==================== xulie_gen
==> xulie_gen/placement.png <==
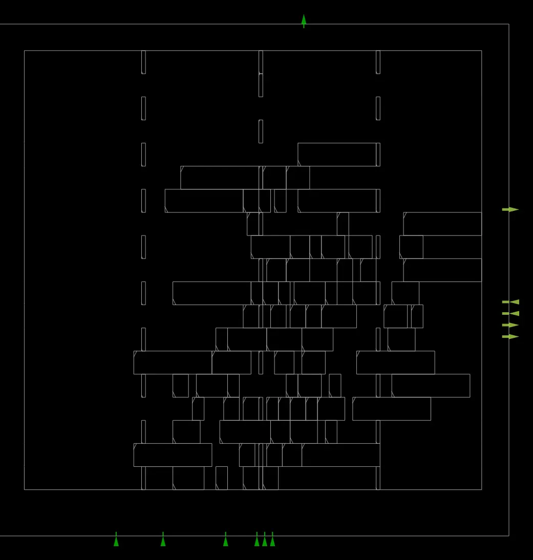
File: src/rtl/xulie_pkg.sv
// xulie_pkg: shared FSM state encoding and default pattern for the xulie generator/detector family.
package xulie_pkg;

    localparam logic [1:0] S_IDLE = 2'd0;
    localparam logic [1:0] S_SEND = 2'd1;
    localparam logic [1:0] S_DONE = 2'd2;

    localparam logic [3:0] XULIE_PAT_1110 = 4'b1110;

endpackage

File: src/rtl/xulie_shreg.sv
// xulie_shreg: parallel-load, shift-left register with serial MSB output.
module xulie_shreg #(
    parameter int W = 4
) (
    input  logic         clk,
    input  logic         rst_n,
    input  logic         load,
    input  logic         shift,
    input  logic         clr,
    input  logic [W-1:0] din,
    output logic         msb
);

    logic [W-1:0] sr_d, sr_q;

    always_comb sr_d = load ? din : shift ? {sr_q[W-2:0], 1'b0} : clr ? '0 : sr_q;

    always_ff @(posedge clk or negedge rst_n) begin
        if (!rst_n) sr_q <= '0;
        else        sr_q <= sr_d;
    end

    assign msb = sr_q[W-1];

endmodule

File: src/rtl/xulie_gen.sv
// xulie_gen: serial pattern generator; sends PATTERN MSB-first max(Rep,1) times, then pulses Done.
module xulie_gen
    import xulie_pkg::*;
#(
    parameter int               PAT_W   = 4,
    parameter logic [PAT_W-1:0] PATTERN = XULIE_PAT_1110,
    parameter int               CNT_W   = 4
) (
    input  logic             Clk,
    input  logic             Reset,
    input  logic             Start,
    input  logic [CNT_W-1:0] Rep,
    input  logic             Abort,
    output logic             Dout,
    output logic             Dvalid,
    output logic             Busy,
    output logic             Done
);

    localparam int            BW   = $clog2(PAT_W);
    localparam logic [BW-1:0] LAST = BW'(PAT_W - 1);

    logic [1:0]       state_d, state_q;
    logic [BW-1:0]    bit_d, bit_q;
    logic [CNT_W-1:0] rep_d, rep_q;
    logic             busy_d, busy_q;
    logic             done_d, done_q;
    logic             load, shift, clr;

    always_comb begin
        state_d = state_q;
        bit_d   = bit_q;
        rep_d   = rep_q;
        load    = 1'b0;
        shift   = 1'b0;
        clr     = 1'b0;
        if (state_q == S_IDLE) begin
            if (Start && !Abort) begin
                state_d = S_SEND;
                bit_d   = '0;
                rep_d   = (Rep == '0) ? CNT_W'(1) : Rep;
                load    = 1'b1;
            end
        end else if (state_q == S_SEND) begin
            if (Abort) begin
                state_d = S_IDLE;
                bit_d   = '0;
                rep_d   = '0;
                clr     = 1'b1;
            end else if (bit_q == LAST) begin
                bit_d = '0;
                // reload keeps repetitions back-to-back with no idle bit between them
                if (rep_q > CNT_W'(1)) begin
                    rep_d = rep_q - CNT_W'(1);
                    load  = 1'b1;
                end else begin
                    state_d = S_DONE;
                    rep_d   = '0;
                    clr     = 1'b1;
                end
            end else begin
                bit_d = bit_q + BW'(1);
                shift = 1'b1;
            end
        end else begin
            state_d = S_IDLE;
        end
        busy_d = (state_d == S_SEND);
        done_d = (state_d == S_DONE);
    end

    always_ff @(posedge Clk or negedge Reset) begin
        if (!Reset) begin
            state_q <= S_IDLE;
            bit_q   <= '0;
            rep_q   <= '0;
            busy_q  <= 1'b0;
            done_q  <= 1'b0;
        end else begin
            state_q <= state_d;
            bit_q   <= bit_d;
            rep_q   <= rep_d;
            busy_q  <= busy_d;
            done_q  <= done_d;
        end
    end

    xulie_shreg #(.W(PAT_W)) u_shreg (
        .clk  (Clk),
        .rst_n(Reset),
        .load (load),
        .shift(shift),
        .clr  (clr),
        .din  (PATTERN),
        .msb  (Dout)
    );

    assign Dvalid = busy_q;
    assign Busy   = busy_q;
    assign Done   = done_q;

endmodule

File: config.mk
export PLATFORM = sky130hd
export DESIGN_NAME = xulie_gen
export DESIGN_NICKNAME = d
export VERILOG_FILES = /design/src/rtl/xulie_pkg.sv /design/src/rtl/xulie_shreg.sv /design/src/rtl/xulie_gen.sv
export SDC_FILE = /design/constraint.sdc
export NUM_CORES = 1
export LEC_CHECK = 0
export CAP_MARGIN = 20
export CORE_MARGIN = 3
export CORE_UTILIZATION = 25
export DETAILED_ROUTE_END_ITERATION = 10
export DONT_BUFFER_PORTS = 1
export GPL_ROUTABILITY_DRIVEN = 0
export SYNTH_ARGS = -nofsm -noshare
export SYNTH_HDL_FRONTEND = slang
export SYNTH_SLANG_ARGS = --single-unit
File: constraint.sdc
create_clock -name Clk -period 2.15 [get_ports Clk]
set_input_delay 0.3225 -clock Clk [delete_from_list [all_inputs] [get_ports Clk]]
set_output_delay 0.3225 -clock Clk [all_outputs]
set_load 0.02 [all_outputs]
==> PnR_summary.wiki <==
=== Synthesis and place and route ===
{| class="wikitable"
! Metric !! Value
|-
| Cell count of the worst hold path || 1
|-
| Peak supply drop || 0.409 mV
|-
| RSZ-0062 raised after global routing || false
|-
| Total vias in the final route || approximately 550
|-
| Largest area contributor in the synthesized netlist || sky130_fd_sc_hd__dfrtp_1
|-
| Number of placed cells counting well taps || 104
|-
| Top_reg_cell synth || sky130_fd_sc_hd__dfrtp_1
|-
| Proportion of register bits with asynchronous set or reset after synthesis || 100%
|-
| Final Hold Fails || 0
|-
| Kind of end point of the critical path || flip-flop
|-
| Worst slew margin relative to its limit || 59.7%
|-
| Crit path max-delay family || simple AND/OR/NAND/NOR gates
|-
| Mapped Nets || 88
|-
| Worst setup endpoint || Busy
|-
| Clock transition at path regs || 0.08 ns
|-
| Total of warnings raised by yosys || 0
|-
| HPWL after detailed placement || around 1000 um
|-
| Number of enable-type register cells in the synthesized netlist || 0
|-
| Post-cts gate resize count || 0
|-
| Final total negative setup slack || 0 ns
|-
| Min Hold Slack || 0.106 ns
|-
| Worst setup slack before clock tree synthesis || 0.493 ns
|-
| Die width || around 60 um
|-
| Synthesized-area fraction occupied by xor and xnor cells || 1.19%
|-
| # port buffers || 0
|-
| Fraction of the yosys area taken by sequential cells || 44.2%
|-
| # DRC || 0
|-
| Worst-case reg-to-reg path depth || 5
|-
| Outcome || completed
|-
| Final setup violation count || 0
|}
Notes on xulie_gen/placement.png above:
fill count: 296
non-filler instance count after layout: 109
final sequential cell count: 13
utilization after layout: 28.1%
number of tap cells inserted: 31

synth_stat cells, drive strengths merged (3+ instances only):
cell   instances
dfrtp         13
o21ai          9
nor2           7
nand2          6
a21oi          5
inv            5
buf            4
ha             3
nor3           3
nor3b          3
o31ai          3
where the power goes:
| group | switching (W) | total [W] | internal [W] | leakage [nW] |
|---|---|---|---|---|
| registers | 0.0000411 | 0.000319 | 0.000278 | 0.162 |
| clock network | 0.0000788 | 0.000151 | 0.0000719 | 0.0150 |
| logic | 0.0000673 | 0.000124 | 0.0000562 | 0.146 |
| total | 0.000187 | 0.000594 | 0.000406 | 0.323 |
layout make-up:
class                   count  area, um^2  share of cell area, %
multi-input cells          55         363                   46.4
flip-flops and latches     13         325                   41.6
well taps                  31        38.8                   4.96
clock buffers               4        26.3                   3.36
inverters                   5        18.8                   2.40
repair buffers              1        10.0                   1.28
per-layer routing:
layer / share of wire [%] / up-vias
met2: 47 / 8
met4: 1.7 / 0
met5: 0 / -
met1: 47 / 265
li1: - / 277
met3: 3.8 / 2

==================== ascon_msg_packer
==> ascon_msg_packer/placement.png <==
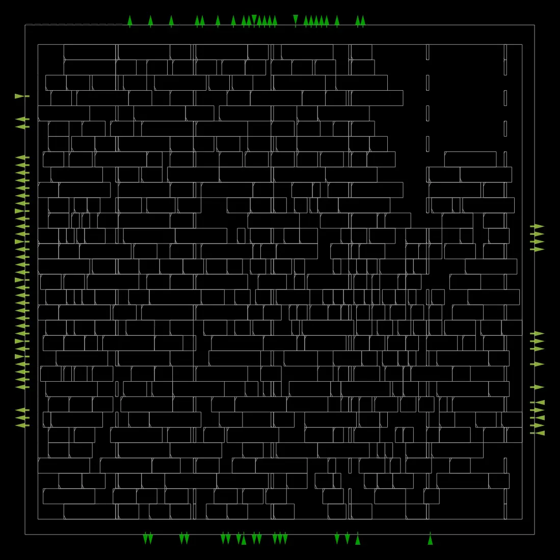
## config.mk

```make
export PLATFORM = sky130hd
export DESIGN_NAME = ascon_msg_packer
export DESIGN_NICKNAME = d
export VERILOG_FILES = /design/src/rtl/ascon_msg_packer.sv
export SDC_FILE = /design/constraint.sdc
export NUM_CORES = 1
export LEC_CHECK = 0
export CAP_MARGIN = 10
export CORE_MARGIN = 2
export CORE_UTILIZATION = 49
export CTS_CLUSTER_SIZE = 12
export DETAILED_ROUTE_END_ITERATION = 8
export PLACE_DENSITY = 0.8
export SLEW_MARGIN = 20
export SYNTH_ARGS = -nofsm -noshare
export SYNTH_HDL_FRONTEND = slang
export SYNTH_SLANG_ARGS = --single-unit
```

## constraint.sdc

```tcl
create_clock -name clk -period 2.1 [get_ports clk]
set_input_delay 0.315 -clock clk [delete_from_list [all_inputs] [get_ports clk]]
set_output_delay 0.315 -clock clk [all_outputs]
set_load 0.01 [all_outputs]
```

## src/rtl/ascon_msg_packer.sv

```systemverilog
// ascon_msg_packer
//   Byte-stream front end for the Ascon hash core. Accepts message bytes over
//   a valid/ready handshake, packs them big-endian into 64-bit blocks and
//   presents each block with a one-hot last-length code and a one-cycle
//   start pulse per message.
//
// Ports
//   clk        system clock, rising edge
//   rstn       asynchronous active-low reset
//   s_valid    input byte valid
//   s_ready    packer can accept a byte this cycle
//   s_data     message byte
//   s_last     s_data is the final byte of the message
//   s_empty    with s_valid: zero-length message strobe (s_data/s_last ignored)
//   m_valid    block_out/last_out valid
//   m_ready    core accepts the block
//   block_out  packed block, first byte in [63:56]
//   last_out   one-hot valid-byte count of the final block, zero otherwise
//   start_out  one-cycle pulse marking a new message
//   busy       message in progress
module ascon_msg_packer #(
    parameter int unsigned BW = 64
) (
    input  logic          clk,
    input  logic          rstn,
    input  logic          s_valid,
    output logic          s_ready,
    input  logic [7:0]    s_data,
    input  logic          s_last,
    input  logic          s_empty,
    output logic          m_valid,
    input  logic          m_ready,
    output logic [BW-1:0] block_out,
    output logic [8:0]    last_out,
    output logic          start_out,
    output logic          busy
);

    typedef enum logic [1:0] {
        IDLE = 2'd0,
        FILL = 2'd1,
        HOLD = 2'd2
    } state_t;

    state_t          state_q, state_d;
    logic [BW-1:0]   block_q, block_d;
    logic [2:0]      cnt_q, cnt_d;
    logic            full_q, full_d;
    logic [8:0]      last_q, last_d;
    logic            start_q, start_d;
    logic [3:0]      n_bytes;

    always_ff @(posedge clk or negedge rstn) begin
        if (!rstn) begin
            state_q <= IDLE;
            block_q <= '0;
            cnt_q   <= '0;
            full_q  <= 1'b0;
            last_q  <= '0;
            start_q <= 1'b0;
        end else begin
            state_q <= state_d;
            block_q <= block_d;
            cnt_q   <= cnt_d;
            full_q  <= full_d;
            last_q  <= last_d;
            start_q <= start_d;
        end
    end

    // Valid-byte count of the block once the byte at cnt_q is written.
    assign n_bytes = {1'b0, cnt_q} + 4'd1;

    always_comb begin
        state_d = state_q;
        block_d = block_q;
        cnt_d   = cnt_q;
        full_d  = full_q;
        last_d  = last_q;
        start_d = 1'b0;

        unique case (state_q)
            IDLE: begin
                if (s_valid) begin
                    start_d = 1'b1;
                    block_d = '0;
                    if (s_empty) begin
                        // Zero-length message: empty block, last_out[0].
                        cnt_d   = '0;
                        last_d  = 9'b0_0000_0001;
                        state_d = HOLD;
                    end else begin
                        block_d[BW-1 -: 8] = s_data;
                        cnt_d = 3'd1;
                        if (s_last) begin
                            last_d  = 9'b0_0000_0010;
                            state_d = HOLD;
                        end else begin
                            state_d = FILL;
                        end
                    end
                end
            end

            FILL: begin
                // s_empty mid-message is a protocol error and is dropped.
                if (s_valid && !s_empty && !full_q) begin
                    for (int unsigned k = 0; k < BW / 8; k++) begin
                        if (cnt_q == k[2:0]) begin
                            block_d[BW - 1 - 8 * k -: 8] = s_data;
                        end
                    end
                    cnt_d  = cnt_q + 3'd1;
                    full_d = (cnt_q == 3'd7);
                    if (s_last) begin
                        last_d  = 9'(9'd1 << n_bytes);
                        state_d = HOLD;
                    end else if (cnt_q == 3'd7) begin
                        last_d  = '0;
                        state_d = HOLD;
                    end
                end
            end

            HOLD: begin
                if (m_ready) begin
                    // The block register is cleared on every accept so that
                    // unwritten byte lanes of the next block read as zero.
                    block_d = '0;
                    cnt_d   = '0;
                    full_d  = 1'b0;
                    last_d  = '0;
                    state_d = (last_q != '0) ? IDLE : FILL;
                end
            end

            default: begin
                state_d = IDLE;
            end
        endcase
    end

    assign s_ready   = (state_q != HOLD) && !full_q;
    assign m_valid   = (state_q == HOLD);
    assign block_out = block_q;
    assign last_out  = last_q;
    assign start_out = start_q;
    assign busy      = (state_q != IDLE);

endmodule

```

==> PnR_summary.wiki <==
=== Synthesis and place and route ===
{| class="wikitable"
! Metric !! Value
|-
| # DRC || 0
|-
| Late-Pin Clk Latency || ~0.35 ns
|-
| Gr usage total || 23.3%
|-
| Kind of end point of the critical path || output port
|-
| Detailed-route wire length on metal 1 || about 3800 um
|-
| Launching point of the worst reg2reg path || state_q[1]
|-
| Routed WL || 9000 um
|-
| Tool Warnings || 33
|-
| Total congestion overflow after global routing || 0
|-
| Max-Cap Viols || 0
|-
| Register Area || 0.00200 mm^2
|-
| Outcome || completed
|-
| Clock transition at path regs || 0.09 ns
|-
| Die width || around 91 um
|-
| Yosys cell count || 281
|-
| Via count of the first global-routing pass || 2865
|-
| 1st-pass router iterations || 4
|-
| # port buffers || 90
|-
| Total met3 wirelength after detailed routing || between 600 and 700 um
|}
Notes on ascon_msg_packer/placement.png above:
number of core rows: 31
non-filler instance count after layout: 508
fill count: 541

-- report_power, final --
| part | internal, W | total [W] | switching [W] | leakage [nW] |
|---|---|---|---|---|
| clock | 0.000475 | 0.00109 | 0.000620 | 0.0895 |
| sequential | 0.00199 | 0.00227 | 0.000281 | 1.09 |
| combinational | 0.00208 | 0.00373 | 0.00166 | 1.26 |
| total | 0.00454 | 0.00710 | 0.00256 | 2.43 |
-- kinds of logic after synthesis --
kind of cell	after synthesis	synth area share, %
compound gates	30	6.28
fa+ha+maj	9	3.07
buf+inv	25	3.00
flops	80	54.6
mux	74	23.2
simple gates	63	9.86
-- worst max-delay path, cell delays in order (launching register included) --
cell	delay [ns]
sky130_fd_sc_hd__dfrtp_1	0.41
sky130_fd_sc_hd__inv_1	0.09
sky130_fd_sc_hd__ha_1	0.17
sky130_fd_sc_hd__buf_4	0.14
sky130_fd_sc_hd__clkdlybuf4s50_1	0.53
-- what timing repair did --
action / in CTS / in global routing
hold buffers: 1 / 0
resized: 1 / 1
endpoints found under the setup margin: 2 / 1
buffers inserted: 1 / 0
endpoints found under the hold margin: 43 / 0
cloned: 0 / 0

==================== seg7_index_reader_flat
==> seg7_index_reader_flat/wires.png <==
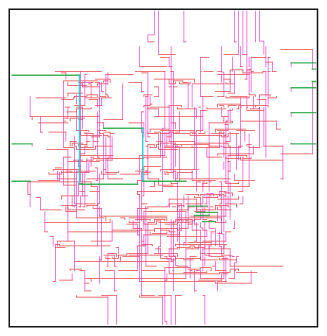
File: config.mk
export PLATFORM = sky130hd
export DESIGN_NAME = seg7_index_reader_flat
export DESIGN_NICKNAME = d
export VERILOG_FILES = /design/src/rtl/seg7_pkg.sv /design/src/rtl/seg7_index_reader_if.sv /design/src/rtl/seg7_pattern_classify.sv /design/src/rtl/seg7_index_reader.sv /design/src/flat_wrapper.sv
export SDC_FILE = /design/constraint.sdc
export NUM_CORES = 1
export LEC_CHECK = 0
export ABC_AREA = 1
export CORE_AREA = 4 4 63 65
export DETAILED_ROUTE_END_ITERATION = 7
export DIE_AREA = 0 0 67 69
export SYNTH_ARGS = -nofsm -noshare
export SYNTH_HDL_FRONTEND = slang
export SYNTH_SLANG_ARGS = --single-unit
File: constraint.sdc
create_clock -name clk -period 4.13 [get_ports clk]
set_clock_uncertainty 0.05 [all_clocks]
set_input_delay 0.413 -clock clk [delete_from_list [all_inputs] [get_ports clk]]
set_output_delay 0.413 -clock clk [all_outputs]
set_load 0.1 [all_outputs]
File: src/rtl/seg7_pkg.sv
// rtl/seg7_pkg.sv - shared 7-segment pattern constants, bit order and state enum
package seg7_pkg;

    // Segment bit order inside the {none, segments} code
    localparam int SEG_A    = 0;
    localparam int SEG_G    = 6;
    localparam int SEG_NONE = 7;

    localparam logic [6:0] SEG7_DIGIT [0:7] = '{
        7'h3F, 7'h06, 7'h5B, 7'h4F, 7'h66, 7'h6D, 7'h7D, 7'h07
    };

    localparam logic [7:0] SEG7_BLANK = 8'h80;

    typedef enum logic [1:0] {
        BLANK = 2'd0,
        DIGIT = 2'd1,
        FAULT = 2'd2
    } seg7_state_t;

    function automatic logic [7:0] seg7_onehot(input logic [2:0] idx);
        return 8'd1 << idx;
    endfunction

endpackage

File: src/rtl/seg7_index_reader_if.sv
// rtl/seg7_index_reader_if.sv - sensed pattern in, decoded digit out (err_count under SEG7_READER_ERR_COUNT_EN)
interface seg7_index_reader_if;
    logic [6:0] segments;
    logic       none;
    logic [2:0] index;
    logic [7:0] onehot;
    logic       valid;
    logic       blank;
    logic       illegal;
    logic       update;
`ifdef SEG7_READER_ERR_COUNT_EN
    logic [7:0] err_count;

    modport master (
        output segments, none,
        input  index, onehot, valid, blank, illegal, update, err_count
    );
    modport slave (
        input  segments, none,
        output index, onehot, valid, blank, illegal, update, err_count
    );
`else
    modport master (
        output segments, none,
        input  index, onehot, valid, blank, illegal, update
    );
    modport slave (
        input  segments, none,
        output index, onehot, valid, blank, illegal, update
    );
`endif
endinterface

File: src/rtl/seg7_pattern_classify.sv
// rtl/seg7_pattern_classify.sv - combinational {none,segments} to {index, class} lookup
module seg7_pattern_classify
    import seg7_pkg::*;
(
    input  logic [7:0]  i_code,
    output logic [2:0]  o_index,
    output seg7_state_t o_class
);

    always_comb begin
        o_index = '0;
        o_class = FAULT;
        if (i_code == SEG7_BLANK) begin
            o_class = BLANK;
        end
        for (int i = 0; i < 8; i++) begin
            if (!i_code[SEG_NONE] && i_code[SEG_G:SEG_A] == SEG7_DIGIT[i]) begin
                o_index = 3'(i);
                o_class = DIGIT;
            end
        end
    end

endmodule

File: src/rtl/seg7_index_reader.sv
// rtl/seg7_index_reader.sv - debounce a sensed 7-segment pattern and decode it to a bit index
// Optional fault-entry counter built when SEG7_READER_ERR_COUNT_EN is defined.
module seg7_index_reader
    import seg7_pkg::*;
#(
    parameter int STABLE_CYCLES = 4
) (
    input logic               clk,
    input logic               rst,
    seg7_index_reader_if.slave bus
);

    localparam logic [7:0] C_MAX  = 8'(STABLE_CYCLES);
    localparam logic [7:0] C_LAST = 8'(STABLE_CYCLES - 1);

    logic [7:0]  w_code;
    logic [7:0]  r_sample;
    logic [7:0]  r_cnt;
    logic        w_accept;
    logic [2:0]  w_cls_index;
    seg7_state_t w_class;

    seg7_state_t r_state, w_state_nx;
    logic [2:0]  r_index, w_index_nx;
    logic        r_update, w_update_nx;

    assign w_code = {bus.none, bus.segments};

    always_ff @(posedge clk) begin
        if (rst) begin
            r_sample <= SEG7_BLANK;
            r_cnt    <= '0;
        end else begin
            r_sample <= w_code;
            if (w_code != r_sample) begin
                r_cnt <= '0;
            end else if (r_cnt != C_MAX) begin
                r_cnt <= r_cnt + 8'd1;
            end
        end
    end

    // r_cnt counts repeats after the capture edge, so STABLE_CYCLES samples means r_cnt >= STABLE_CYCLES-1
    assign w_accept = (r_cnt >= C_LAST);

    seg7_pattern_classify u_classify (
        .i_code  (r_sample),
        .o_index (w_cls_index),
        .o_class (w_class)
    );

    always_ff @(posedge clk) begin
        if (rst) begin
            r_state  <= BLANK;
            r_index  <= '0;
            r_update <= 1'b0;
        end else begin
            r_state  <= w_state_nx;
            r_index  <= w_index_nx;
            r_update <= w_update_nx;
        end
    end

    always_comb begin
        w_state_nx  = r_state;
        w_index_nx  = r_index;
        w_update_nx = 1'b0;
        if (w_accept) begin
            case (w_class)
                DIGIT: begin
                    if (r_state != DIGIT || r_index != w_cls_index) begin
                        w_state_nx  = DIGIT;
                        w_index_nx  = w_cls_index;
                        w_update_nx = 1'b1;
                    end
                end
                BLANK: begin
                    if (r_state != BLANK) begin
                        w_state_nx  = BLANK;
                        w_index_nx  = '0;
                        w_update_nx = 1'b1;
                    end
                end
                default: begin
                    if (r_state != FAULT) begin
                        w_state_nx  = FAULT;
                        w_index_nx  = '0;
                        w_update_nx = 1'b1;
                    end
                end
            endcase
        end
    end

    assign bus.index   = r_index;
    assign bus.onehot  = (r_state == DIGIT) ? seg7_onehot(r_index) : 8'h00;
    assign bus.valid   = (r_state == DIGIT);
    assign bus.blank   = (r_state == BLANK);
    assign bus.illegal = (r_state == FAULT);
    assign bus.update  = r_update;

`ifdef SEG7_READER_ERR_COUNT_EN
    logic [7:0] r_err_count;

    always_ff @(posedge clk) begin
        if (rst) begin
            r_err_count <= '0;
        end else if (w_state_nx == FAULT && r_state != FAULT && r_err_count != 8'hFF) begin
            r_err_count <= r_err_count + 8'd1;
        end
    end

    assign bus.err_count = r_err_count;
`endif

endmodule
File: src/flat_wrapper.sv
// flat-port wrapper written by rule: the top's interface ports become plain ports
module seg7_index_reader_flat import seg7_pkg::*;
#(
    parameter int STABLE_CYCLES = 4
)
  (clk, rst, bus_segments, bus_none, bus_index, bus_onehot, bus_valid, bus_blank, bus_illegal, bus_update);
  seg7_index_reader_if bus_i ();
  input logic clk;
  input logic rst;
  input wire logic [$bits(bus_i.segments)-1:0] bus_segments;
  input wire logic [$bits(bus_i.none)-1:0] bus_none;
  output wire logic [$bits(bus_i.index)-1:0] bus_index;
  output wire logic [$bits(bus_i.onehot)-1:0] bus_onehot;
  output wire logic [$bits(bus_i.valid)-1:0] bus_valid;
  output wire logic [$bits(bus_i.blank)-1:0] bus_blank;
  output wire logic [$bits(bus_i.illegal)-1:0] bus_illegal;
  output wire logic [$bits(bus_i.update)-1:0] bus_update;
  assign bus_i.segments = bus_segments;
  assign bus_i.none = bus_none;
  assign bus_index = bus_i.index;
  assign bus_onehot = bus_i.onehot;
  assign bus_valid = bus_i.valid;
  assign bus_blank = bus_i.blank;
  assign bus_illegal = bus_i.illegal;
  assign bus_update = bus_i.update;
  seg7_index_reader #(.STABLE_CYCLES(STABLE_CYCLES)) u_core (.clk(clk), .rst(rst), .bus(bus_i));
endmodule
==> PnR_summary.wiki <==
=== Synthesis and place and route ===
{| class="wikitable"
! Metric !! Value
|-
| Tool Warnings || 27
|-
| First-pass GRT wire length || 5250 um
|-
| Worst min-delay path class || reg2reg
|-
| Most popular library cell in the synthesized design by count || sky130_fd_sc_hd__nand2_1
|-
| Outcome || completed
|-
| Adder-cell share of the synthesized area || 1.88%
|-
| Proportion of register bits with asynchronous set or reset after synthesis || 0%
|-
| Dominant kind of combinational cell || simple AND/OR/NAND/NOR gates
|-
| # port buffers || 24
|-
| Fraction of the yosys area taken by sequential cells || 33.1%
|-
| Critical path launch point || u_core.r_state[0]
|-
| Number of diodes added for antenna fixing || 0
|-
| RSZ-0062 raised after global routing || false
|-
| Weighted congestion reported at the end of routability-driven placement || 0.821
|-
| Synthesis-to-layout area growth || 26.0%
|-
| Antenna violations before repair || 0
|-
| Number of hold-repair buffers added at the cts stage || 0
|-
| Non-filler instance count after layout || around 280
|-
| Yosys cell count || around 210
|-
| Clock network area share || under 10%
|}
## Picture notes: seg7_index_reader_flat/wires.png
red -> metal 1  # wire length 1410 um
cyan -> metal 4  # wire length 35.4 um
magenta -> metal 2  # wire length 1300 um
green -> metal 3  # wire length 90.8 um
Routed WL: 2830 um
total vias in the final route: 1257
gr usage total: 14.0%

==> routing by layer <==
layer	GRT usage, %	part of all wire [%]	wire [um]	up-vias
met5	0	0	0	-
li1	-	-	-	700
met1	18.6	50	1410	533
met3	3.41	3.2	90	4
met4	3.38	1.2	35	0
met2	22.6	46	1300	20
==> power by group <==
group / switching [W] / leakage, nW / internal (W)
registers: 0.00000519 / 0.179 / 0.000216
logic: 0.0000187 / 0.518 / 0.0000163
clock network: 0.0000724 / 0.0279 / 0.0000981
total: 0.0000963 / 0.725 / 0.000331
==> metrics by stage <==
step,setup WS [ns],area (um^2)
5_1_grt,1.08,1680
6_report,1.24,1680
3_3_place_gp,1.65,1630
2_1_floorplan,0.280,1330
4_1_cts,1.18,1680
3_5_place_dp,1.56,1630
==> sequential cells by signal, summed over array words and instances, names as in the netlist <==
| register | flops |
|---|---|
| u_core.bus.index | 3 |
| u_core.r_state | 2 |
| u_core.r_sample | 8 |
| u_core.bus.update | 1 |
| u_core.r_cnt | 8 |

==================== fc_classifier
==> fc_classifier/placement.png <==
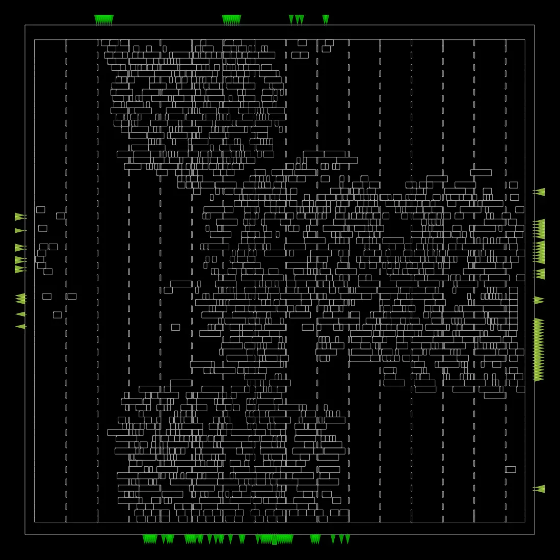
==> fc_classifier/placement_by_type.png <==
Fill, decap, tap and diode cells in gray.
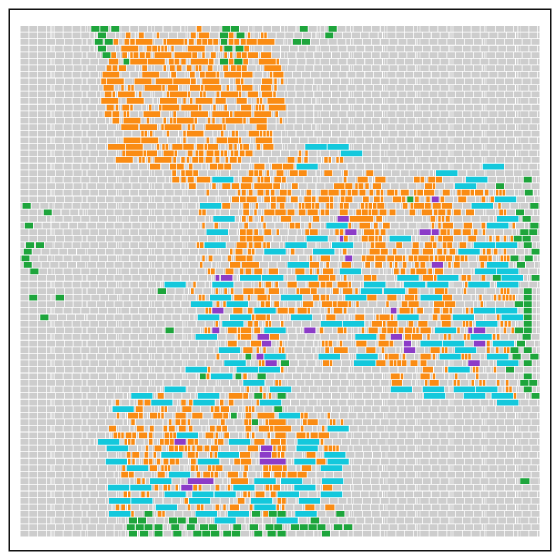
==> fc_classifier/io_placement.png <==
Pins as bars across the die edge, other pins in gray.
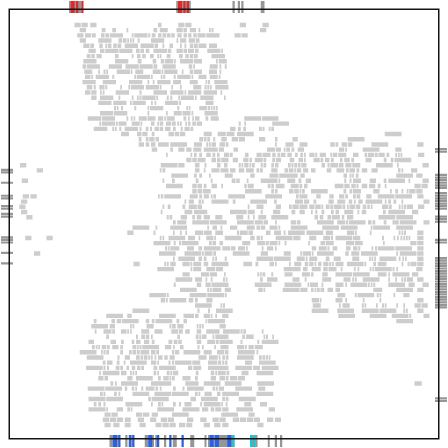
## src/rtl/fc_pkg.sv

```systemverilog
// Shared types and default sizes for the FC classifier.
// Holds the FSM state enum and the default vector/class/accumulator sizes.
package fc_pkg;

  localparam int IN_LEN      = 7168;
  localparam int NUM_CLASSES = 8;
  localparam int ACC_WIDTH   = 32;

  typedef enum logic [2:0] {
    S_IDLE,
    S_BIAS,
    S_MAC,
    S_DRAIN,
    S_EMIT,
    S_FIN
  } fc_state_t;

endpackage

```

## src/rtl/fc_mac.sv

```systemverilog
// Multiply stage: signed operand product plus a 2-deep issue/valid pipe.
// Ports: clk, rst_n, issue, act, wgt -> prod (sign-extended), valid.
module fc_mac #(
  parameter int DATA_WIDTH = 8,
  parameter int ACC_WIDTH  = 32
) (
  input  logic                  clk,
  input  logic                  rst_n,
  input  logic                  issue,
  input  logic [DATA_WIDTH-1:0] act,
  input  logic [DATA_WIDTH-1:0] wgt,
  output logic [ACC_WIDTH-1:0]  prod,
  output logic                  valid
);

  logic [1:0] vpipe;
  logic signed [2*DATA_WIDTH-1:0] p;

  always_ff @(posedge clk or negedge rst_n) begin
    if (!rst_n) begin
      vpipe <= '0;
    end else begin
      vpipe <= {vpipe[0], issue};
    end
  end

  // Operands arrive two cycles after their address, in step with vpipe[1].
  assign p     = $signed(act) * $signed(wgt);
  assign prod  = ACC_WIDTH'(p);
  assign valid = vpipe[1];

endmodule

```

## src/rtl/fc_classifier.sv

```systemverilog
// Fully-connected classifier: per-class bias + dot product, then argmax.
// Ports: start/busy/done handshake, act/wgt/bias memory ports, logit stream, class_id.
module fc_classifier #(
  parameter int DATA_WIDTH     = 8,
  parameter int IN_LEN         = fc_pkg::IN_LEN,
  parameter int NUM_CLASSES    = fc_pkg::NUM_CLASSES,
  parameter int BIAS_WIDTH     = 32,
  parameter int ACC_WIDTH      = fc_pkg::ACC_WIDTH,
  parameter int ACT_ADDR_WIDTH = 13,
  parameter int WGT_ADDR_WIDTH = 16,
  parameter int CLS_WIDTH      = 3
) (
  input  logic                      clk,
  input  logic                      rst_n,
  input  logic                      start,
  output logic                      busy,
  output logic [ACT_ADDR_WIDTH-1:0] act_addr,
  input  logic [DATA_WIDTH-1:0]     act_data,
  output logic [WGT_ADDR_WIDTH-1:0] wgt_addr,
  input  logic [DATA_WIDTH-1:0]     wgt_data,
  output logic [CLS_WIDTH-1:0]      bias_addr,
  input  logic [BIAS_WIDTH-1:0]     bias_data,
  output logic                      logit_valid,
  output logic [CLS_WIDTH-1:0]      logit_idx,
  output logic [ACC_WIDTH-1:0]      logit_out,
  output logic [CLS_WIDTH-1:0]      class_id,
  output logic                      done
);

  import fc_pkg::*;

  localparam logic [ACT_ADDR_WIDTH-1:0] BIAS_LAST  = ACT_ADDR_WIDTH'(2);
  localparam logic [ACT_ADDR_WIDTH-1:0] MAC_LAST   = ACT_ADDR_WIDTH'(IN_LEN - 1);
  localparam logic [ACT_ADDR_WIDTH-1:0] DRAIN_LAST = ACT_ADDR_WIDTH'(1);
  localparam logic [CLS_WIDTH-1:0]      K_LAST     = CLS_WIDTH'(NUM_CLASSES - 1);

  fc_state_t state, state_n;
  logic [ACT_ADDR_WIDTH-1:0] cnt, cnt_n;
  logic [CLS_WIDTH-1:0]      k, k_n;
  logic [ACC_WIDTH-1:0]      acc;
  logic [ACC_WIDTH-1:0]      max_q;
  logic [CLS_WIDTH-1:0]      best;
  logic [ACC_WIDTH-1:0]      mac_prod;
  logic                      mac_valid;
  logic                      issue;

  assign issue = (state == S_MAC);
  assign busy  = (state != S_IDLE);

  fc_mac #(
    .DATA_WIDTH (DATA_WIDTH),
    .ACC_WIDTH  (ACC_WIDTH)
  ) u_mac (
    .clk   (clk),
    .rst_n (rst_n),
    .issue (issue),
    .act   (act_data),
    .wgt   (wgt_data),
    .prod  (mac_prod),
    .valid (mac_valid)
  );

  always_comb begin
    state_n = state;
    cnt_n   = cnt;
    k_n     = k;
    unique case (state)
      S_IDLE: begin
        // done is high only in the first IDLE cycle; a start there is dropped.
        if (start && !done) begin
          state_n = S_BIAS;
          cnt_n   = '0;
          k_n     = '0;
        end
      end
      S_BIAS: begin
        if (cnt == BIAS_LAST) begin
          state_n = S_MAC;
          cnt_n   = '0;
        end else begin
          cnt_n = cnt + 1'b1;
        end
      end
      S_MAC: begin
        if (cnt == MAC_LAST) begin
          state_n = S_DRAIN;
          cnt_n   = '0;
        end else begin
          cnt_n = cnt + 1'b1;
        end
      end
      S_DRAIN: begin
        if (cnt == DRAIN_LAST) begin
          state_n = S_EMIT;
          cnt_n   = '0;
        end else begin
          cnt_n = cnt + 1'b1;
        end
      end
      S_EMIT: begin
        if (k == K_LAST) begin
          state_n = S_FIN;
        end else begin
          state_n = S_BIAS;
          k_n     = k + 1'b1;
          cnt_n   = '0;
        end
      end
      S_FIN: begin
        state_n = S_IDLE;
      end
      default: begin
        state_n = S_IDLE;
      end
    endcase
  end

  always_ff @(posedge clk or negedge rst_n) begin
    if (!rst_n) begin
      state       <= S_IDLE;
      cnt         <= '0;
      k           <= '0;
      acc         <= '0;
      max_q       <= '0;
      best        <= '0;
      act_addr    <= '0;
      wgt_addr    <= '0;
      bias_addr   <= '0;
      logit_out   <= '0;
      logit_idx   <= '0;
      logit_valid <= 1'b0;
      class_id    <= '0;
      done        <= 1'b0;
    end else begin
      state       <= state_n;
      cnt         <= cnt_n;
      k           <= k_n;
      logit_valid <= 1'b0;
      done        <= 1'b0;

      // Addresses are loaded from next-state values so they are
      // presented during the cycle that issues them.
      if (state_n == S_BIAS && cnt_n == '0) begin
        bias_addr <= k_n;
      end
      if (state_n == S_MAC) begin
        act_addr <= cnt_n;
        wgt_addr <= WGT_ADDR_WIDTH'(32'(k_n) * IN_LEN + 32'(cnt_n));
      end

      if (state == S_BIAS && cnt == BIAS_LAST) begin
        acc <= ACC_WIDTH'($signed(bias_data));
      end else if (mac_valid) begin
        acc <= acc + mac_prod;
      end

      if (state == S_EMIT) begin
        logit_out   <= acc;
        logit_idx   <= k;
        logit_valid <= 1'b1;
        if (k == '0 || $signed(acc) > $signed(max_q)) begin
          max_q <= acc;
          best  <= k;
        end
      end

      if (state == S_FIN) begin
        class_id <= best;
        done     <= 1'b1;
      end
    end
  end

endmodule

```

## config.mk

```make
export PLATFORM = sky130hd
export DESIGN_NAME = fc_classifier
export DESIGN_NICKNAME = d
export VERILOG_FILES = /design/src/rtl/fc_pkg.sv /design/src/rtl/fc_mac.sv /design/src/rtl/fc_classifier.sv
export SDC_FILE = /design/constraint.sdc
export NUM_CORES = 1
export LEC_CHECK = 0
export CORE_MARGIN = 4
export CORE_UTILIZATION = 25
export CTS_BUF_LIST = sky130_fd_sc_hd__clkbuf_8
export CTS_CLUSTER_DIAMETER = 40
export DETAILED_ROUTE_END_ITERATION = 7
export SYNTH_ARGS = -nofsm -noshare
export SYNTH_HDL_FRONTEND = slang
export SYNTH_SLANG_ARGS = --single-unit
```

## constraint.sdc

```tcl
create_clock -name clk -period 9.9 [get_ports clk]
set_clock_uncertainty 0.1 [all_clocks]
set_input_delay 1.98 -clock clk [delete_from_list [all_inputs] [get_ports clk]]
set_output_delay 1.98 -clock clk [all_outputs]
set_load 0.005 [all_outputs]
```

==> PnR_summary.wiki <==
=== Synthesis and place and route ===
{| class="wikitable"
! Metric !! Value
|-
| Element type at the critical path start || input pin
|-
| Transition time at the pin with the least slew margin || around 1.2 ns
|-
| Min Hold Slack || 0.260 ns
|-
| Worst slew margin relative to its limit || 22.5%
|-
| Launching point of the worst reg2reg path || state[1]
|-
| Top_reg_cell synth || sky130_fd_sc_hd__dfrtp_1
|-
| Clock transition at path regs || approximately 0.090 ns
|-
| Total vias in the final route || about 9100
|-
| Via density || 4.58
|-
| Tool Warnings || 32
|-
| Post-cts gate resize count || 0
|-
| Outcome || completed
|-
| RSZ-0062 raised after global routing || false
|-
| Psw || 0.00170 W
|-
| Synthesis-to-layout area growth || 18.9%
|-
| Layout cell share with drive strength beyond 1 || ~7.8%
|-
| Critical setup path kind || in2reg
|-
| Final total negative setup slack || 0 ns
|-
| Biggest cell category by area in the final layout || combinational gates
|-
| Combinational Power Share || between 60% and 70%
|-
| Buffering overhead || about a tenth
|}
## Picture notes: fc_classifier/placement.png
sequential cell area share: 27.0%
number of core rows: 78
number of tap cells inserted: 600

## Picture notes: fc_classifier/placement_by_type.png
green -> other buffers and delay cells  # cells 131, share of their area 9.8%
orange -> combinational and other logic  # cells 1067, share of their area 59%
purple -> clock drivers and dummy loads  # cells 31, share of their area 3.0%
cyan -> flops  # cells 150, share of their area 29%
fin area: 0.0139 mm^2
utilization after layout: 30.3%
Floorplan Core Area: 0.0458 mm^2

## Picture notes: fc_classifier/io_placement.png
red -> wgt_data  # pins 8, direction input, edge top
blue -> wgt_addr  # pins 16, direction output, edge bottom
cyan -> class_id  # pins 3, direction output, edge bottom
die width: 224 um
# port buffers: 123

-- worst max-delay path by stage --
| stage | to | slack, ns | depth (start not counted) |
|---|---|---|---|
| 5_1_grt | acc[31] | 0.31 | 27 |
| 6_report | acc[31] | 0.84 | 26 |
| 3_5_place_dp | acc[31] | 0.08 | 26 |
| 2_1_floorplan | acc[28] | 1.31 | 23 |
| 4_1_cts | acc[31] | 0.55 | 26 |
| 3_3_place_gp | acc[31] | 0.38 | 26 |
-- cells by family after synthesis --
kind of cell,count (synthesis),share of synthesized area [%]
xor gates and xnor gates,49,3.68
buffers and inverters,192,6.80
DFF,150,32.2
muxes,65,6.07
and+or+nand+nor,404,16.4
AOI/OAI and AO/OA,240,13.3
adders and majority gates,165,21.5
-- metrics by stage --
| step | power (W) | utilization, % |
|---|---|---|
| 2_1_floorplan | 0.00253 | - |
| 3_3_place_gp | 0.00302 | 29.4 |
| 6_report | 0.00358 | 30.3 |
| 3_5_place_dp | 0.00306 | 29.4 |
| 4_1_cts | 0.00356 | 30.3 |
| 5_1_grt | 0.00388 | 30.3 |
-- layer usage --
layer / wire length [um] / track usage (%)
met4: 475 / 2.86
met3: 1250 / 2.29
met5: 0 / 0
met2: 13900 / 19.2
met1: 14400 / 16.7

==================== microwire_bus_ctrl
==> microwire_bus_ctrl/placement.png <==
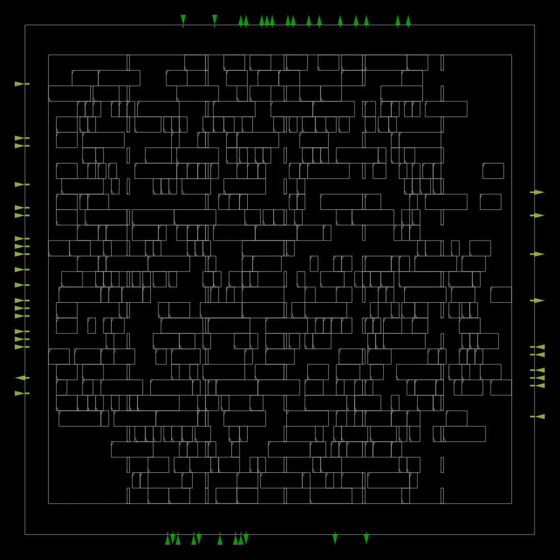
[src/rtl/mitm_bus_pkg.sv]
// Shared definitions for the Microwire MITM bus control slice:
// FSM state encoding, default buffer sizing and the chunk-size width helper.
package mitm_bus_pkg;

    localparam int unsigned BUF_SIZE_DEFAULT    = 9;
    localparam int unsigned SYNC_STAGES_DEFAULT = 2;

    typedef enum logic [1:0] {
        ST_IDLE     = 2'd0,
        ST_WAIT_CMD = 2'd1,
        ST_CHUNK    = 2'd2,
        ST_FINISH   = 2'd3
    } bus_state_e;

    // Bits needed to express a chunk size of 0..buf_size.
    function automatic int unsigned chunk_size_width(input int unsigned buf_size);
        return $clog2(buf_size + 1);
    endfunction

endpackage

[src/rtl/bus_line_sync.sv]
// Input line synchronizer with rising-edge pulse.
//   clk, rst    : system clock, synchronous active-high reset
//   line_in     : asynchronous pin
//   line_sync   : synchronized level (SYNC_STAGES flops)
//   rise_pulse  : registered 1-cycle pulse on a rising edge of the line
// Optional macro BUS_CTRL_GLITCH_FILTER_EN: the edge is taken from a filtered
// level that only follows the synced line after two equal consecutive samples,
// adding one cycle of latency and rejecting single-cycle glitches.
module bus_line_sync #(
    parameter int unsigned SYNC_STAGES = 2
) (
    input  logic clk,
    input  logic rst,
    input  logic line_in,
    output logic line_sync,
    output logic rise_pulse
);

    logic [SYNC_STAGES-1:0] sync_q, sync_d;
    logic                   prev_q, prev_d;
    logic                   rise_q, rise_d;
`ifdef BUS_CTRL_GLITCH_FILTER_EN
    logic                   filt_q, filt_d;
`endif

    assign line_sync  = sync_q[SYNC_STAGES-1];
    assign rise_pulse = rise_q;

    // Next-state for the synchronizer chain and edge detector.
    always_comb begin
        sync_d = (sync_q << 1) | SYNC_STAGES'(line_in);
        prev_d = line_sync;
`ifdef BUS_CTRL_GLITCH_FILTER_EN
        filt_d = (line_sync == prev_q) ? line_sync : filt_q;
        rise_d = filt_d & ~filt_q;
`else
        rise_d = line_sync & ~prev_q;
`endif
    end

    always_ff @(posedge clk) begin
        if (rst) begin
            sync_q <= '0;
            prev_q <= 1'b0;
            rise_q <= 1'b0;
`ifdef BUS_CTRL_GLITCH_FILTER_EN
            filt_q <= 1'b0;
`endif
        end else begin
            sync_q <= sync_d;
            prev_q <= prev_d;
            rise_q <= rise_d;
`ifdef BUS_CTRL_GLITCH_FILTER_EN
            filt_q <= filt_d;
`endif
        end
    end

endmodule

[src/rtl/microwire_bus_ctrl.sv]
// Microwire bus control stage between master, target EEPROM and MITM logic.
// Forwards CS/SK/DI/DO, captures chunks of serial bits on command, and can
// substitute MISO/MOSI bits from fake buffers during a chunk.
//   sys_clk, rst                      : clock, synchronous active-high reset
//   master_cs/sk/di_in, target_do_in  : bus pins in
//   target_cs/sk/di_out, master_do_out: bus pins out (combinational mux)
//   cmd_next_chunk, cmd_finish        : 1-cycle command pulses
//   next_chunk_size                   : chunk length, clamped to BUF_SIZE
//   fake_*_select, fake_*_data        : substitution control and data (MSB first)
//   comm_active, bus_ready            : registered status
//   real_miso_data, real_mosi_data    : captured bits, newest at [0]
// Optional macro BUS_CTRL_GLITCH_FILTER_EN enables the SK glitch filter.
module microwire_bus_ctrl
    import mitm_bus_pkg::*;
#(
    parameter int unsigned BUF_SIZE         = BUF_SIZE_DEFAULT,
    parameter int unsigned CHUNK_SIZE_WIDTH = chunk_size_width(BUF_SIZE),
    parameter int unsigned SYNC_STAGES      = SYNC_STAGES_DEFAULT
) (
    input  logic                        sys_clk,
    input  logic                        rst,
    input  logic                        master_cs_in,
    input  logic                        master_sk_in,
    input  logic                        master_di_in,
    input  logic                        target_do_in,
    output logic                        target_cs_out,
    output logic                        target_sk_out,
    output logic                        target_di_out,
    output logic                        master_do_out,
    input  logic                        cmd_next_chunk,
    input  logic                        cmd_finish,
    input  logic [CHUNK_SIZE_WIDTH-1:0] next_chunk_size,
    input  logic                        fake_miso_select,
    input  logic                        fake_mosi_select,
    input  logic [BUF_SIZE-1:0]         fake_miso_data,
    input  logic [BUF_SIZE-1:0]         fake_mosi_data,
    output logic                        comm_active,
    output logic                        bus_ready,
    output logic [BUF_SIZE-1:0]         real_miso_data,
    output logic [BUF_SIZE-1:0]         real_mosi_data
);

    logic cs_sync, sk_sync, di_sync, do_sync;
    logic cs_rise, sk_rise, di_rise, do_rise;
    logic unused_sync;

    bus_state_e                  state_q, state_d;
    logic                        comm_active_q, comm_active_d;
    logic                        bus_ready_q, bus_ready_d;
    logic [BUF_SIZE-1:0]         real_miso_q, real_miso_d;
    logic [BUF_SIZE-1:0]         real_mosi_q, real_mosi_d;
    logic [BUF_SIZE-1:0]         fake_miso_sr_q, fake_miso_sr_d;
    logic [BUF_SIZE-1:0]         fake_mosi_sr_q, fake_mosi_sr_d;
    logic [CHUNK_SIZE_WIDTH-1:0] cnt_q, cnt_d;
    logic                        miso_sel_q, miso_sel_d;
    logic                        mosi_sel_q, mosi_sel_d;
    logic [CHUNK_SIZE_WIDTH-1:0] size_clamped;
    logic                        do_shift;

    bus_line_sync #(.SYNC_STAGES(SYNC_STAGES)) u_sync_cs (
        .clk(sys_clk), .rst(rst), .line_in(master_cs_in), .line_sync(cs_sync), .rise_pulse(cs_rise));
    bus_line_sync #(.SYNC_STAGES(SYNC_STAGES)) u_sync_sk (
        .clk(sys_clk), .rst(rst), .line_in(master_sk_in), .line_sync(sk_sync), .rise_pulse(sk_rise));
    bus_line_sync #(.SYNC_STAGES(SYNC_STAGES)) u_sync_di (
        .clk(sys_clk), .rst(rst), .line_in(master_di_in), .line_sync(di_sync), .rise_pulse(di_rise));
    bus_line_sync #(.SYNC_STAGES(SYNC_STAGES)) u_sync_do (
        .clk(sys_clk), .rst(rst), .line_in(target_do_in), .line_sync(do_sync), .rise_pulse(do_rise));

    assign unused_sync = cs_rise ^ di_rise ^ do_rise ^ sk_sync;

    // Pin forwarding; rst forces passthrough without waiting for the clock.
    assign target_cs_out = master_cs_in;
    assign target_sk_out = master_sk_in;
    assign master_do_out = (state_q == ST_CHUNK && miso_sel_q && !rst) ?
                           fake_miso_sr_q[BUF_SIZE-1] : target_do_in;
    assign target_di_out = (state_q == ST_CHUNK && mosi_sel_q && !rst) ?
                           fake_mosi_sr_q[BUF_SIZE-1] : master_di_in;

    assign comm_active    = comm_active_q;
    assign bus_ready      = bus_ready_q;
    assign real_miso_data = real_miso_q;
    assign real_mosi_data = real_mosi_q;

    assign size_clamped = (next_chunk_size > CHUNK_SIZE_WIDTH'(BUF_SIZE)) ?
                          CHUNK_SIZE_WIDTH'(BUF_SIZE) : next_chunk_size;

    // Next-state and datapath.
    always_comb begin
        state_d        = state_q;
        comm_active_d  = comm_active_q;
        bus_ready_d    = bus_ready_q;
        real_miso_d    = real_miso_q;
        real_mosi_d    = real_mosi_q;
        fake_miso_sr_d = fake_miso_sr_q;
        fake_mosi_sr_d = fake_mosi_sr_q;
        cnt_d          = cnt_q;
        miso_sel_d     = miso_sel_q;
        mosi_sel_d     = mosi_sel_q;
        do_shift       = 1'b0;

        if (state_q != ST_IDLE && !cs_sync) begin
            state_d       = ST_IDLE;
            comm_active_d = 1'b0;
            bus_ready_d   = 1'b0;
        end else begin
            unique case (state_q)
                ST_IDLE: begin
                    if (cs_sync) begin
                        state_d       = ST_WAIT_CMD;
                        comm_active_d = 1'b1;
                        bus_ready_d   = 1'b1;
                    end
                end
                ST_WAIT_CMD: begin
                    if (cmd_finish) begin
                        state_d     = ST_FINISH;
                        bus_ready_d = 1'b0;
                    end else if (cmd_next_chunk && size_clamped != '0) begin
                        state_d        = ST_CHUNK;
                        bus_ready_d    = 1'b0;
                        real_miso_d    = '0;
                        real_mosi_d    = '0;
                        fake_miso_sr_d = fake_miso_data;
                        fake_mosi_sr_d = fake_mosi_data;
                        miso_sel_d     = fake_miso_select;
                        mosi_sel_d     = fake_mosi_select;
                        cnt_d          = size_clamped;
                        // An edge coinciding with the load is bit 1 of the chunk.
                        do_shift       = sk_rise;
                    end
                end
                ST_CHUNK: begin
                    do_shift = sk_rise;
                end
                ST_FINISH: begin
                    bus_ready_d = 1'b0;
                end
                default: begin
                    state_d = ST_IDLE;
                end
            endcase
        end

        if (do_shift) begin
            real_miso_d    = (real_miso_d << 1) | BUF_SIZE'(do_sync);
            real_mosi_d    = (real_mosi_d << 1) | BUF_SIZE'(di_sync);
            fake_miso_sr_d = fake_miso_sr_d << 1;
            fake_mosi_sr_d = fake_mosi_sr_d << 1;
            cnt_d          = cnt_d - CHUNK_SIZE_WIDTH'(1);
            if (cnt_d == '0) begin
                state_d     = ST_WAIT_CMD;
                bus_ready_d = 1'b1;
            end
        end
    end

    always_ff @(posedge sys_clk) begin
        if (rst) begin
            state_q        <= ST_IDLE;
            comm_active_q  <= 1'b0;
            bus_ready_q    <= 1'b0;
            real_miso_q    <= '0;
            real_mosi_q    <= '0;
            fake_miso_sr_q <= '0;
            fake_mosi_sr_q <= '0;
            cnt_q          <= '0;
            miso_sel_q     <= 1'b0;
            mosi_sel_q     <= 1'b0;
        end else begin
            state_q        <= state_d;
            comm_active_q  <= comm_active_d;
            bus_ready_q    <= bus_ready_d;
            real_miso_q    <= real_miso_d;
            real_mosi_q    <= real_mosi_d;
            fake_miso_sr_q <= fake_miso_sr_d;
            fake_mosi_sr_q <= fake_mosi_sr_d;
            cnt_q          <= cnt_d;
            miso_sel_q     <= miso_sel_d;
            mosi_sel_q     <= mosi_sel_d;
        end
    end

endmodule
[config.mk]
export PLATFORM = sky130hd
export DESIGN_NAME = microwire_bus_ctrl
export DESIGN_NICKNAME = d
export VERILOG_FILES = /design/src/rtl/mitm_bus_pkg.sv /design/src/rtl/bus_line_sync.sv /design/src/rtl/microwire_bus_ctrl.sv
export SDC_FILE = /design/constraint.sdc
export NUM_CORES = 1
export LEC_CHECK = 0
export ABC_AREA = 1
export CAP_MARGIN = 15
export CORE_MARGIN = 4
export CORE_UTILIZATION = 40
export CTS_CLUSTER_SIZE = 24
export DETAILED_ROUTE_END_ITERATION = 6
export SLEW_MARGIN = 10
export SYNTH_ARGS = -nofsm -noshare
export SYNTH_HDL_FRONTEND = slang
export SYNTH_HIERARCHICAL = 1
export SYNTH_SLANG_ARGS = --single-unit
[constraint.sdc]
create_clock -name sys_clk -period 2.7 [get_ports sys_clk]
set_input_delay 0.81 -clock sys_clk [delete_from_list [all_inputs] [get_ports sys_clk]]
set_output_delay 0.81 -clock sys_clk [all_outputs]
set_load 0.01 [all_outputs]
==> PnR_summary.wiki <==
=== Synthesis and place and route ===
{| class="wikitable"
! Metric !! Value
|-
| Outcome || completed
|-
| Worst Hold Launch || u_sync_sk/prev_q
|-
| Comb gate area || 0.00125 mm^2
|-
| 1st-pass router iterations || 4
|-
| Worst setup margin || 0.0679 ns
|-
| Final Hold Fails || 0
|-
| Met2 usage || 23.0%
|-
| Wirelength per Cell || 11.7 um
|-
| Top Layout Cells || sky130_fd_sc_hd__nand2_1, sky130_fd_sc_hd__dfxtp_1, sky130_fd_sc_hd__clkdlybuf4s50_1, sky130_fd_sc_hd__inv_1, sky130_fd_sc_hd__nor2_1
|-
| Top-level I/O count || 56
|-
| Transition time at the pin with the least slew margin || 0.304 ns
|-
| Post-CTS setup buffer count || 0
|-
| Worst setup slack before clock tree synthesis || -0.255 ns
|-
| Layer carrying the most global-route usage || met2
|-
| Worst slew margin relative to its limit || 79.7%
|-
| Sequential cell area share || between 30% and 40%
|-
| Clock buffers created by TritonCTS || 5
|-
| Combinational share of cell area || approximately 37%
|-
| Clock transition at path regs || 0.09 ns
|-
| Layout cell share with drive strength beyond 1 || 14.6%
|-
| Mapped Nets || approximately 380
|-
| Biggest cell category by area in the final layout || combinational gates
|}
Notes on microwire_bus_ctrl/placement.png above:
final sequential cell count: 56
utilization after layout: 52.8%

==> routing by layer <==
metal | share of wire (%) | up-vias
met1 | 48 | 982
met3 | 4.8 | 7
met2 | 46 | 42
met4 | 1.2 | 0
met5 | 0 | -
li1 | - | 1196
==> where the power goes <==
group / internal [W] / switching, W
Combinational: 0.000110 / 0.000131
Sequential: 0.000847 / 0.00000827
Clock: 0.000209 / 0.000267
==> metrics by stage <==
stage / std cells / utilization [%] / hold WS [ns] / total power [W] / instance area (um^2)
2_1_floorplan: 345 / - / 0.382 / 0.00102 / 2660
3_3_place_gp: 472 / 51.5 / 0.385 / 0.00112 / 3310
3_5_place_dp: 472 / 51.5 / 0.390 / 0.00112 / 3310
4_1_cts: 480 / 52.9 / 0.404 / 0.00160 / 3400
5_1_grt: 480 / 52.8 / 0.415 / 0.00166 / 3390
6_report: 480 / 52.8 / 0.400 / 0.00157 / 3390
==> final timing paths <==
kind                                to  cells after the start  slack, ns
setup / recovery         target_sk_out                      2       0.07
hold / removal    u_sync_sk/rise_pulse                      1       0.40
hold reg to reg   u_sync_sk/rise_pulse                      1       0.40
setup reg to reg             bus_ready                     15       0.67

==================== regfile_writeback_queue_flat
**config.mk**
```make
export PLATFORM = sky130hd
export DESIGN_NAME = regfile_writeback_queue_flat
export DESIGN_NICKNAME = d
export VERILOG_FILES = /design/src/rtl/regfile_writeback_queue_if.sv /design/src/rtl/regfile_writeback_queue.sv /design/src/flat_wrapper.sv
export SDC_FILE = /design/constraint.sdc
export NUM_CORES = 1
export LEC_CHECK = 0
export CAP_MARGIN = 20
export CORE_ASPECT_RATIO = 0.9
export CORE_UTILIZATION = 30
export CTS_CLUSTER_DIAMETER = 80
export CTS_CLUSTER_SIZE = 25
export DETAILED_ROUTE_END_ITERATION = 6
export GPL_ROUTABILITY_DRIVEN = 0
export PLACE_DENSITY = 0.53
export SYNTH_ARGS = -nofsm -noshare
export SYNTH_HDL_FRONTEND = slang
export SYNTH_SLANG_ARGS = --single-unit
export TNS_END_PERCENT = 20
```
**constraint.sdc**
```tcl
create_clock -name CLK -period 3.1 [get_ports CLK]
set_input_delay 0.31 -clock CLK [delete_from_list [all_inputs] [get_ports CLK]]
set_output_delay 0.31 -clock CLK [all_outputs]
set_load 0.01 [all_outputs]
```
**src/rtl/regfile_writeback_queue_if.sv**
```systemverilog
// Write-back request channel between the datapath (master) and the
// register-file write-back queue (slave).
interface regfile_writeback_queue_if #(
  parameter int WORD_W = 32,
  parameter int REG_W  = 5
);
  logic              wb_valid;
  logic              wb_ready;
  logic [REG_W-1:0]  wb_sel;
  logic [WORD_W-1:0] wb_dat;

  modport master (output wb_valid, output wb_sel, output wb_dat, input wb_ready);
  modport slave  (input wb_valid, input wb_sel, input wb_dat, output wb_ready);
endinterface

```
**src/rtl/regfile_writeback_queue.sv**
```systemverilog
// Buffers write-back requests and drains them into the register file write port,
// stalling while decode reads and forwarding the youngest queued value per register.
module regfile_writeback_queue #(
  parameter int DEPTH  = 4,
  parameter int WORD_W = 32,
  parameter int REG_W  = 5
) (
  input  logic                       CLK,
  input  logic                       RST,
  regfile_writeback_queue_if.slave   wb,
  input  logic                       rd_busy,
  input  logic                       flush,
  output logic                       WEN,
  output logic [REG_W-1:0]           wsel,
  output logic [WORD_W-1:0]          wdat,
  input  logic [REG_W-1:0]           q_sel,
  output logic                       q_pending,
  output logic [WORD_W-1:0]          q_dat,
  output logic [$clog2(DEPTH+1)-1:0] count
);
  localparam int PTR_W = $clog2(DEPTH);
  localparam int CNT_W = $clog2(DEPTH+1);

  logic [REG_W-1:0]  sel_q [DEPTH];
  logic [REG_W-1:0]  sel_d [DEPTH];
  logic [WORD_W-1:0] dat_q [DEPTH];
  logic [WORD_W-1:0] dat_d [DEPTH];
  logic [PTR_W-1:0]  head_q, head_d, tail_q, tail_d;
  logic [CNT_W-1:0]  count_q, count_d;

  logic              full, ready, push, pop;
  logic [PTR_W-1:0]  fwd_idx;
  logic              fwd_hit;
  logic [WORD_W-1:0] fwd_dat;

  always_comb begin
    full  = (count_q == CNT_W'(DEPTH));
    ready = !full && !flush;
    // A select of 0 targets the hard-wired zero register: accept but drop it.
    push  = wb.wb_valid && ready && (wb.wb_sel != '0);
    // A reset cycle must not leak a write into the register file.
    pop   = (count_q != '0) && !rd_busy && !flush && !RST;

    head_d  = head_q;
    tail_d  = tail_q;
    count_d = count_q;
    sel_d   = sel_q;
    dat_d   = dat_q;

    if (flush) begin
      head_d  = '0;
      tail_d  = '0;
      count_d = '0;
    end else begin
      if (push) begin
        sel_d[tail_q] = wb.wb_sel;
        dat_d[tail_q] = wb.wb_dat;
        tail_d        = tail_q + PTR_W'(1);
      end
      if (pop) begin
        head_d = head_q + PTR_W'(1);
      end
      count_d = count_q + CNT_W'(push) - CNT_W'(pop);
    end
  end

  // Walk from oldest to youngest so the last match wins.
  always_comb begin
    fwd_idx = '0;
    fwd_hit = 1'b0;
    fwd_dat = '0;
    for (int k = 0; k < DEPTH; k++) begin
      fwd_idx = head_q + PTR_W'(k);
      if ((CNT_W'(k) < count_q) && (sel_q[fwd_idx] == q_sel) && (q_sel != '0)) begin
        fwd_hit = 1'b1;
        fwd_dat = dat_q[fwd_idx];
      end
    end
  end

  always_ff @(posedge CLK) begin
    if (RST) begin
      head_q  <= '0;
      tail_q  <= '0;
      count_q <= '0;
    end else begin
      head_q  <= head_d;
      tail_q  <= tail_d;
      count_q <= count_d;
    end
  end

  for (genvar gi = 0; gi < DEPTH; gi++) begin : g_entry
    always_ff @(posedge CLK) begin
      if (RST) begin
        sel_q[gi] <= '0;
        dat_q[gi] <= '0;
      end else begin
        sel_q[gi] <= sel_d[gi];
        dat_q[gi] <= dat_d[gi];
      end
    end
  end

  assign wb.wb_ready = ready;
  assign WEN         = pop;
  assign wsel        = pop ? sel_q[head_q] : '0;
  assign wdat        = pop ? dat_q[head_q] : '0;
  assign q_pending   = fwd_hit;
  assign q_dat       = fwd_dat;
  assign count       = count_q;
endmodule

```
**src/flat_wrapper.sv**
```systemverilog
// flat-port wrapper written by rule: the top's interface ports become plain ports
module regfile_writeback_queue_flat 
#(
  parameter int DEPTH  = 4,
  parameter int WORD_W = 32,
  parameter int REG_W  = 5
)
  (CLK, RST, rd_busy, flush, WEN, wsel, wdat, q_sel, q_pending, q_dat, count, wb_wb_valid, wb_wb_sel, wb_wb_dat, wb_wb_ready);
  regfile_writeback_queue_if #(.WORD_W(WORD_W), .REG_W(REG_W)) wb_i ();
  input  logic CLK;
  input  logic RST;
  input  logic rd_busy;
  input  logic flush;
  output logic WEN;
  output logic [REG_W-1:0] wsel;
  output logic [WORD_W-1:0] wdat;
  input  logic [REG_W-1:0] q_sel;
  output logic q_pending;
  output logic [WORD_W-1:0] q_dat;
  output logic [$clog2(DEPTH+1)-1:0] count;
  input wire logic [$bits(wb_i.wb_valid)-1:0] wb_wb_valid;
  input wire logic [$bits(wb_i.wb_sel)-1:0] wb_wb_sel;
  input wire logic [$bits(wb_i.wb_dat)-1:0] wb_wb_dat;
  output wire logic [$bits(wb_i.wb_ready)-1:0] wb_wb_ready;
  assign wb_i.wb_valid = wb_wb_valid;
  assign wb_i.wb_sel = wb_wb_sel;
  assign wb_i.wb_dat = wb_wb_dat;
  assign wb_wb_ready = wb_i.wb_ready;
  regfile_writeback_queue #(.DEPTH(DEPTH), .WORD_W(WORD_W), .REG_W(REG_W)) u_core (.CLK(CLK), .RST(RST), .wb(wb_i), .rd_busy(rd_busy), .flush(flush), .WEN(WEN), .wsel(wsel), .wdat(wdat), .q_sel(q_sel), .q_pending(q_pending), .q_dat(q_dat), .count(count));
endmodule
```
==> PnR_summary.wiki <==
=== Synthesis and place and route ===
{| class="wikitable"
! Metric !! Value
|-
| Outcome || finished, violations left
|-
| Violated checks || negative setup slack
|-
| Worst setup margin || -0.529 ns
|-
| Min Hold Slack || 0.271 ns
|-
| Via density || 5.12
|-
| Top_reg_cell synth || sky130_fd_sc_hd__dfxtp_1
|-
| Tool Warnings || 34
|-
| Final setup violation count || 33
|-
| Chip footprint || approximately 0.035 mm^2
|-
| Largest register by flop count || u_core.dat_q
|-
| Number of placed cells counting well taps || approximately 1900
|-
| Synthesis-to-layout area growth || 34.8%
|-
| Peak supply drop || 0.363 mV
|-
| Clock transition at path regs || 0.07 ns
|-
| Kind of end point of the critical path || output port
|-
| Combined buffer and inverter count along the critical path || 7
|-
| Area of the mapped netlist || 0.0102 mm^2
|-
| Starting density of the core || a little under a third
|-
| Max-Cap Viols || 0
|-
| Post-cts gate resize count || 208
|-
| Most common cell after layout, fill and taps aside || sky130_fd_sc_hd__nand2_1
|-
| Buffers from clock root to sink, at most || 2
|}
## path summary, 6_finish.rpt
kind / startpoint / to / slack, ns / depth (start not counted)
setup / recovery: u_core.head_q[0] / q_dat[17] / -0.53 / 13
hold / removal: RST / u_core.count[0] / 0.27 / 3
setup reg to reg: u_core.count[1] / u_core.dat_q[125] / 0.75 / 8
hold reg to reg: u_core.dat_q[83] / u_core.dat_q[83] / 0.47 / 2
## cell families after synthesis
logic type	after synthesis	synth area share, %
xor+xnor	21	1.80
simple gates	530	21.8
mux	153	18.0
flops	155	30.3
buf+inv	136	5.93
compound gates	349	21.0
fa+ha+maj	9	1.17
## cell type report
type	instances	area (um^2)	share of cell area, %
clock buffers	20	447	3.24
clock inverters	12	164	1.19
inverters	12	45.0	0.327
multi-input cells	1062	6810	49.4
flip-flops and latches	155	3110	22.6
well taps	455	569	4.13
repair buffers	264	2650	19.2
## metal layers
layer | GRT usage, % | vias up | routed length, um
li1 | - | 4994 | -
met1 | 27.7 | 4833 | 16700
met2 | 31.6 | 272 | 15500
met3 | 3.24 | 32 | 1760
met4 | 4.72 | 2 | 432
met5 | 0 | - | 17
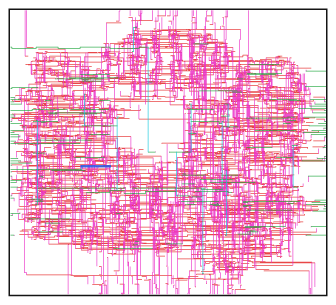
(regfile_writeback_queue_flat/wires.png)
green -> metal 3  # wire length 1760 um
cyan -> metal 4  # wire length 433 um
blue -> metal 5  # wire length 17.5 um
red -> metal 1  # wire length 16700 um
magenta -> metal 2  # wire length 15500 um
total vias in the final route: 10133
Routed WL: 34500 um
gr usage total: 19.8%
Wirelength per Cell: 17.4 um


==================== fp32_to_fp16_share_ctrl
### src/rtl/fp32_to_fp16_share_ctrl_pkg.sv
// fp_conv_pkg: fp32/fp16 format constants, fp32 field slices and range flags
package fp_conv_pkg;
  localparam int FP32_BIAS = 127;
  localparam int FP16_BIAS = 15;
  localparam int FP16_EMAX = 15;
  localparam int FP16_EMIN = -14;
  localparam int F32_EXP_W = 8;
  localparam int F32_MAN_W = 23;
  localparam int F16_EXP_W = 5;
  localparam int F16_MAN_W = 10;
  typedef struct packed {
    logic [F16_EXP_W+F16_MAN_W:0] data;
    logic ovf;
    logic unf;
  } conv_res_t;
  function automatic logic f32_sign(input logic [31:0] x);
    return x[31];
  endfunction
  function automatic logic [F32_EXP_W-1:0] f32_exp(input logic [31:0] x);
    return x[30:23];
  endfunction
  function automatic logic [F32_MAN_W-1:0] f32_man(input logic [31:0] x);
    return x[22:0];
  endfunction
  function automatic int f32_uexp(input logic [31:0] x);
    return int'(f32_exp(x)) - FP32_BIAS;
  endfunction
  function automatic logic f32_ovf(input logic [31:0] x);
    return f32_exp(x) != '1 && f32_uexp(x) > FP16_EMAX;
  endfunction
  function automatic logic f32_unf(input logic [31:0] x);
    return f32_exp(x) != '1 && (f32_exp(x) != '0 || f32_man(x) != '0) && f32_uexp(x) < FP16_EMIN;
  endfunction
endpackage

### src/rtl/fp32_to_fp16.sv
// fp32_to_fp16: truncating fp32->fp16 conversion, saturating to Inf, denormal/zero on underflow
module fp32_to_fp16
  import fp_conv_pkg::*;
(
  input  logic [31:0] a,
  output logic [15:0] y
);
  logic s;
  logic [F32_EXP_W-1:0] e;
  logic [F32_MAN_W-1:0] m;
  logic [F16_MAN_W-1:0] nan_m, den_m;
  always_comb begin
    s = f32_sign(a);
    e = f32_exp(a);
    m = f32_man(a);
    nan_m = m[22 -: F16_MAN_W] | {{(F16_MAN_W-1){1'b0}}, ~|m[22 -: F16_MAN_W] & |m};
    den_m = F16_MAN_W'({1'b1, m} >> (8'(FP32_BIAS - 1) - e));
    y = e == '1 ? {s, 5'h1f, nan_m} :
        f32_ovf(a) ? {s, 5'h1f, 10'd0} :
        f32_uexp(a) >= FP16_EMIN ? {s, 5'(e - 8'(FP32_BIAS - FP16_BIAS)), m[22 -: F16_MAN_W]} :
        {s, 5'd0, den_m};
  end
endmodule

### src/rtl/rr_arbiter.sv
// rr_arbiter: combinational round-robin search starting at ptr, one-hot grant plus index
module rr_arbiter #(
  parameter int N = 4,
  parameter int ID_W = 2
) (
  input  logic [N-1:0]    req,
  input  logic [ID_W-1:0] ptr,
  output logic [N-1:0]    gnt,
  output logic [ID_W-1:0] idx
);
  logic [N-1:0] m;
  always_comb begin
    gnt = '0;
    idx = '0;
    m = '0;
    for (int i = N - 1; i >= 0; i--) begin
      m = N'(1) << ((int'(ptr) + i) % N);
      if (|(req & m)) begin
        gnt = m;
        idx = ID_W'((int'(ptr) + i) % N);
      end
    end
  end
endmodule

### src/rtl/fp32_to_fp16_share_ctrl.sv
// fp32_to_fp16_share_ctrl: round-robin shares one fp32->fp16 converter over a 2-stage pipeline
module fp32_to_fp16_share_ctrl
  import fp_conv_pkg::*;
#(
  parameter int NUM_REQ = 4,
  parameter int ID_W = 2,
  parameter int CNT_W = 16
) (
  input  logic                  clk,
  input  logic                  rst,
  input  logic [NUM_REQ-1:0]    req_valid,
  output logic [NUM_REQ-1:0]    req_ready,
  input  logic [NUM_REQ*32-1:0] req_data,
  output logic                  out_valid,
  input  logic                  out_ready,
  output logic [15:0]           out_data,
  output logic [ID_W-1:0]       out_id,
  output logic                  out_ovf,
  output logic                  out_unf,
  output logic [CNT_W-1:0]      conv_cnt,
  output logic                  busy
);
  logic s1_valid, s2_valid, s1_load, s2_load, accept;
  logic [31:0] s1_data;
  logic [ID_W-1:0] s1_id, s2_id, rr_ptr, g_idx;
  logic [NUM_REQ-1:0] gnt;
  logic [15:0] conv;
  logic [31:0] req_words [NUM_REQ];
  conv_res_t s2_res;
  for (genvar i = 0; i < NUM_REQ; i++) begin : g_words
    assign req_words[i] = req_data[32*i +: 32];
  end
  rr_arbiter #(.N(NUM_REQ), .ID_W(ID_W)) u_arb (.req(req_valid), .ptr(rr_ptr), .gnt(gnt), .idx(g_idx));
  fp32_to_fp16 u_conv (.a(s1_data), .y(conv));
  always_comb begin
    s2_load = s1_valid & (~s2_valid | out_ready);
    s1_load = ~s1_valid | s2_load;
    req_ready = s1_load ? gnt : '0;
    accept = |(req_valid & req_ready);
  end
  assign out_valid = s2_valid;
  assign out_data = s2_res.data;
  assign out_id = s2_id;
  assign out_ovf = s2_res.ovf;
  assign out_unf = s2_res.unf;
  assign busy = s1_valid | s2_valid;
  always_ff @(posedge clk) begin
    if (rst) begin
      s1_valid <= 1'b0;
      s2_valid <= 1'b0;
      s2_res <= '0;
      s2_id <= '0;
      conv_cnt <= '0;
      rr_ptr <= '0;
    end else begin
      if (s1_load) s1_valid <= accept;
      if (accept) begin
        s1_data <= req_words[g_idx];
        s1_id <= g_idx;
        rr_ptr <= g_idx == ID_W'(NUM_REQ - 1) ? '0 : g_idx + 1'b1;
      end
      if (s2_load) begin
        s2_res <= '{conv, f32_ovf(s1_data), f32_unf(s1_data)};
        s2_id <= s1_id;
        s2_valid <= 1'b1;
      end else if (out_ready) s2_valid <= 1'b0;
      if (s2_valid & out_ready) conv_cnt <= conv_cnt + 1'b1;
    end
  end
endmodule
### config.mk
export PLATFORM = sky130hd
export DESIGN_NAME = fp32_to_fp16_share_ctrl
export DESIGN_NICKNAME = d
export VERILOG_FILES = /design/src/rtl/fp32_to_fp16_share_ctrl_pkg.sv /design/src/rtl/fp32_to_fp16.sv /design/src/rtl/rr_arbiter.sv /design/src/rtl/fp32_to_fp16_share_ctrl.sv
export SDC_FILE = /design/constraint.sdc
export NUM_CORES = 1
export LEC_CHECK = 0
export CORE_ASPECT_RATIO = 1.1
export CORE_MARGIN = 2
export CORE_UTILIZATION = 49
export CTS_BUF_LIST = sky130_fd_sc_hd__clkbuf_8
export DETAILED_ROUTE_END_ITERATION = 12
export PLACE_DENSITY_LB_ADDON = 0.3
export SETUP_SLACK_MARGIN = 0.02
export SYNTH_ARGS = -nofsm -noshare
export SYNTH_HDL_FRONTEND = slang
export SYNTH_SLANG_ARGS = --single-unit
### constraint.sdc
create_clock -name clk -period 5.4 [get_ports clk]
set_input_delay 0.81 -clock clk [delete_from_list [all_inputs] [get_ports clk]]
set_output_delay 0.81 -clock clk [all_outputs]
set_load 0.02 [all_outputs]
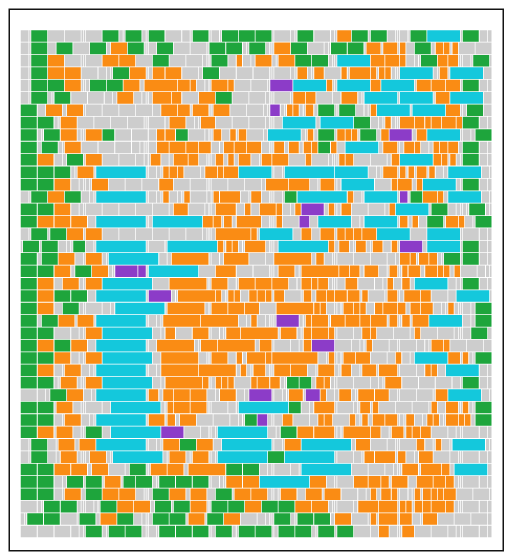
(fp32_to_fp16_share_ctrl/placement_by_type.png)
Fill, decap, tap and diode cells in gray.
orange -> combinational and other logic  # cells 472, share of their area 49%
purple -> clock drivers and dummy loads  # cells 16, share of their area 2.3%
cyan -> flops  # cells 74, share of their area 24%
green -> other buffers and delay cells  # cells 187, share of their area 24%
Floorplan Core Area: 0.0115 mm^2
number of core rows: 41
sequential cell area share: 23.5%

==> PnR_summary.wiki <==
=== Synthesis and place and route ===
{| class="wikitable"
! Metric !! Value
|-
| Total of warnings raised by yosys || 0
|-
| Cell chosen for the clock root || sky130_fd_sc_hd__clkbuf_8
|-
| Outcome || completed
|-
| Power density over the cells || 636 mW/mm^2
|-
| Most popular library cell in the synthesized design by count || sky130_fd_sc_hd__mux2i_1
|-
| Layout cell share with drive strength beyond 1 || 8.68%
|-
| Fill count || 928
|-
| Number of placed cells counting well taps || between 800 and 900
|-
| Area post-placement || around 0.0076 mm^2
|-
| Buffering overhead || 23.8%
|-
| Synthesized-area fraction occupied by xor and xnor cells || 3.44%
|-
| Final Hold Fails || 0
|-
| Multi-input combinational cell count || 460
|-
| Via density || 5.96
|-
| Fin area || 0.00774 mm^2
|}
==> power groups by stage <==
stage	Clock [W]	Combinational (W)	Sequential (W)
final	0.000401	0.00333	0.00119
after CTS	0.000406	0.00333	0.00118
after detailed placement	0	0.00332	0.00119
after global routing	0.000435	0.00361	0.00122
after global placement	0	0.00326	0.00118
after floorplan	0	0.00268	0.00109
==> critical path, stage by stage <==
cell	delay (ns)
sky130_fd_sc_hd__clkdlybuf4s50_1	0.52
sky130_fd_sc_hd__a22o_2	0.33
sky130_fd_sc_hd__or2_2	0.38
sky130_fd_sc_hd__a221oi_1	0.41
sky130_fd_sc_hd__a2bb2oi_1	0.25
sky130_fd_sc_hd__nor2_1	0.06
sky130_fd_sc_hd__clkdlybuf4s50_1	0.55
==> sequential cells by signal, indices dropped and copies added (netlist names) <==
register and flops:
out_valid 1, rr_ptr 2, s1_valid 1, out_unf 1
out_id 2, out_ovf 1, s1_id 2, out_data 16
s1_data 32, conv_cnt 16
==> layer usage <==
layer	global-route usage [%]	up-vias	share of wire [%]
li1	-	2557	-
met5	0	-	0
met2	43.8	231	51
met3	5.07	27	6.1
met1	31.3	2547	41
met4	7.93	0	2.0

==================== lcd_char_render
==> lcd_char_render/clk_routes.png <==
Scale bar: 50 um.
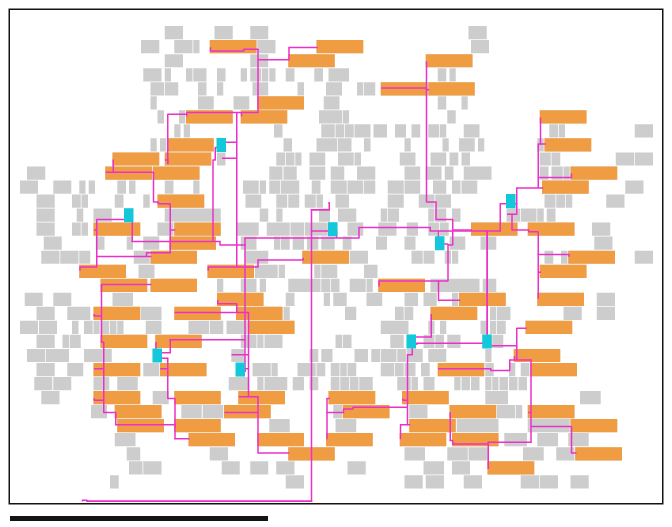
[src/rtl/lcd_char_render.sv]
// Renders one 8x16 ASCII glyph to the LCD: CASET/RASET/RAMWR header, then 128 RGB565 pixels.
// Optional build macro LCD_CHAR_INVERT_EN adds an invert input that swaps FG/BG per character.
module lcd_char_render #(
  parameter int unsigned LCD_W    = 240,
  parameter int unsigned LCD_H    = 320,
  parameter logic [15:0] FG_COLOR = 16'hFFFF,
  parameter logic [15:0] BG_COLOR = 16'h0000
) (
  input  logic        sys_clk_50MHz,
  input  logic        sys_rst_n,
  input  logic        show_char_flag,
  input  logic [6:0]  ascii_num,
  input  logic [8:0]  start_x,
  input  logic [8:0]  start_y,
`ifdef LCD_CHAR_INVERT_EN
  input  logic        invert,
`endif
  input  logic        wr_done,
  output logic [10:0] font_addr,
  input  logic [7:0]  font_row,
  output logic [8:0]  show_char_data,
  output logic        en_write_show_char,
  output logic        busy,
  output logic        show_char_done
);

  localparam logic [15:0] X_MAX = 16'(LCD_W - 8);
  localparam logic [15:0] Y_MAX = 16'(LCD_H - 16);

  typedef enum logic [2:0] {
    IDLE, HDR_SEND, HDR_WAIT, FETCH, FLAT, PIX_SEND, PIX_WAIT, DONE
  } state_t;

  state_t      state_r, state_nxt_s;
  logic [3:0]  hdr_idx_r, hdr_idx_nxt_s;
  logic [3:0]  row_r, row_nxt_s;
  logic [2:0]  col_r, col_nxt_s;
  logic        half_r, half_nxt_s;
  logic        latch_s, cap_row_s, send_s;
  logic [8:0]  data_nxt_s, hdr_byte_s;
  logic [15:0] xs_r, ys_r, xe_s, ye_s, x_ext_s, y_ext_s, fg_s, bg_s, color_s;
  logic [6:0]  glyph_r, glyph_s;
  logic [7:0]  row_bits_r;
  logic        pix_bit_s, inv_s;
  logic [8:0]  data_r;
  logic        en_r, busy_r, done_r;
  logic [10:0] font_addr_r;

`ifdef LCD_CHAR_INVERT_EN
  logic invert_r;
  assign inv_s = invert_r;
`else
  assign inv_s = 1'b0;
`endif

  assign x_ext_s = {7'd0, start_x};
  assign y_ext_s = {7'd0, start_y};
  assign glyph_s = (ascii_num >= 7'h20 && ascii_num <= 7'h7E) ? (ascii_num - 7'h20) : 7'h00;
  assign xe_s    = xs_r + 16'd7;
  assign ye_s    = ys_r + 16'd15;
  assign fg_s    = inv_s ? BG_COLOR : FG_COLOR;
  assign bg_s    = inv_s ? FG_COLOR : BG_COLOR;
  assign pix_bit_s = row_bits_r[3'd7 - col_r];
  assign color_s = pix_bit_s ? fg_s : bg_s;

  // Header byte selection by index
  always_comb begin
    hdr_byte_s = {1'b0, 8'h00};
    case (hdr_idx_r)
      4'd0:    hdr_byte_s = {1'b0, 8'h2A};
      4'd1:    hdr_byte_s = {1'b1, xs_r[15:8]};
      4'd2:    hdr_byte_s = {1'b1, xs_r[7:0]};
      4'd3:    hdr_byte_s = {1'b1, xe_s[15:8]};
      4'd4:    hdr_byte_s = {1'b1, xe_s[7:0]};
      4'd5:    hdr_byte_s = {1'b0, 8'h2B};
      4'd6:    hdr_byte_s = {1'b1, ys_r[15:8]};
      4'd7:    hdr_byte_s = {1'b1, ys_r[7:0]};
      4'd8:    hdr_byte_s = {1'b1, ye_s[15:8]};
      4'd9:    hdr_byte_s = {1'b1, ye_s[7:0]};
      4'd10:   hdr_byte_s = {1'b0, 8'h2C};
      default: hdr_byte_s = {1'b0, 8'h00};
    endcase
  end

  // Next-state, counter and strobe logic
  always_comb begin
    state_nxt_s   = state_r;
    hdr_idx_nxt_s = hdr_idx_r;
    row_nxt_s     = row_r;
    col_nxt_s     = col_r;
    half_nxt_s    = half_r;
    latch_s       = 1'b0;
    cap_row_s     = 1'b0;
    send_s        = 1'b0;
    data_nxt_s    = data_r;
    case (state_r)
      IDLE: begin
        if (show_char_flag) begin
          latch_s       = 1'b1;
          hdr_idx_nxt_s = 4'd0;
          row_nxt_s     = 4'd0;
          col_nxt_s     = 3'd0;
          half_nxt_s    = 1'b0;
          state_nxt_s   = HDR_SEND;
        end else begin
          state_nxt_s = IDLE;
        end
      end
      HDR_SEND: begin
        send_s      = 1'b1;
        data_nxt_s  = hdr_byte_s;
        state_nxt_s = HDR_WAIT;
      end
      HDR_WAIT: begin
        if (!wr_done) begin
          state_nxt_s = HDR_WAIT;
        end else if (hdr_idx_r == 4'd10) begin
          state_nxt_s = FETCH;
        end else begin
          hdr_idx_nxt_s = hdr_idx_r + 4'd1;
          state_nxt_s   = HDR_SEND;
        end
      end
      FETCH: state_nxt_s = FLAT;
      FLAT: begin
        cap_row_s   = 1'b1;
        state_nxt_s = PIX_SEND;
      end
      PIX_SEND: begin
        send_s      = 1'b1;
        data_nxt_s  = half_r ? {1'b1, color_s[7:0]} : {1'b1, color_s[15:8]};
        state_nxt_s = PIX_WAIT;
      end
      PIX_WAIT: begin
        if (!wr_done) begin
          state_nxt_s = PIX_WAIT;
        end else if (!half_r) begin
          half_nxt_s  = 1'b1;
          state_nxt_s = PIX_SEND;
        end else if (col_r != 3'd7) begin
          half_nxt_s  = 1'b0;
          col_nxt_s   = col_r + 3'd1;
          state_nxt_s = PIX_SEND;
        end else if (row_r != 4'd15) begin
          half_nxt_s  = 1'b0;
          col_nxt_s   = 3'd0;
          row_nxt_s   = row_r + 4'd1;
          state_nxt_s = FETCH;
        end else begin
          half_nxt_s  = 1'b0;
          col_nxt_s   = 3'd0;
          state_nxt_s = DONE;
        end
      end
      DONE:    state_nxt_s = IDLE;
      default: state_nxt_s = IDLE;
    endcase
  end

  // FSM state and sequencing counters
  always_ff @(posedge sys_clk_50MHz or negedge sys_rst_n) begin
    if (!sys_rst_n) begin
      state_r   <= IDLE;
      hdr_idx_r <= 4'd0;
      row_r     <= 4'd0;
      col_r     <= 3'd0;
      half_r    <= 1'b0;
    end else begin
      state_r   <= state_nxt_s;
      hdr_idx_r <= hdr_idx_nxt_s;
      row_r     <= row_nxt_s;
      col_r     <= col_nxt_s;
      half_r    <= half_nxt_s;
    end
  end

  // Latched request, glyph row buffer and registered outputs
  always_ff @(posedge sys_clk_50MHz or negedge sys_rst_n) begin
    if (!sys_rst_n) begin
      xs_r        <= 16'd0;
      ys_r        <= 16'd0;
      glyph_r     <= 7'd0;
      row_bits_r  <= 8'd0;
`ifdef LCD_CHAR_INVERT_EN
      invert_r    <= 1'b0;
`endif
      data_r      <= 9'd0;
      en_r        <= 1'b0;
      busy_r      <= 1'b0;
      done_r      <= 1'b0;
      font_addr_r <= 11'd0;
    end else begin
      if (latch_s) begin
        xs_r    <= (x_ext_s > X_MAX) ? X_MAX : x_ext_s;
        ys_r    <= (y_ext_s > Y_MAX) ? Y_MAX : y_ext_s;
        glyph_r <= glyph_s;
`ifdef LCD_CHAR_INVERT_EN
        invert_r <= invert;
`endif
      end
      if (cap_row_s) begin
        row_bits_r <= font_row;
      end
      // Address is presented during FETCH so the ROM word is ready in FLAT
      if (state_nxt_s == FETCH) begin
        font_addr_r <= {glyph_r, row_nxt_s};
      end
      data_r <= data_nxt_s;
      en_r   <= send_s;
      busy_r <= (state_nxt_s != IDLE) && (state_nxt_s != DONE);
      done_r <= (state_nxt_s == DONE);
    end
  end

  assign font_addr          = font_addr_r;
  assign show_char_data     = data_r;
  assign en_write_show_char = en_r;
  assign busy               = busy_r;
  assign show_char_done     = done_r;

endmodule
[config.mk]
export PLATFORM = sky130hd
export DESIGN_NAME = lcd_char_render
export DESIGN_NICKNAME = d
export VERILOG_FILES = /design/src/rtl/lcd_char_render.sv
export SDC_FILE = /design/constraint.sdc
export NUM_CORES = 1
export LEC_CHECK = 0
export CORE_ASPECT_RATIO = 0.75
export CORE_MARGIN = 1.5
export CORE_UTILIZATION = 34
export CTS_BUF_LIST = sky130_fd_sc_hd__clkbuf_2
export CTS_CLUSTER_SIZE = 10
export DETAILED_ROUTE_END_ITERATION = 10
export SLEW_MARGIN = 20
export SYNTH_ARGS = -nofsm -noshare
export SYNTH_HDL_FRONTEND = slang
export SYNTH_SLANG_ARGS = --single-unit
[constraint.sdc]
create_clock -name sys_clk_50MHz -period 3.7 [get_ports sys_clk_50MHz]
set_clock_uncertainty 0.1 [all_clocks]
set_input_delay 0.925 -clock sys_clk_50MHz [delete_from_list [all_inputs] [get_ports sys_clk_50MHz]]
set_output_delay 0.925 -clock sys_clk_50MHz [all_outputs]
set_load 0.03 [all_outputs]
==> PnR_summary.wiki <==
=== Synthesis and place and route ===
{| class="wikitable"
! Metric !! Value
|-
| Outcome || completed
|-
| Worst-case reg-to-reg path depth || 7
|-
| Cell chosen for the clock root || sky130_fd_sc_hd__clkbuf_2
|-
| Worst setup slack before clock tree synthesis || 0.823 ns
|-
| Worst setup endpoint || font_addr[4]
|-
| Fill count || 1091
|-
| Clock transition at path regs || 0.23 ns
|-
| Power density over the cells || 677 mW/mm^2
|-
| CP arrival || 1.62 ns
|-
| Number of hold-repair buffers added at the cts stage || 0
|-
| Synth top area cells || sky130_fd_sc_hd__dfrtp_1, sky130_fd_sc_hd__mux2_2, sky130_fd_sc_hd__ha_1
|-
| 1st-pass router iterations || 4
|-
| Layout cell share with drive strength beyond 1 || 11.9%
|-
| Chip footprint || between 0.01 and 0.015 mm^2
|-
| Non-filler instance count after layout || 588
|-
| Critical path launch point || font_addr[4]
|-
| Starting density of the core || a little over a third
|-
| Buffers from clock root to sink, at most || 2
|-
| Maximum number of pins on one net before global-route repair || 41
|-
| Synthesis-to-layout area growth || 21.2%
|-
| Final period demand of the worst path || about 2.6 ns
|}
Notes on lcd_char_render/clk_routes.png above:
cyan -> clock drivers  # count 9
orange -> flip-flops  # count 71
magenta -> clock wires  # length 942 um
routed clock nets = 10
flops lie = widely spread
Late-Pin Clk Latency: 0.55 ns
part of the power in the clock network: 14.1%
clock group power: 0.000450 W

## flip-flops by register name, summed over array words and instances, names as in the netlist, 3 cells and up
name            flops
row_r               4
show_char_data      9
row_bits_r          8
font_addr          11
ys_r                9
hdr_idx_r           4
glyph_r             7
state_r             3
col_r               3
xs_r                9
## cells by family after synthesis
family	count (synthesis)	synth area share, %
AOI/OAI and AO/OA	91	17.0
xor gates and xnor gates	15	3.39
adders and majority gates	11	3.55
buffers and inverters	39	4.58
DFF	71	45.8
muxes	26	7.97
and+or+nand+nor	133	17.8
## power breakdown
part	internal (W)	switching, W	total, W
registers	0.00103	0.000315	0.00135
logic	0.000659	0.000729	0.00139
clock network	0.000157	0.000293	0.000450
## cell type report
class | instances | area [um^2] | area share (%)
multi-input cells | 276 | 1930 | 41.1
flip-flops and latches | 71 | 1780 | 37.8
repair buffers | 64 | 623 | 13.3
well taps | 140 | 175 | 3.73
inverters | 20 | 75.1 | 1.60
clock inverters | 7 | 72.6 | 1.54
clock buffers | 9 | 45.0 | 0.958
diodes | 1 | 2.50 | 0.0532

==================== csr_trap_unit
File: config.mk
export PLATFORM = sky130hd
export DESIGN_NAME = csr_trap_unit
export DESIGN_NICKNAME = d
export VERILOG_FILES = /design/src/rtl/csr_pkg.sv /design/src/rtl/csr_counter64.sv /design/src/rtl/csr_trap_unit.sv
export SDC_FILE = /design/constraint.sdc
export NUM_CORES = 1
export LEC_CHECK = 0
export CAP_MARGIN = 20
export CORE_ASPECT_RATIO = 0.7
export CORE_MARGIN = 2
export CORE_UTILIZATION = 46
export DETAILED_ROUTE_END_ITERATION = 8
export GPL_ROUTABILITY_DRIVEN = 0
export PLACE_DENSITY = 0.77
export SYNTH_ARGS = -nofsm -noshare
export SYNTH_HDL_FRONTEND = slang
export SYNTH_SLANG_ARGS = --single-unit
File: constraint.sdc
create_clock -name clk -period 3.4 [get_ports clk]
set_input_delay 0.68 -clock clk [delete_from_list [all_inputs] [get_ports clk]]
set_output_delay 0.68 -clock clk [all_outputs]
set_load 0.02 [all_outputs]
File: src/rtl/csr_pkg.sv
// Shared constants for the machine-mode CSR file and trap controller:
// CSR addresses, Zicsr op encoding, mcause codes, status/enable bit
// positions and mtvec modes, plus the read-modify-write helper.
package csr_pkg;

    // CSR addresses
    localparam logic [11:0] CSR_MSTATUS   = 12'h300;
    localparam logic [11:0] CSR_MIE       = 12'h304;
    localparam logic [11:0] CSR_MTVEC     = 12'h305;
    localparam logic [11:0] CSR_MSCRATCH  = 12'h340;
    localparam logic [11:0] CSR_MEPC      = 12'h341;
    localparam logic [11:0] CSR_MCAUSE    = 12'h342;
    localparam logic [11:0] CSR_MIP       = 12'h344;
    localparam logic [11:0] CSR_MHARTID   = 12'hF14;
    localparam logic [11:0] CSR_MCYCLE    = 12'hB00;
    localparam logic [11:0] CSR_MINSTRET  = 12'hB02;
    localparam logic [11:0] CSR_MCYCLEH   = 12'hB80;
    localparam logic [11:0] CSR_MINSTRETH = 12'hB82;

    // Zicsr operation carried on Di_csr_op
    typedef enum logic [1:0] {
        CSR_OP_NONE = 2'b00,
        CSR_OP_RW   = 2'b01,
        CSR_OP_RS   = 2'b10,
        CSR_OP_RC   = 2'b11
    } csr_op_e;

    // mcause values
    localparam logic [31:0] MCAUSE_ILLEGAL   = 32'd2;
    localparam logic [31:0] MCAUSE_EBREAK    = 32'd3;
    localparam logic [31:0] MCAUSE_ECALL     = 32'd11;
    localparam logic [31:0] MCAUSE_IRQ_EXT   = 32'h8000_000B;
    localparam logic [31:0] MCAUSE_IRQ_TIMER = 32'h8000_0007;

    // mstatus / mie / mip bit positions
    localparam int MSTATUS_MIE  = 3;
    localparam int MSTATUS_MPIE = 7;
    localparam int MIE_MTIE     = 7;
    localparam int MIE_MEIE     = 11;

    // mtvec mode field
    localparam logic [1:0] MTVEC_DIRECT   = 2'b00;
    localparam logic [1:0] MTVEC_VECTORED = 2'b01;

    // Value a Zicsr op would store given the old CSR contents
    function automatic logic [31:0] csr_apply(input csr_op_e op,
                                              input logic [31:0] old_v,
                                              input logic [31:0] wdata);
        case (op)
            CSR_OP_RW: return wdata;
            CSR_OP_RS: return old_v | wdata;
            CSR_OP_RC: return old_v & ~wdata;
            default:   return old_v;
        endcase
    endfunction

endpackage

File: src/rtl/csr_counter64.sv
// 64-bit free-running counter with increment enable and independent
// 32-bit half writes. A half write wins over the increment and leaves the
// other half untouched. Wraps from all-ones to zero.
module csr_counter64 (
    input  logic        clk,
    input  logic        reset_x,
    input  logic        inc_i,
    input  logic        wr_lo_i,
    input  logic        wr_hi_i,
    input  logic [31:0] wdata_i,
    output logic [63:0] cnt_o
);

    logic [63:0] cnt_q, cnt_d;

    // next count: half write has priority over increment
    always_comb begin
        cnt_d = cnt_q;
        if (wr_lo_i)
            cnt_d[31:0] = wdata_i;
        else if (wr_hi_i)
            cnt_d[63:32] = wdata_i;
        else if (inc_i)
            cnt_d = cnt_q + 64'd1;
    end

    // counter register
    always_ff @(posedge clk or negedge reset_x) begin
        if (!reset_x) cnt_q <= '0;
        else          cnt_q <= cnt_d;
    end

    assign cnt_o = cnt_q;

endmodule

File: src/rtl/csr_trap_unit.sv
// Machine-mode CSR file and trap controller for the single-hart RV32 core.
// Handles Zicsr accesses, synchronous exceptions, masked timer/external
// interrupts, mret and direct/vectored mtvec. Redirect and read data are
// combinational; all state updates land on the next clock edge.
// Optional feature macro: CSR_COUNTERS_EN adds mcycle/minstret (64-bit).
module csr_trap_unit
    import csr_pkg::*;
#(
    parameter logic [31:0] MTVEC_RESET = 32'h0000_0000,
    parameter logic [31:0] HART_ID     = 32'd0
) (
    input  logic        clk,
    input  logic        reset_x,
    input  logic [31:0] Di_PC,
    input  logic [1:0]  Di_csr_op,
    input  logic [11:0] Di_csr_addr,
    input  logic [31:0] Di_csr_wdata,
    input  logic        Di_ecall,
    input  logic        Di_ebreak,
    input  logic        Di_illegal,
    input  logic        Di_mret,
    input  logic        Di_retire,
    input  logic        Di_irq_timer,
    input  logic        Di_irq_ext,
    output logic [31:0] Do_csr_rdata,
    output logic        Do_csr_bad,
    output logic        Do_redirect,
    output logic [31:0] Do_redirect_pc,
    output logic [31:0] Do_mepc
);

    // Architectural state; only the implemented status/enable bits exist
    logic        mst_mie_q,  mst_mie_d;
    logic        mst_mpie_q, mst_mpie_d;
    logic        mtie_q,     mtie_d;
    logic        meie_q,     meie_d;
    logic [31:0] mtvec_q,    mtvec_d;
    logic [31:0] mscratch_q, mscratch_d;
    logic [31:0] mepc_q,     mepc_d;
    logic [31:0] mcause_q,   mcause_d;

    csr_op_e     op;
    logic [31:0] rd_val;
    logic        csr_known;
    logic [31:0] wr_val;
    logic        irq_ext, irq_tmr, exc, trap, is_irq, do_mret, csr_wr;
    logic [31:0] cause;
    logic [31:0] trap_pc;

`ifdef CSR_COUNTERS_EN
    logic [63:0] mcycle, minstret;
`endif

    assign op = csr_op_e'(Di_csr_op);

    // CSR read decode; unknown addresses read zero
    always_comb begin
        rd_val    = '0;
        csr_known = 1'b1;
        case (Di_csr_addr)
            CSR_MSTATUS:   rd_val = {19'b0, 2'b11, 3'b0, mst_mpie_q, 3'b0, mst_mie_q, 3'b0};
            CSR_MIE:       rd_val = {20'b0, meie_q, 3'b0, mtie_q, 7'b0};
            CSR_MTVEC:     rd_val = mtvec_q;
            CSR_MSCRATCH:  rd_val = mscratch_q;
            CSR_MEPC:      rd_val = mepc_q;
            CSR_MCAUSE:    rd_val = mcause_q;
            CSR_MIP:       rd_val = {20'b0, Di_irq_ext, 3'b0, Di_irq_timer, 7'b0};
            CSR_MHARTID:   rd_val = HART_ID;
`ifdef CSR_COUNTERS_EN
            CSR_MCYCLE:    rd_val = mcycle[31:0];
            CSR_MCYCLEH:   rd_val = mcycle[63:32];
            CSR_MINSTRET:  rd_val = minstret[31:0];
            CSR_MINSTRETH: rd_val = minstret[63:32];
`endif
            default:       csr_known = 1'b0;
        endcase
    end

    // Event arbitration: exceptions, then interrupts, then mret, then CSR write
    always_comb begin
        irq_ext = mst_mie_q && meie_q && Di_irq_ext;
        irq_tmr = mst_mie_q && mtie_q && Di_irq_timer;
        exc     = Di_illegal || Di_ebreak || Di_ecall;
        trap    = exc || irq_ext || irq_tmr;
        is_irq  = !exc && (irq_ext || irq_tmr);
        if (Di_illegal)     cause = MCAUSE_ILLEGAL;
        else if (Di_ebreak) cause = MCAUSE_EBREAK;
        else if (Di_ecall)  cause = MCAUSE_ECALL;
        else if (irq_ext)   cause = MCAUSE_IRQ_EXT;
        else                cause = MCAUSE_IRQ_TIMER;
        // vectored mode offsets interrupts only, by 4 x cause code
        trap_pc = {mtvec_q[31:2], 2'b00};
        if (is_irq && mtvec_q[1:0] == MTVEC_VECTORED)
            trap_pc = trap_pc + {25'b0, cause[4:0], 2'b00};
        do_mret = Di_mret && !trap;
        csr_wr  = (op != CSR_OP_NONE) && !trap && !do_mret && csr_known;
        wr_val  = csr_apply(op, rd_val, Di_csr_wdata);
    end

    // Outputs are forced quiet while reset is held; read data still decodes
    always_comb begin
        Do_csr_rdata   = rd_val;
        Do_csr_bad     = reset_x && !csr_known;
        Do_redirect    = reset_x && (trap || do_mret);
        Do_redirect_pc = '0;
        if (reset_x) begin
            if (trap)         Do_redirect_pc = trap_pc;
            else if (do_mret) Do_redirect_pc = mepc_q;
        end
        Do_mepc = mepc_q;
    end

    // Next architectural state
    always_comb begin
        mst_mie_d  = mst_mie_q;
        mst_mpie_d = mst_mpie_q;
        mtie_d     = mtie_q;
        meie_d     = meie_q;
        mtvec_d    = mtvec_q;
        mscratch_d = mscratch_q;
        mepc_d     = mepc_q;
        mcause_d   = mcause_q;
        if (trap) begin
            mepc_d     = Di_PC & ~32'h3;
            mcause_d   = cause;
            mst_mpie_d = mst_mie_q;
            mst_mie_d  = 1'b0;
        end else if (do_mret) begin
            mst_mie_d  = mst_mpie_q;
            mst_mpie_d = 1'b1;
        end else if (csr_wr) begin
            case (Di_csr_addr)
                CSR_MSTATUS: begin
                    mst_mie_d  = wr_val[MSTATUS_MIE];
                    mst_mpie_d = wr_val[MSTATUS_MPIE];
                end
                CSR_MIE: begin
                    mtie_d = wr_val[MIE_MTIE];
                    meie_d = wr_val[MIE_MEIE];
                end
                // reserved modes (1x) collapse to direct
                CSR_MTVEC:    mtvec_d = {wr_val[31:2],
                                         (wr_val[1:0] == MTVEC_VECTORED) ? MTVEC_VECTORED : MTVEC_DIRECT};
                CSR_MSCRATCH: mscratch_d = wr_val;
                CSR_MEPC:     mepc_d     = wr_val & ~32'h3;
                CSR_MCAUSE:   mcause_d   = wr_val;
                default: ;
            endcase
        end
    end

    // CSR state registers
    always_ff @(posedge clk or negedge reset_x) begin
        if (!reset_x) begin
            mst_mie_q  <= 1'b0;
            mst_mpie_q <= 1'b1;
            mtie_q     <= 1'b0;
            meie_q     <= 1'b0;
            mtvec_q    <= {MTVEC_RESET[31:2],
                           (MTVEC_RESET[1:0] == MTVEC_VECTORED) ? MTVEC_VECTORED : MTVEC_DIRECT};
            mscratch_q <= '0;
            mepc_q     <= '0;
            mcause_q   <= '0;
        end else begin
            mst_mie_q  <= mst_mie_d;
            mst_mpie_q <= mst_mpie_d;
            mtie_q     <= mtie_d;
            meie_q     <= meie_d;
            mtvec_q    <= mtvec_d;
            mscratch_q <= mscratch_d;
            mepc_q     <= mepc_d;
            mcause_q   <= mcause_d;
        end
    end

`ifdef CSR_COUNTERS_EN
    csr_counter64 u_mcycle (
        .clk     (clk),
        .reset_x (reset_x),
        .inc_i   (1'b1),
        .wr_lo_i (csr_wr && Di_csr_addr == CSR_MCYCLE),
        .wr_hi_i (csr_wr && Di_csr_addr == CSR_MCYCLEH),
        .wdata_i (wr_val),
        .cnt_o   (mcycle)
    );

    // a trapping instruction does not retire
    csr_counter64 u_minstret (
        .clk     (clk),
        .reset_x (reset_x),
        .inc_i   (Di_retire && !trap),
        .wr_lo_i (csr_wr && Di_csr_addr == CSR_MINSTRET),
        .wr_hi_i (csr_wr && Di_csr_addr == CSR_MINSTRETH),
        .wdata_i (wr_val),
        .cnt_o   (minstret)
    );
`else
    logic unused_retire;
    assign unused_retire = Di_retire;
`endif

endmodule

==> PnR_summary.wiki <==
=== Synthesis and place and route ===
{| class="wikitable"
! Metric !! Value
|-
| Outcome || finished, violations left
|-
| Violated checks || negative setup slack
|-
| Final worst clock skew || 0.00627 ns
|-
| Total cell area reported by yosys after synthesis || 0.00788 mm^2
|-
| Top cell by count, worst path || sky130_fd_sc_hd__buf_6
|-
| Endpoint required time on the critical path || about 2.7 ns
|-
| Antenna violations before repair || 1
|-
| Amount of wire on met2 after detailed routing || 14000 um
|-
| Cell count after synthesis || around 940
|-
| Critical setup path kind || in2out
|-
| Combined buffer and inverter count along the critical path || 4
|-
| Clock Sink Count || 129
|-
| Final setup violation count || 26
|-
| Layout inverter count without the clock tree || 18
|-
| Number of tap cells inserted || 225
|-
| Worst setup margin || -0.234 ns
|-
| Fmax || 275 MHz
|}
stage by stage:
stage,setup WS (ns),power (W),instances
4_1_cts,-0.201,0.00403,1455
3_3_place_gp,-1.17,0.00220,1399
2_1_floorplan,-0.0178,0.00188,939
3_5_place_dp,-1.19,0.00221,1399
6_report,-0.234,0.00407,1477
5_1_grt,-0.311,0.00417,1477
cells in the final DEF, fill, tap and decap left out, drive strengths merged, types with 23 or more instances in the layout:
master         instances
xnor2                 43
nand2                199
dfrtp                128
and2                  29
clkdlybuf4s50         96
nor2                  34
a22oi                 58
clkbuf                23
a21oi                 25
buf                  223
o21ai                165
where the power goes:
group	total, W	switching [W]	internal (W)
clock	0.00186	0.000775	0.00109
sequential	0.00160	0.0000395	0.00157
combinational	0.000608	0.000329	0.000280
total	0.00407	0.00114	0.00293
worst paths after layout:
path	slack, ns	to	cells past startpoint	from
worst max-delay path	-0.23	Do_redirect_pc[26]	13	Di_illegal
worst max register to register	0.40	mscratch_q[28]	10	meie_q
min in group clk	0.48	mscratch_q[29]	2	mscratch_q[29]
max in group asynchronous	2.09	mtvec_q[21]	2	reset_x
worst min-delay path	0.1	mtvec_q[2]	1	reset_x
worst min register to register	0.48	mscratch_q[29]	2	mscratch_q[29]
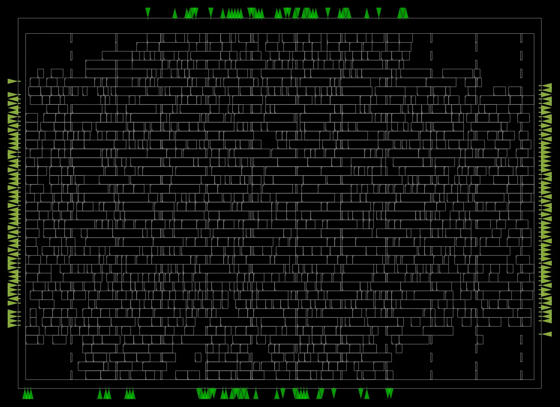
(csr_trap_unit/placement.png)
sequential cell area share: 26.4%
non-filler instance count after layout: 1477
final sequential cell count: 129
Floorplan Core Area: 0.0165 mm^2

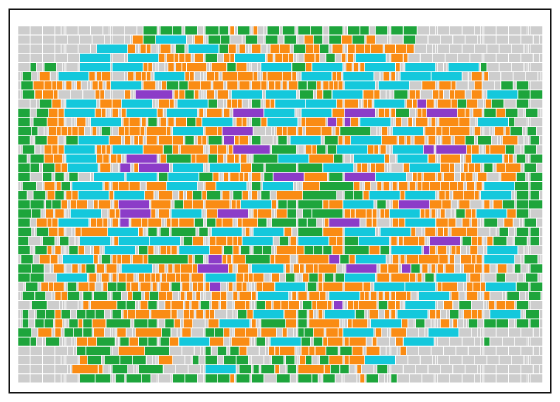
(csr_trap_unit/placement_by_type.png)
Fill, decap, tap and diode cells in gray.
orange -> combinational and other logic  # cells 744, share of their area 40%
purple -> clock drivers and dummy loads  # cells 32, share of their area 4.9%
cyan -> flops  # cells 129, share of their area 27%
green -> other buffers and delay cells  # cells 347, share of their area 28%
number of core rows: 39
fin area: 0.0122 mm^2
utilization after layout: 73.9%

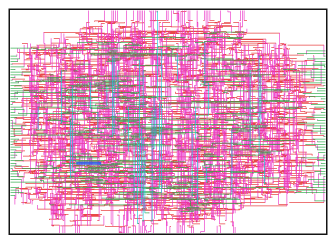
(csr_trap_unit/wires.png)
red -> metal 1  # wire length 12900 um
green -> metal 3  # wire length 4390 um
blue -> metal 5  # wire length 11.0 um
cyan -> metal 4  # wire length 1070 um
magenta -> metal 2  # wire length 14000 um
Wirelength per Cell: 21.9 um
total vias in the final route: 9071


==================== nbit_univ_shifter_flat
[src/rtl/nbit_univ_shifter_if.sv]
// Command and status bundle for nbit_univ_shifter.
// The master drives the command fields and samples the registered status fields.
// The slave is the shifter itself.
interface nbit_univ_shifter_if #(
    parameter int N = 8,
    parameter int W = $clog2(N)
);
    logic         shift_ena;
    logic [2:0]   mode;
    logic [N-1:0] inp;
    logic         sin;
    logic [W-1:0] amt;
    logic [N-1:0] outp;
    logic         busy;
    logic         done;

    modport master (
        output shift_ena, mode, inp, sin, amt,
        input  outp, busy, done
    );

    modport slave (
        input  shift_ena, mode, inp, sin, amt,
        output outp, busy, done
    );
endinterface

[src/rtl/nbit_univ_shifter.sv]
// N-bit universal shift register: load/shift/rotate, plus a multi-cycle rotate-right burst.
// Latency: single-cycle ops show on outp one edge later; a burst takes amt enabled edges.
// Backpressure: shift_ena low holds q in IDLE and pauses a running burst, with busy kept high.
module nbit_univ_shifter #(
    parameter int N = 8,
    parameter int W = $clog2(N)
) (
    input  logic                   clk,
    input  logic                   rst_n,
    nbit_univ_shifter_if.slave     bus
);
    typedef enum logic {
        IDLE  = 1'b0,
        BURST = 1'b1
    } state_t;

    localparam logic [2:0] MODE_HOLD  = 3'b000;
    localparam logic [2:0] MODE_LOAD  = 3'b001;
    localparam logic [2:0] MODE_SHL   = 3'b010;
    localparam logic [2:0] MODE_SHR   = 3'b011;
    localparam logic [2:0] MODE_ROL   = 3'b100;
    localparam logic [2:0] MODE_ROR   = 3'b101;
    localparam logic [2:0] MODE_ASR   = 3'b110;
    localparam logic [2:0] MODE_BURST = 3'b111;

    state_t       state, state_nxt;
    logic [N-1:0] q, q_nxt;
    logic [W-1:0] cnt, cnt_nxt;
    logic         done_r, done_nxt;
    logic         busy_r;

    // State, data, counter and status flops; reset wipes everything, aborting any burst.
    always_ff @(posedge clk or negedge rst_n) begin
        if (!rst_n) begin
            state  <= IDLE;
            q      <= '0;
            cnt    <= '0;
            done_r <= 1'b0;
            busy_r <= 1'b0;
        end else begin
            state  <= state_nxt;
            q      <= q_nxt;
            cnt    <= cnt_nxt;
            done_r <= done_nxt;
            busy_r <= (state_nxt == BURST);
        end
    end

    // Next-state: decode the command in IDLE, step the rotate counter in BURST.
    always_comb begin
        state_nxt = state;
        q_nxt     = q;
        cnt_nxt   = cnt;
        done_nxt  = 1'b0;
        unique case (state)
            IDLE: begin
                if (bus.shift_ena) begin
                    case (bus.mode)
                        MODE_HOLD: q_nxt = q;
                        MODE_LOAD: q_nxt = bus.inp;
                        MODE_SHL:  q_nxt = {q[N-2:0], bus.sin};
                        MODE_SHR:  q_nxt = {bus.sin, q[N-1:1]};
                        MODE_ROL:  q_nxt = {q[N-2:0], q[N-1]};
                        MODE_ROR:  q_nxt = {q[0], q[N-1:1]};
                        MODE_ASR:  q_nxt = {q[N-1], q[N-1:1]};
                        MODE_BURST: begin
                            // A zero-length burst completes immediately without entering BURST.
                            if (bus.amt == '0) begin
                                done_nxt = 1'b1;
                            end else begin
                                cnt_nxt   = bus.amt;
                                state_nxt = BURST;
                            end
                        end
                        default: q_nxt = q;
                    endcase
                end
            end
            BURST: begin
                // Command inputs are ignored here; only shift_ena matters (run or pause).
                if (bus.shift_ena) begin
                    q_nxt   = {q[0], q[N-1:1]};
                    cnt_nxt = cnt - W'(1);
                    if (cnt == W'(1)) begin
                        state_nxt = IDLE;
                        done_nxt  = 1'b1;
                    end
                end
            end
            default: state_nxt = IDLE;
        endcase
    end

    assign bus.outp = q;
    assign bus.busy = busy_r;
    assign bus.done = done_r;
endmodule

[src/flat_wrapper.sv]
// flat-port wrapper written by rule: the top's interface ports become plain ports
module nbit_univ_shifter_flat 
#(
    parameter int N = 8,
    parameter int W = $clog2(N)
)
  (clk, rst_n, bus_shift_ena, bus_mode, bus_inp, bus_sin, bus_amt, bus_outp, bus_busy, bus_done);
  nbit_univ_shifter_if #(.N(N), .W(W)) bus_i ();
  input  logic clk;
  input  logic rst_n;
  input wire logic [$bits(bus_i.shift_ena)-1:0] bus_shift_ena;
  input wire logic [$bits(bus_i.mode)-1:0] bus_mode;
  input wire logic [$bits(bus_i.inp)-1:0] bus_inp;
  input wire logic [$bits(bus_i.sin)-1:0] bus_sin;
  input wire logic [$bits(bus_i.amt)-1:0] bus_amt;
  output wire logic [$bits(bus_i.outp)-1:0] bus_outp;
  output wire logic [$bits(bus_i.busy)-1:0] bus_busy;
  output wire logic [$bits(bus_i.done)-1:0] bus_done;
  assign bus_i.shift_ena = bus_shift_ena;
  assign bus_i.mode = bus_mode;
  assign bus_i.inp = bus_inp;
  assign bus_i.sin = bus_sin;
  assign bus_i.amt = bus_amt;
  assign bus_outp = bus_i.outp;
  assign bus_busy = bus_i.busy;
  assign bus_done = bus_i.done;
  nbit_univ_shifter #(.N(N), .W(W)) u_core (.clk(clk), .rst_n(rst_n), .bus(bus_i));
endmodule
[config.mk]
export PLATFORM = sky130hd
export DESIGN_NAME = nbit_univ_shifter_flat
export DESIGN_NICKNAME = d
export VERILOG_FILES = /design/src/rtl/nbit_univ_shifter_if.sv /design/src/rtl/nbit_univ_shifter.sv /design/src/flat_wrapper.sv
export SDC_FILE = /design/constraint.sdc
export NUM_CORES = 1
export LEC_CHECK = 0
export ABC_CLOCK_PERIOD_IN_PS = 1720
export CAP_MARGIN = 20
export CORE_ASPECT_RATIO = 1.1
export CORE_MARGIN = 4
export CORE_UTILIZATION = 49
export CTS_BUF_LIST = sky130_fd_sc_hd__clkbuf_4 sky130_fd_sc_hd__clkbuf_8
export CTS_CLUSTER_SIZE = 10
export DETAILED_ROUTE_END_ITERATION = 10
export PLACE_DENSITY = 0.82
export SETUP_SLACK_MARGIN = 0.1
export SYNTH_ARGS = -nofsm -noshare
export SYNTH_HDL_FRONTEND = slang
export SYNTH_SLANG_ARGS = --single-unit
[constraint.sdc]
create_clock -name clk -period 1.72 [get_ports clk]
set_input_delay 0.344 -clock clk [delete_from_list [all_inputs] [get_ports clk]]
set_output_delay 0.344 -clock clk [all_outputs]
set_load 0.02 [all_outputs]
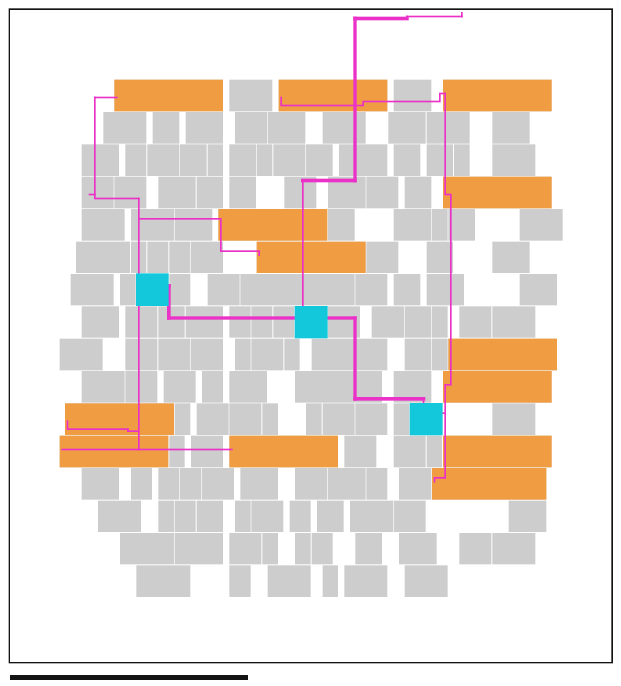
(nbit_univ_shifter_flat/clk_routes.png)
Scale bar: 20 um.
cyan -> clock drivers  # count 3
magenta -> clock wires  # length 196 um
orange -> flip-flops  # count 13
routed clock nets = 4
part of the power in the clock network: 11.2%
Late-Pin Clk Latency: 0.29 ns
final worst clock skew: 0.00937 ns
clock group power: 0.000211 W

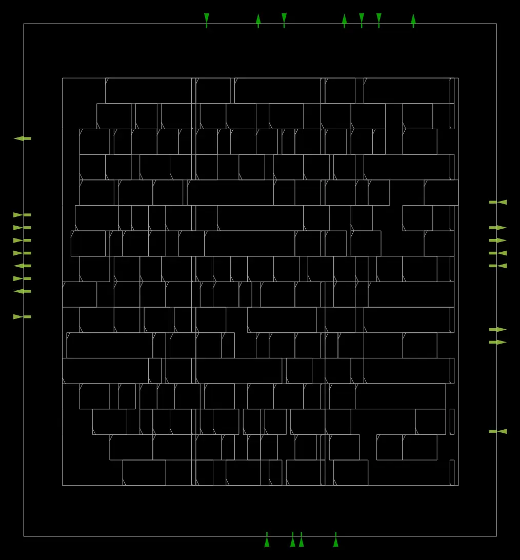
(nbit_univ_shifter_flat/placement.png)
sequential cell area share: 22.8%
non-filler instance count after layout: 185

==> PnR_summary.wiki <==
=== Synthesis and place and route ===
{| class="wikitable"
! Metric !! Value
|-
| Chain of cells forming the critical path || clkdlybuf4s50_1, buf_4, or3_1, nand3_1, a21boi_0, o31ai_1
|-
| Final setup violation count || 0
|-
| Total of warnings raised by yosys || 0
|-
| Number of diodes added for antenna fixing || 0
|-
| Area of the mapped netlist || 975 um^2
|-
| Chip footprint || 0.00277 mm^2
|-
| Antenna violations before repair || 0
|-
| Max-Cap Viols || 0
|-
| Area post-placement || 0.00140 mm^2
|-
| Synthesis-to-layout area growth || 46.7%
|-
| Number of enable-type register cells in the synthesized netlist || 0
|-
| # DRC || 0
|-
| Weighted congestion reported at the end of routability-driven placement || 0.856
|-
| Outcome || completed
|-
| Leading power group || combinational logic
|-
| Sequential cell fraction of total power || 32.1%
|-
| Mux contribution to synthesized area || just over 1%
|-
| Internal power || 0.00105 W
|-
| Number of placed cells counting well taps || ~180
|-
| Number of DRC markers in iteration 0 || 53
|-
| Maximum number of pins on one net before global-route repair || 15
|-
| RSZ-0062 raised after global routing || false
|-
| Cell count after synthesis || 114
|-
| Slowest-stage cell, CP || sky130_fd_sc_hd__clkdlybuf4s50_1
|-
| Critical Path Max Stage Delay || 0.45 ns
|}
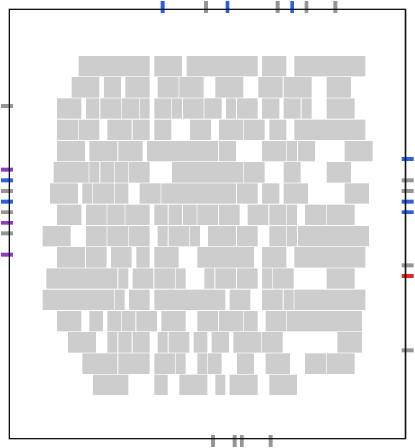
(nbit_univ_shifter_flat/io_placement.png)
Pins as bars across the die edge, other pins in gray.
red -> bus_done  # pins 1, direction output, edge right
purple -> bus_mode  # pins 3, direction input, edge left
blue -> bus_inp  # pins 8, direction input, edge 3 top, 3 right, 2 left
die width: 50.5 um
die boundary height: 54.8 um
# port buffers: 27

-- cell type report --
class | instances | area (um^2)
Multi-Input combinational cell | 87 | 582
Inverter | 5 | 18.8
Timing Repair Buffer | 49 | 439
Tap cell | 27 | 33.8
Fill cell | 140 | 412
Clock buffer | 4 | 30.0
Sequential cell | 13 | 327
-- path summary, 6_finish.rpt --
path                               start            endpoint  slack (ns)  cells past startpoint
max                          bus_mode[1]  u_core.bus.outp[7]        0.15                      6
min                                rst_n       u_core.cnt[2]        0.36                      2
max reg2reg                 u_core.state       u_core.cnt[0]        0.26                      5
min reg2reg                u_core.cnt[0]       u_core.cnt[0]        0.52                      1
max in group asynchronous          rst_n        u_core.state        1.17                      2
min in group clk           u_core.cnt[0]       u_core.cnt[0]        0.52                      1
-- per-layer routing --
metal	part of all wire (%)	wire [um]	global-route usage, %	vias up
met2	49	1390	40.9	46
met1	43	1230	26.6	513
met4	1.2	34	8.07	0
li1	-	-	-	524
met5	0	0	0	-
met3	7.0	201	6.27	8
-- flip-flops by register name, summed over array words and instances, names as in the netlist --
name and count:
u_core.state 1, u_core.cnt 3, u_core.bus.done 1, u_core.bus.outp 8

==================== iter_shifter
==> iter_shifter/placement.png <==
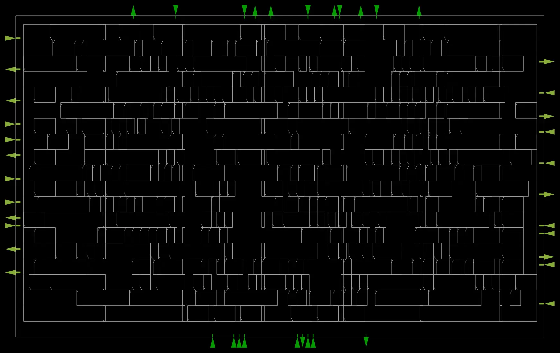
==> iter_shifter/wires.png <==
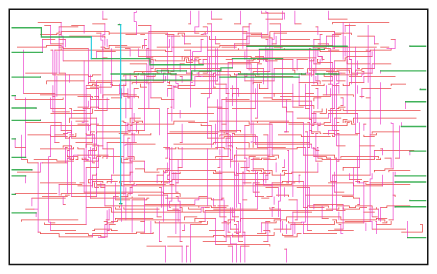
$ cat config.mk
export PLATFORM = sky130hd
export DESIGN_NAME = iter_shifter
export DESIGN_NICKNAME = d
export VERILOG_FILES = /design/src/rtl/shifter_pkg.sv /design/src/rtl/shift_step.sv /design/src/rtl/iter_shifter.sv
export SDC_FILE = /design/constraint.sdc
export NUM_CORES = 1
export LEC_CHECK = 0
export ABC_AREA = 1
export CAP_MARGIN = 15
export CORE_ASPECT_RATIO = 0.6
export CORE_UTILIZATION = 45
export DETAILED_ROUTE_END_ITERATION = 8
export GPL_TIMING_DRIVEN = 0
export PLACE_DENSITY_LB_ADDON = 0.08
export SYNTH_ARGS = -nofsm -noshare
export SYNTH_HDL_FRONTEND = slang
export SYNTH_HIERARCHICAL = 1
export SYNTH_SLANG_ARGS = --single-unit
$ cat constraint.sdc
create_clock -name clk -period 2 [get_ports clk]
set_clock_uncertainty 0.1 [all_clocks]
set_input_delay 0.4 -clock clk [delete_from_list [all_inputs] [get_ports clk]]
set_output_delay 0.4 -clock clk [all_outputs]
set_load 0.01 [all_outputs]
$ cat src/rtl/shifter_pkg.sv
// Shared constants for the iterative shifter: data width, op encodings, FSM states.
// Optional feature macro: ITER_SHIFTER_FAST4_EN (4-bit steps while cnt >= 4).
package shifter_pkg;

   localparam int unsigned DATA_W = 16;
   localparam int unsigned CNT_W  = 4;

   // Shift op encodings, taken straight from alu_op[1:0]
   localparam logic [1:0] SH_ROL = 2'b00;
   localparam logic [1:0] SH_SLL = 2'b01;
   localparam logic [1:0] SH_ROR = 2'b10;
   localparam logic [1:0] SH_SRL = 2'b11;

   // FSM state encodings
   localparam logic [1:0] ST_IDLE  = 2'b00;
   localparam logic [1:0] ST_SHIFT = 2'b01;
   localparam logic [1:0] ST_DONE  = 2'b10;

endpackage

$ cat src/rtl/shift_step.sv
// One combinational shift step of the working register.
// With ITER_SHIFTER_FAST4_EN defined a 4-bit step is selectable via by4;
// otherwise only the 1-bit step exists.
module shift_step
   import shifter_pkg::*;
(
`ifdef ITER_SHIFTER_FAST4_EN
   input  logic              by4,
`endif
   input  logic [1:0]        op,
   input  logic [DATA_W-1:0] data,
   output logic [DATA_W-1:0] data_c
);

   logic [DATA_W-1:0] w_one;

   // Single-bit step: rotates wrap, logical shifts fill with zero
   always_comb begin
      w_one = data;
      case (op)
         SH_ROL:  w_one = {data[DATA_W-2:0], data[DATA_W-1]};
         SH_SLL:  w_one = {data[DATA_W-2:0], 1'b0};
         SH_ROR:  w_one = {data[0], data[DATA_W-1:1]};
         default: w_one = {1'b0, data[DATA_W-1:1]};
      endcase
   end

`ifdef ITER_SHIFTER_FAST4_EN
   logic [DATA_W-1:0] w_four;

   // Four-bit step with the same wrap/fill rules
   always_comb begin
      w_four = data;
      case (op)
         SH_ROL:  w_four = {data[DATA_W-5:0], data[DATA_W-1:DATA_W-4]};
         SH_SLL:  w_four = {data[DATA_W-5:0], 4'b0000};
         SH_ROR:  w_four = {data[3:0], data[DATA_W-1:4]};
         default: w_four = {4'b0000, data[DATA_W-1:4]};
      endcase
   end

   assign data_c = by4 ? w_four : w_one;
`else
   assign data_c = w_one;
`endif

endmodule

$ cat src/rtl/iter_shifter.sv
// Iterative 16-bit shifter: captures an operand, steps it once per cycle
// in SHIFT, then pulses done with the registered result.
// Optional feature macro: ITER_SHIFTER_FAST4_EN (4-bit steps while cnt >= 4).
module iter_shifter
   import shifter_pkg::*;
(
   input  logic              clk,
   input  logic              rst_n,
   input  logic              start,
   input  logic [1:0]        op,
   input  logic [CNT_W-1:0]  shamt,
   input  logic [DATA_W-1:0] in_data,
   output logic              busy,
   output logic              done,
   output logic [DATA_W-1:0] result
);

   logic [1:0]        r_state, w_state_nxt;
   logic [CNT_W-1:0]  r_cnt, w_cnt_nxt;
   logic [DATA_W-1:0] r_work, w_work_nxt;
   logic [1:0]        r_op, w_op_nxt;
   logic              r_busy, w_busy_nxt;
   logic              r_done, w_done_nxt;
   logic [DATA_W-1:0] r_result, w_result_nxt;
   logic [DATA_W-1:0] w_step;
   logic [CNT_W-1:0]  w_dec;

`ifdef ITER_SHIFTER_FAST4_EN
   logic w_by4;
   assign w_by4 = (r_cnt >= CNT_W'(4));
   assign w_dec = w_by4 ? CNT_W'(4) : CNT_W'(1);

   shift_step u_step (
      .by4    (w_by4),
      .op     (r_op),
      .data   (r_work),
      .data_c (w_step)
   );
`else
   assign w_dec = CNT_W'(1);

   shift_step u_step (
      .op     (r_op),
      .data   (r_work),
      .data_c (w_step)
   );
`endif

   // Next-state and next-output decode
   always_comb begin
      w_state_nxt  = r_state;
      w_cnt_nxt    = r_cnt;
      w_work_nxt   = r_work;
      w_op_nxt     = r_op;
      w_done_nxt   = 1'b0;
      w_result_nxt = r_result;
      case (r_state)
         ST_IDLE: begin
            if (start) begin
               w_work_nxt  = in_data;
               w_op_nxt    = op;
               w_cnt_nxt   = shamt;
               w_state_nxt = (shamt == '0) ? ST_DONE : ST_SHIFT;
            end
         end
         ST_SHIFT: begin
            w_work_nxt = w_step;
            w_cnt_nxt  = r_cnt - w_dec;
            if (r_cnt == w_dec) begin
               w_state_nxt = ST_DONE;
            end
         end
         ST_DONE: begin
            w_done_nxt   = 1'b1;
            w_result_nxt = r_work;
            w_state_nxt  = ST_IDLE;
         end
         default: begin
            w_state_nxt = ST_IDLE;
         end
      endcase
      w_busy_nxt = (w_state_nxt != ST_IDLE);
   end

   // State, datapath and output registers
   always_ff @(posedge clk or negedge rst_n) begin
      if (!rst_n) begin
         r_state  <= ST_IDLE;
         r_cnt    <= '0;
         r_work   <= '0;
         r_op     <= SH_ROL;
         r_busy   <= 1'b0;
         r_done   <= 1'b0;
         r_result <= '0;
      end else begin
         r_state  <= w_state_nxt;
         r_cnt    <= w_cnt_nxt;
         r_work   <= w_work_nxt;
         r_op     <= w_op_nxt;
         r_busy   <= w_busy_nxt;
         r_done   <= w_done_nxt;
         r_result <= w_result_nxt;
      end
   end

   assign busy   = r_busy;
   assign done   = r_done;
   assign result = r_result;

endmodule

==> PnR_summary.wiki <==
=== Synthesis and place and route ===
{| class="wikitable"
! Metric !! Value
|-
| Proportion of register bits with asynchronous set or reset after synthesis || 100%
|-
| Ao+oa area frac || 11.4%
|-
| Critical Path Max Stage Delay || roughly 0.54 ns
|-
| Synthesized-area fraction occupied by xor and xnor cells || 0%
|-
| Number of hold-repair buffers added at the cts stage || 1
|-
| Endpoint required time on the critical path || around 1.5 ns
|-
| Weighted congestion reported at the end of routability-driven placement || between 0.7 and 0.8
|-
| Number of distinct standard cells referenced by the synthesized netlist || 20
|-
| Outcome || completed
|-
| Post-route fraction of the period consumed by the critical path || 84.7%
|-
| Final setup violation count || 0
|-
| Leakage || 1.41 nW
|-
| Min Hold Slack || 0.387 ns
|-
| Internal power || 0.00238 W
|-
| Final Hold Fails || 0
|-
| Buffers from clock root to sink, at most || 2
|-
| Largest area contributor in the synthesized netlist || sky130_fd_sc_hd__dfrtp_1
|-
| Remaining antenna violation count || 0
|}
## Picture notes: iter_shifter/placement.png
utilization after layout: 60.3%
number of core rows: 19

## Picture notes: iter_shifter/wires.png
green -> metal 3  # wire length 276 um
red -> metal 1  # wire length 2630 um
magenta -> metal 2  # wire length 2010 um
cyan -> metal 4  # wire length 44.2 um
Wirelength per Cell: 12.3 um
Routed WL: 4960 um
total vias in the final route: 1912
gr usage total: 22.3%

[cells in the final DEF (no fill, tap or decap), types with 6 or more instances in the layout]
master,Yosys,layout
sky130_fd_sc_hd__clkdlybuf4s50_1,0,41
sky130_fd_sc_hd__inv_1,27,27
sky130_fd_sc_hd__o21ai_2,9,9
sky130_fd_sc_hd__nand2_2,7,7
sky130_fd_sc_hd__nand3_1,6,6
sky130_fd_sc_hd__dfrtp_1,42,42
sky130_fd_sc_hd__nand2_1,138,138
sky130_fd_sc_hd__o21ai_0,32,32
sky130_fd_sc_hd__nor2_1,7,7
[final cells by class]
class | instances | area (um^2) | area share (%)
well taps | 63 | 78.8 | 2.83
repair buffers | 44 | 445 | 16.0
plain buffers | 13 | 108 | 3.87
inverters | 29 | 114 | 4.09
clock buffers | 7 | 76.3 | 2.74
flip-flops and latches | 42 | 1050 | 37.8
multi-input cells | 205 | 908 | 32.7
[worst max-delay path by stage]
stage,start,cells after the start,endpoint
floorplan,r_cnt[0],5,r_cnt[2]
detailed placement,start,6,r_work[12]
finish,result[10],1,result[10]
global route,result[14],1,result[14]
CTS,result[14],1,result[14]
global placement,rst_n,1,result[7]


==> layout pictures side by side <==
Routed clock nets over the placement.
(a)
Scale bar: 20 um.
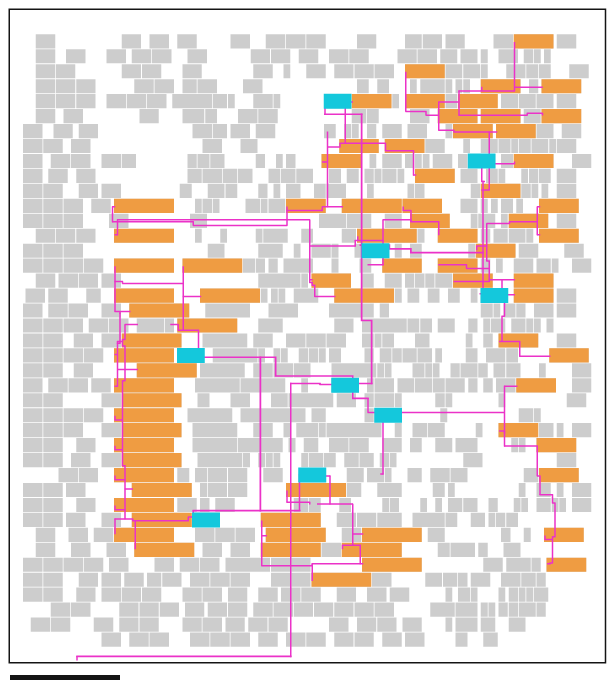
(b)
Scale bar: 50 um.
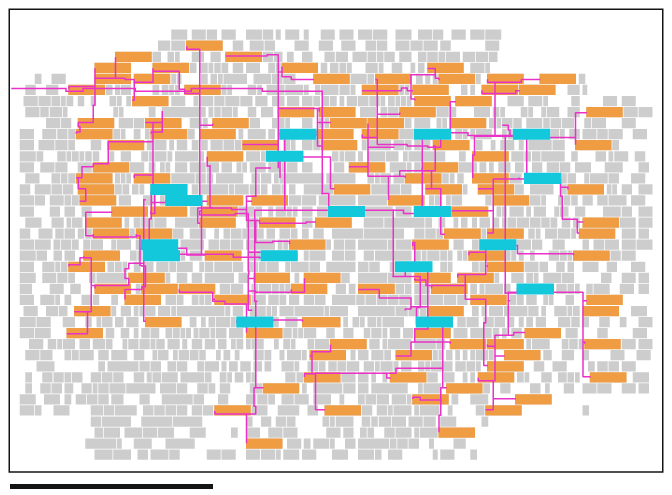
(c)
Scale bar: 20 um.
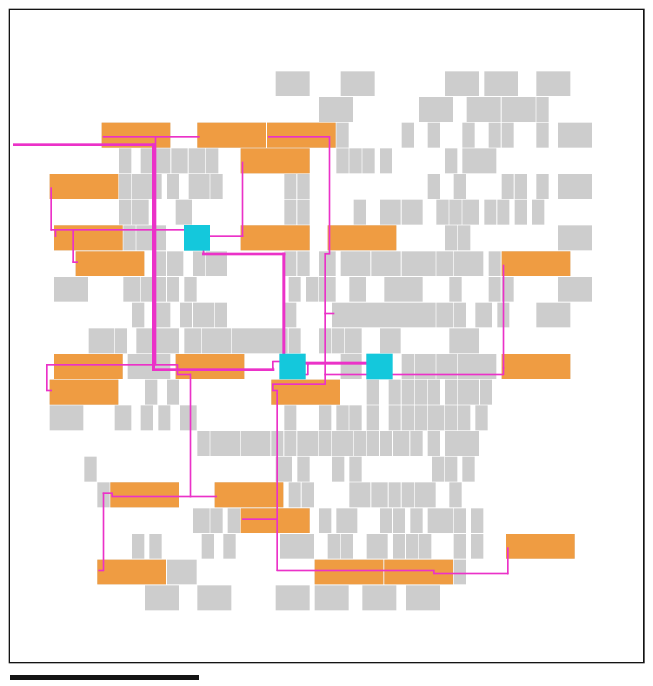
(d)
Scale bar: 20 um.
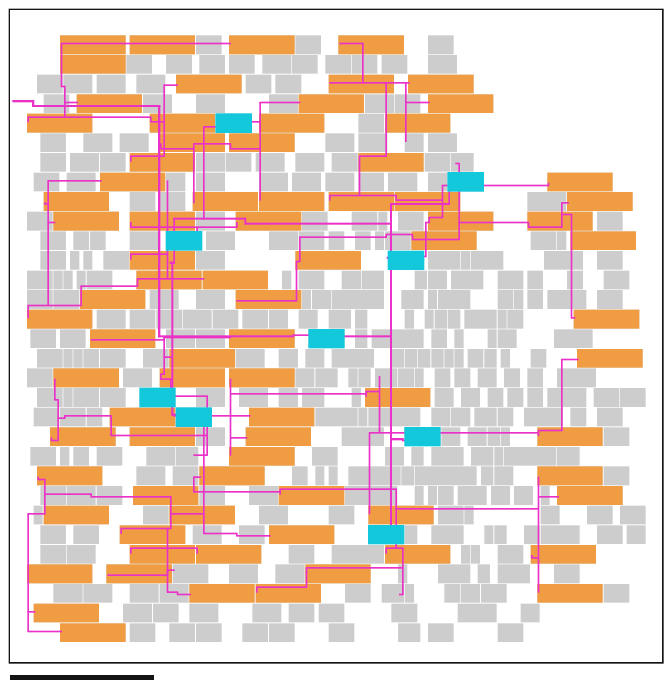
(e)
Scale bar: 50 um.
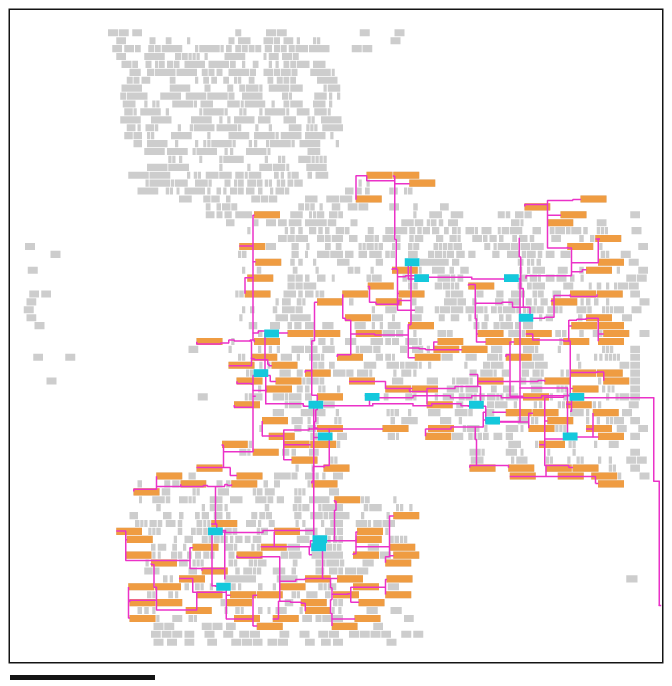
(f)
Scale bar: 20 um.
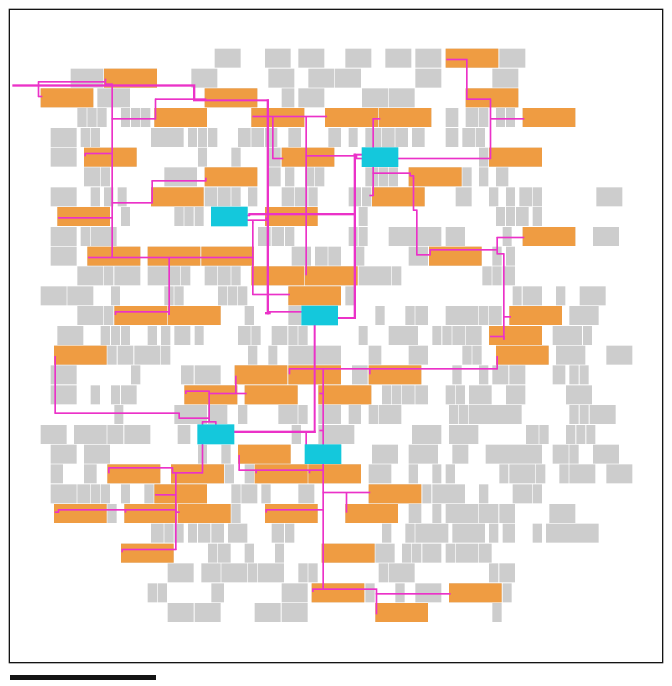
ascon_msg_packer is (d).
csr_trap_unit is (b).
fp32_to_fp16_share_ctrl is (a).
seg7_index_reader_flat is (c).
fc_classifier is (e).
microwire_bus_ctrl is (f).
- fewest sequential cells: (c)


==> gallery <==
Cells colored by class.
Fill, decap, tap and diode cells in gray.
shot_01.png
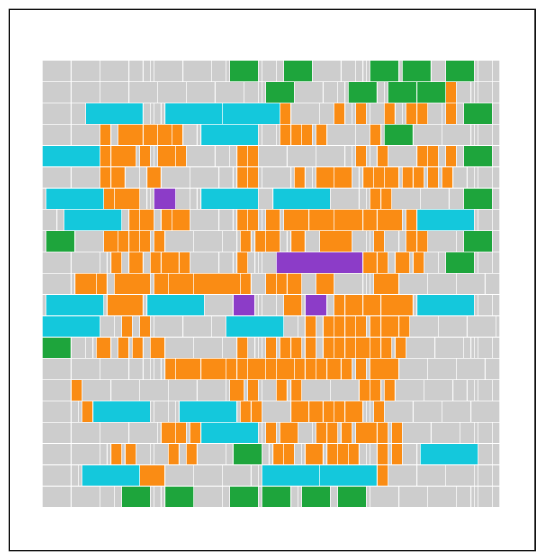
shot_02.png
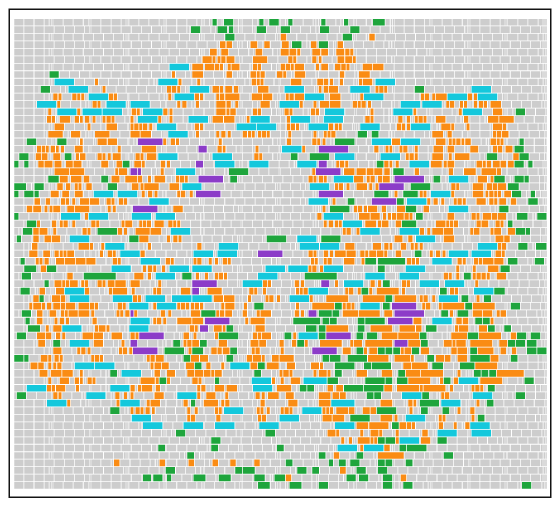
shot_03.png
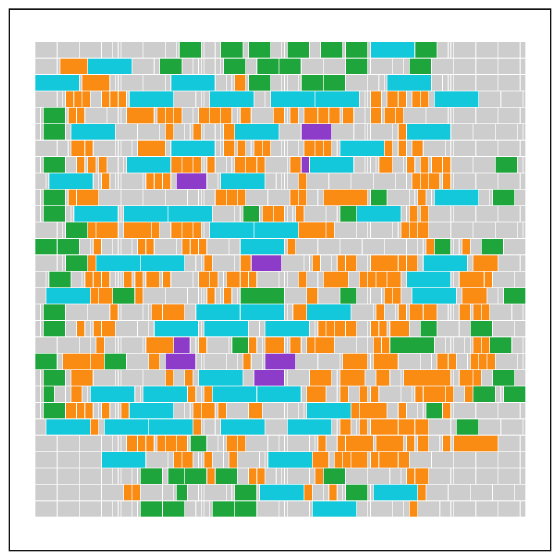
shot_04.png
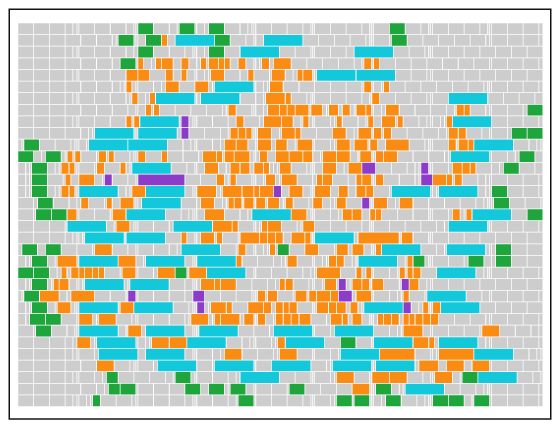
- shot_04.png = lcd_char_render
- shot_01.png = seg7_index_reader_flat
- shot_02.png = regfile_writeback_queue_flat
- shot_03.png = microwire_bus_ctrl

Key to shot_01.png:
orange -> combinational and other logic  # cells 186, share of their area 55%
cyan -> flops  # cells 22, share of their area 27%
green -> other buffers and delay cells  # cells 24, share of their area 15%
purple -> clock drivers and dummy loads  # cells 4, share of their area 3.2%

Power is estimated from default activity; no workload was simulated.
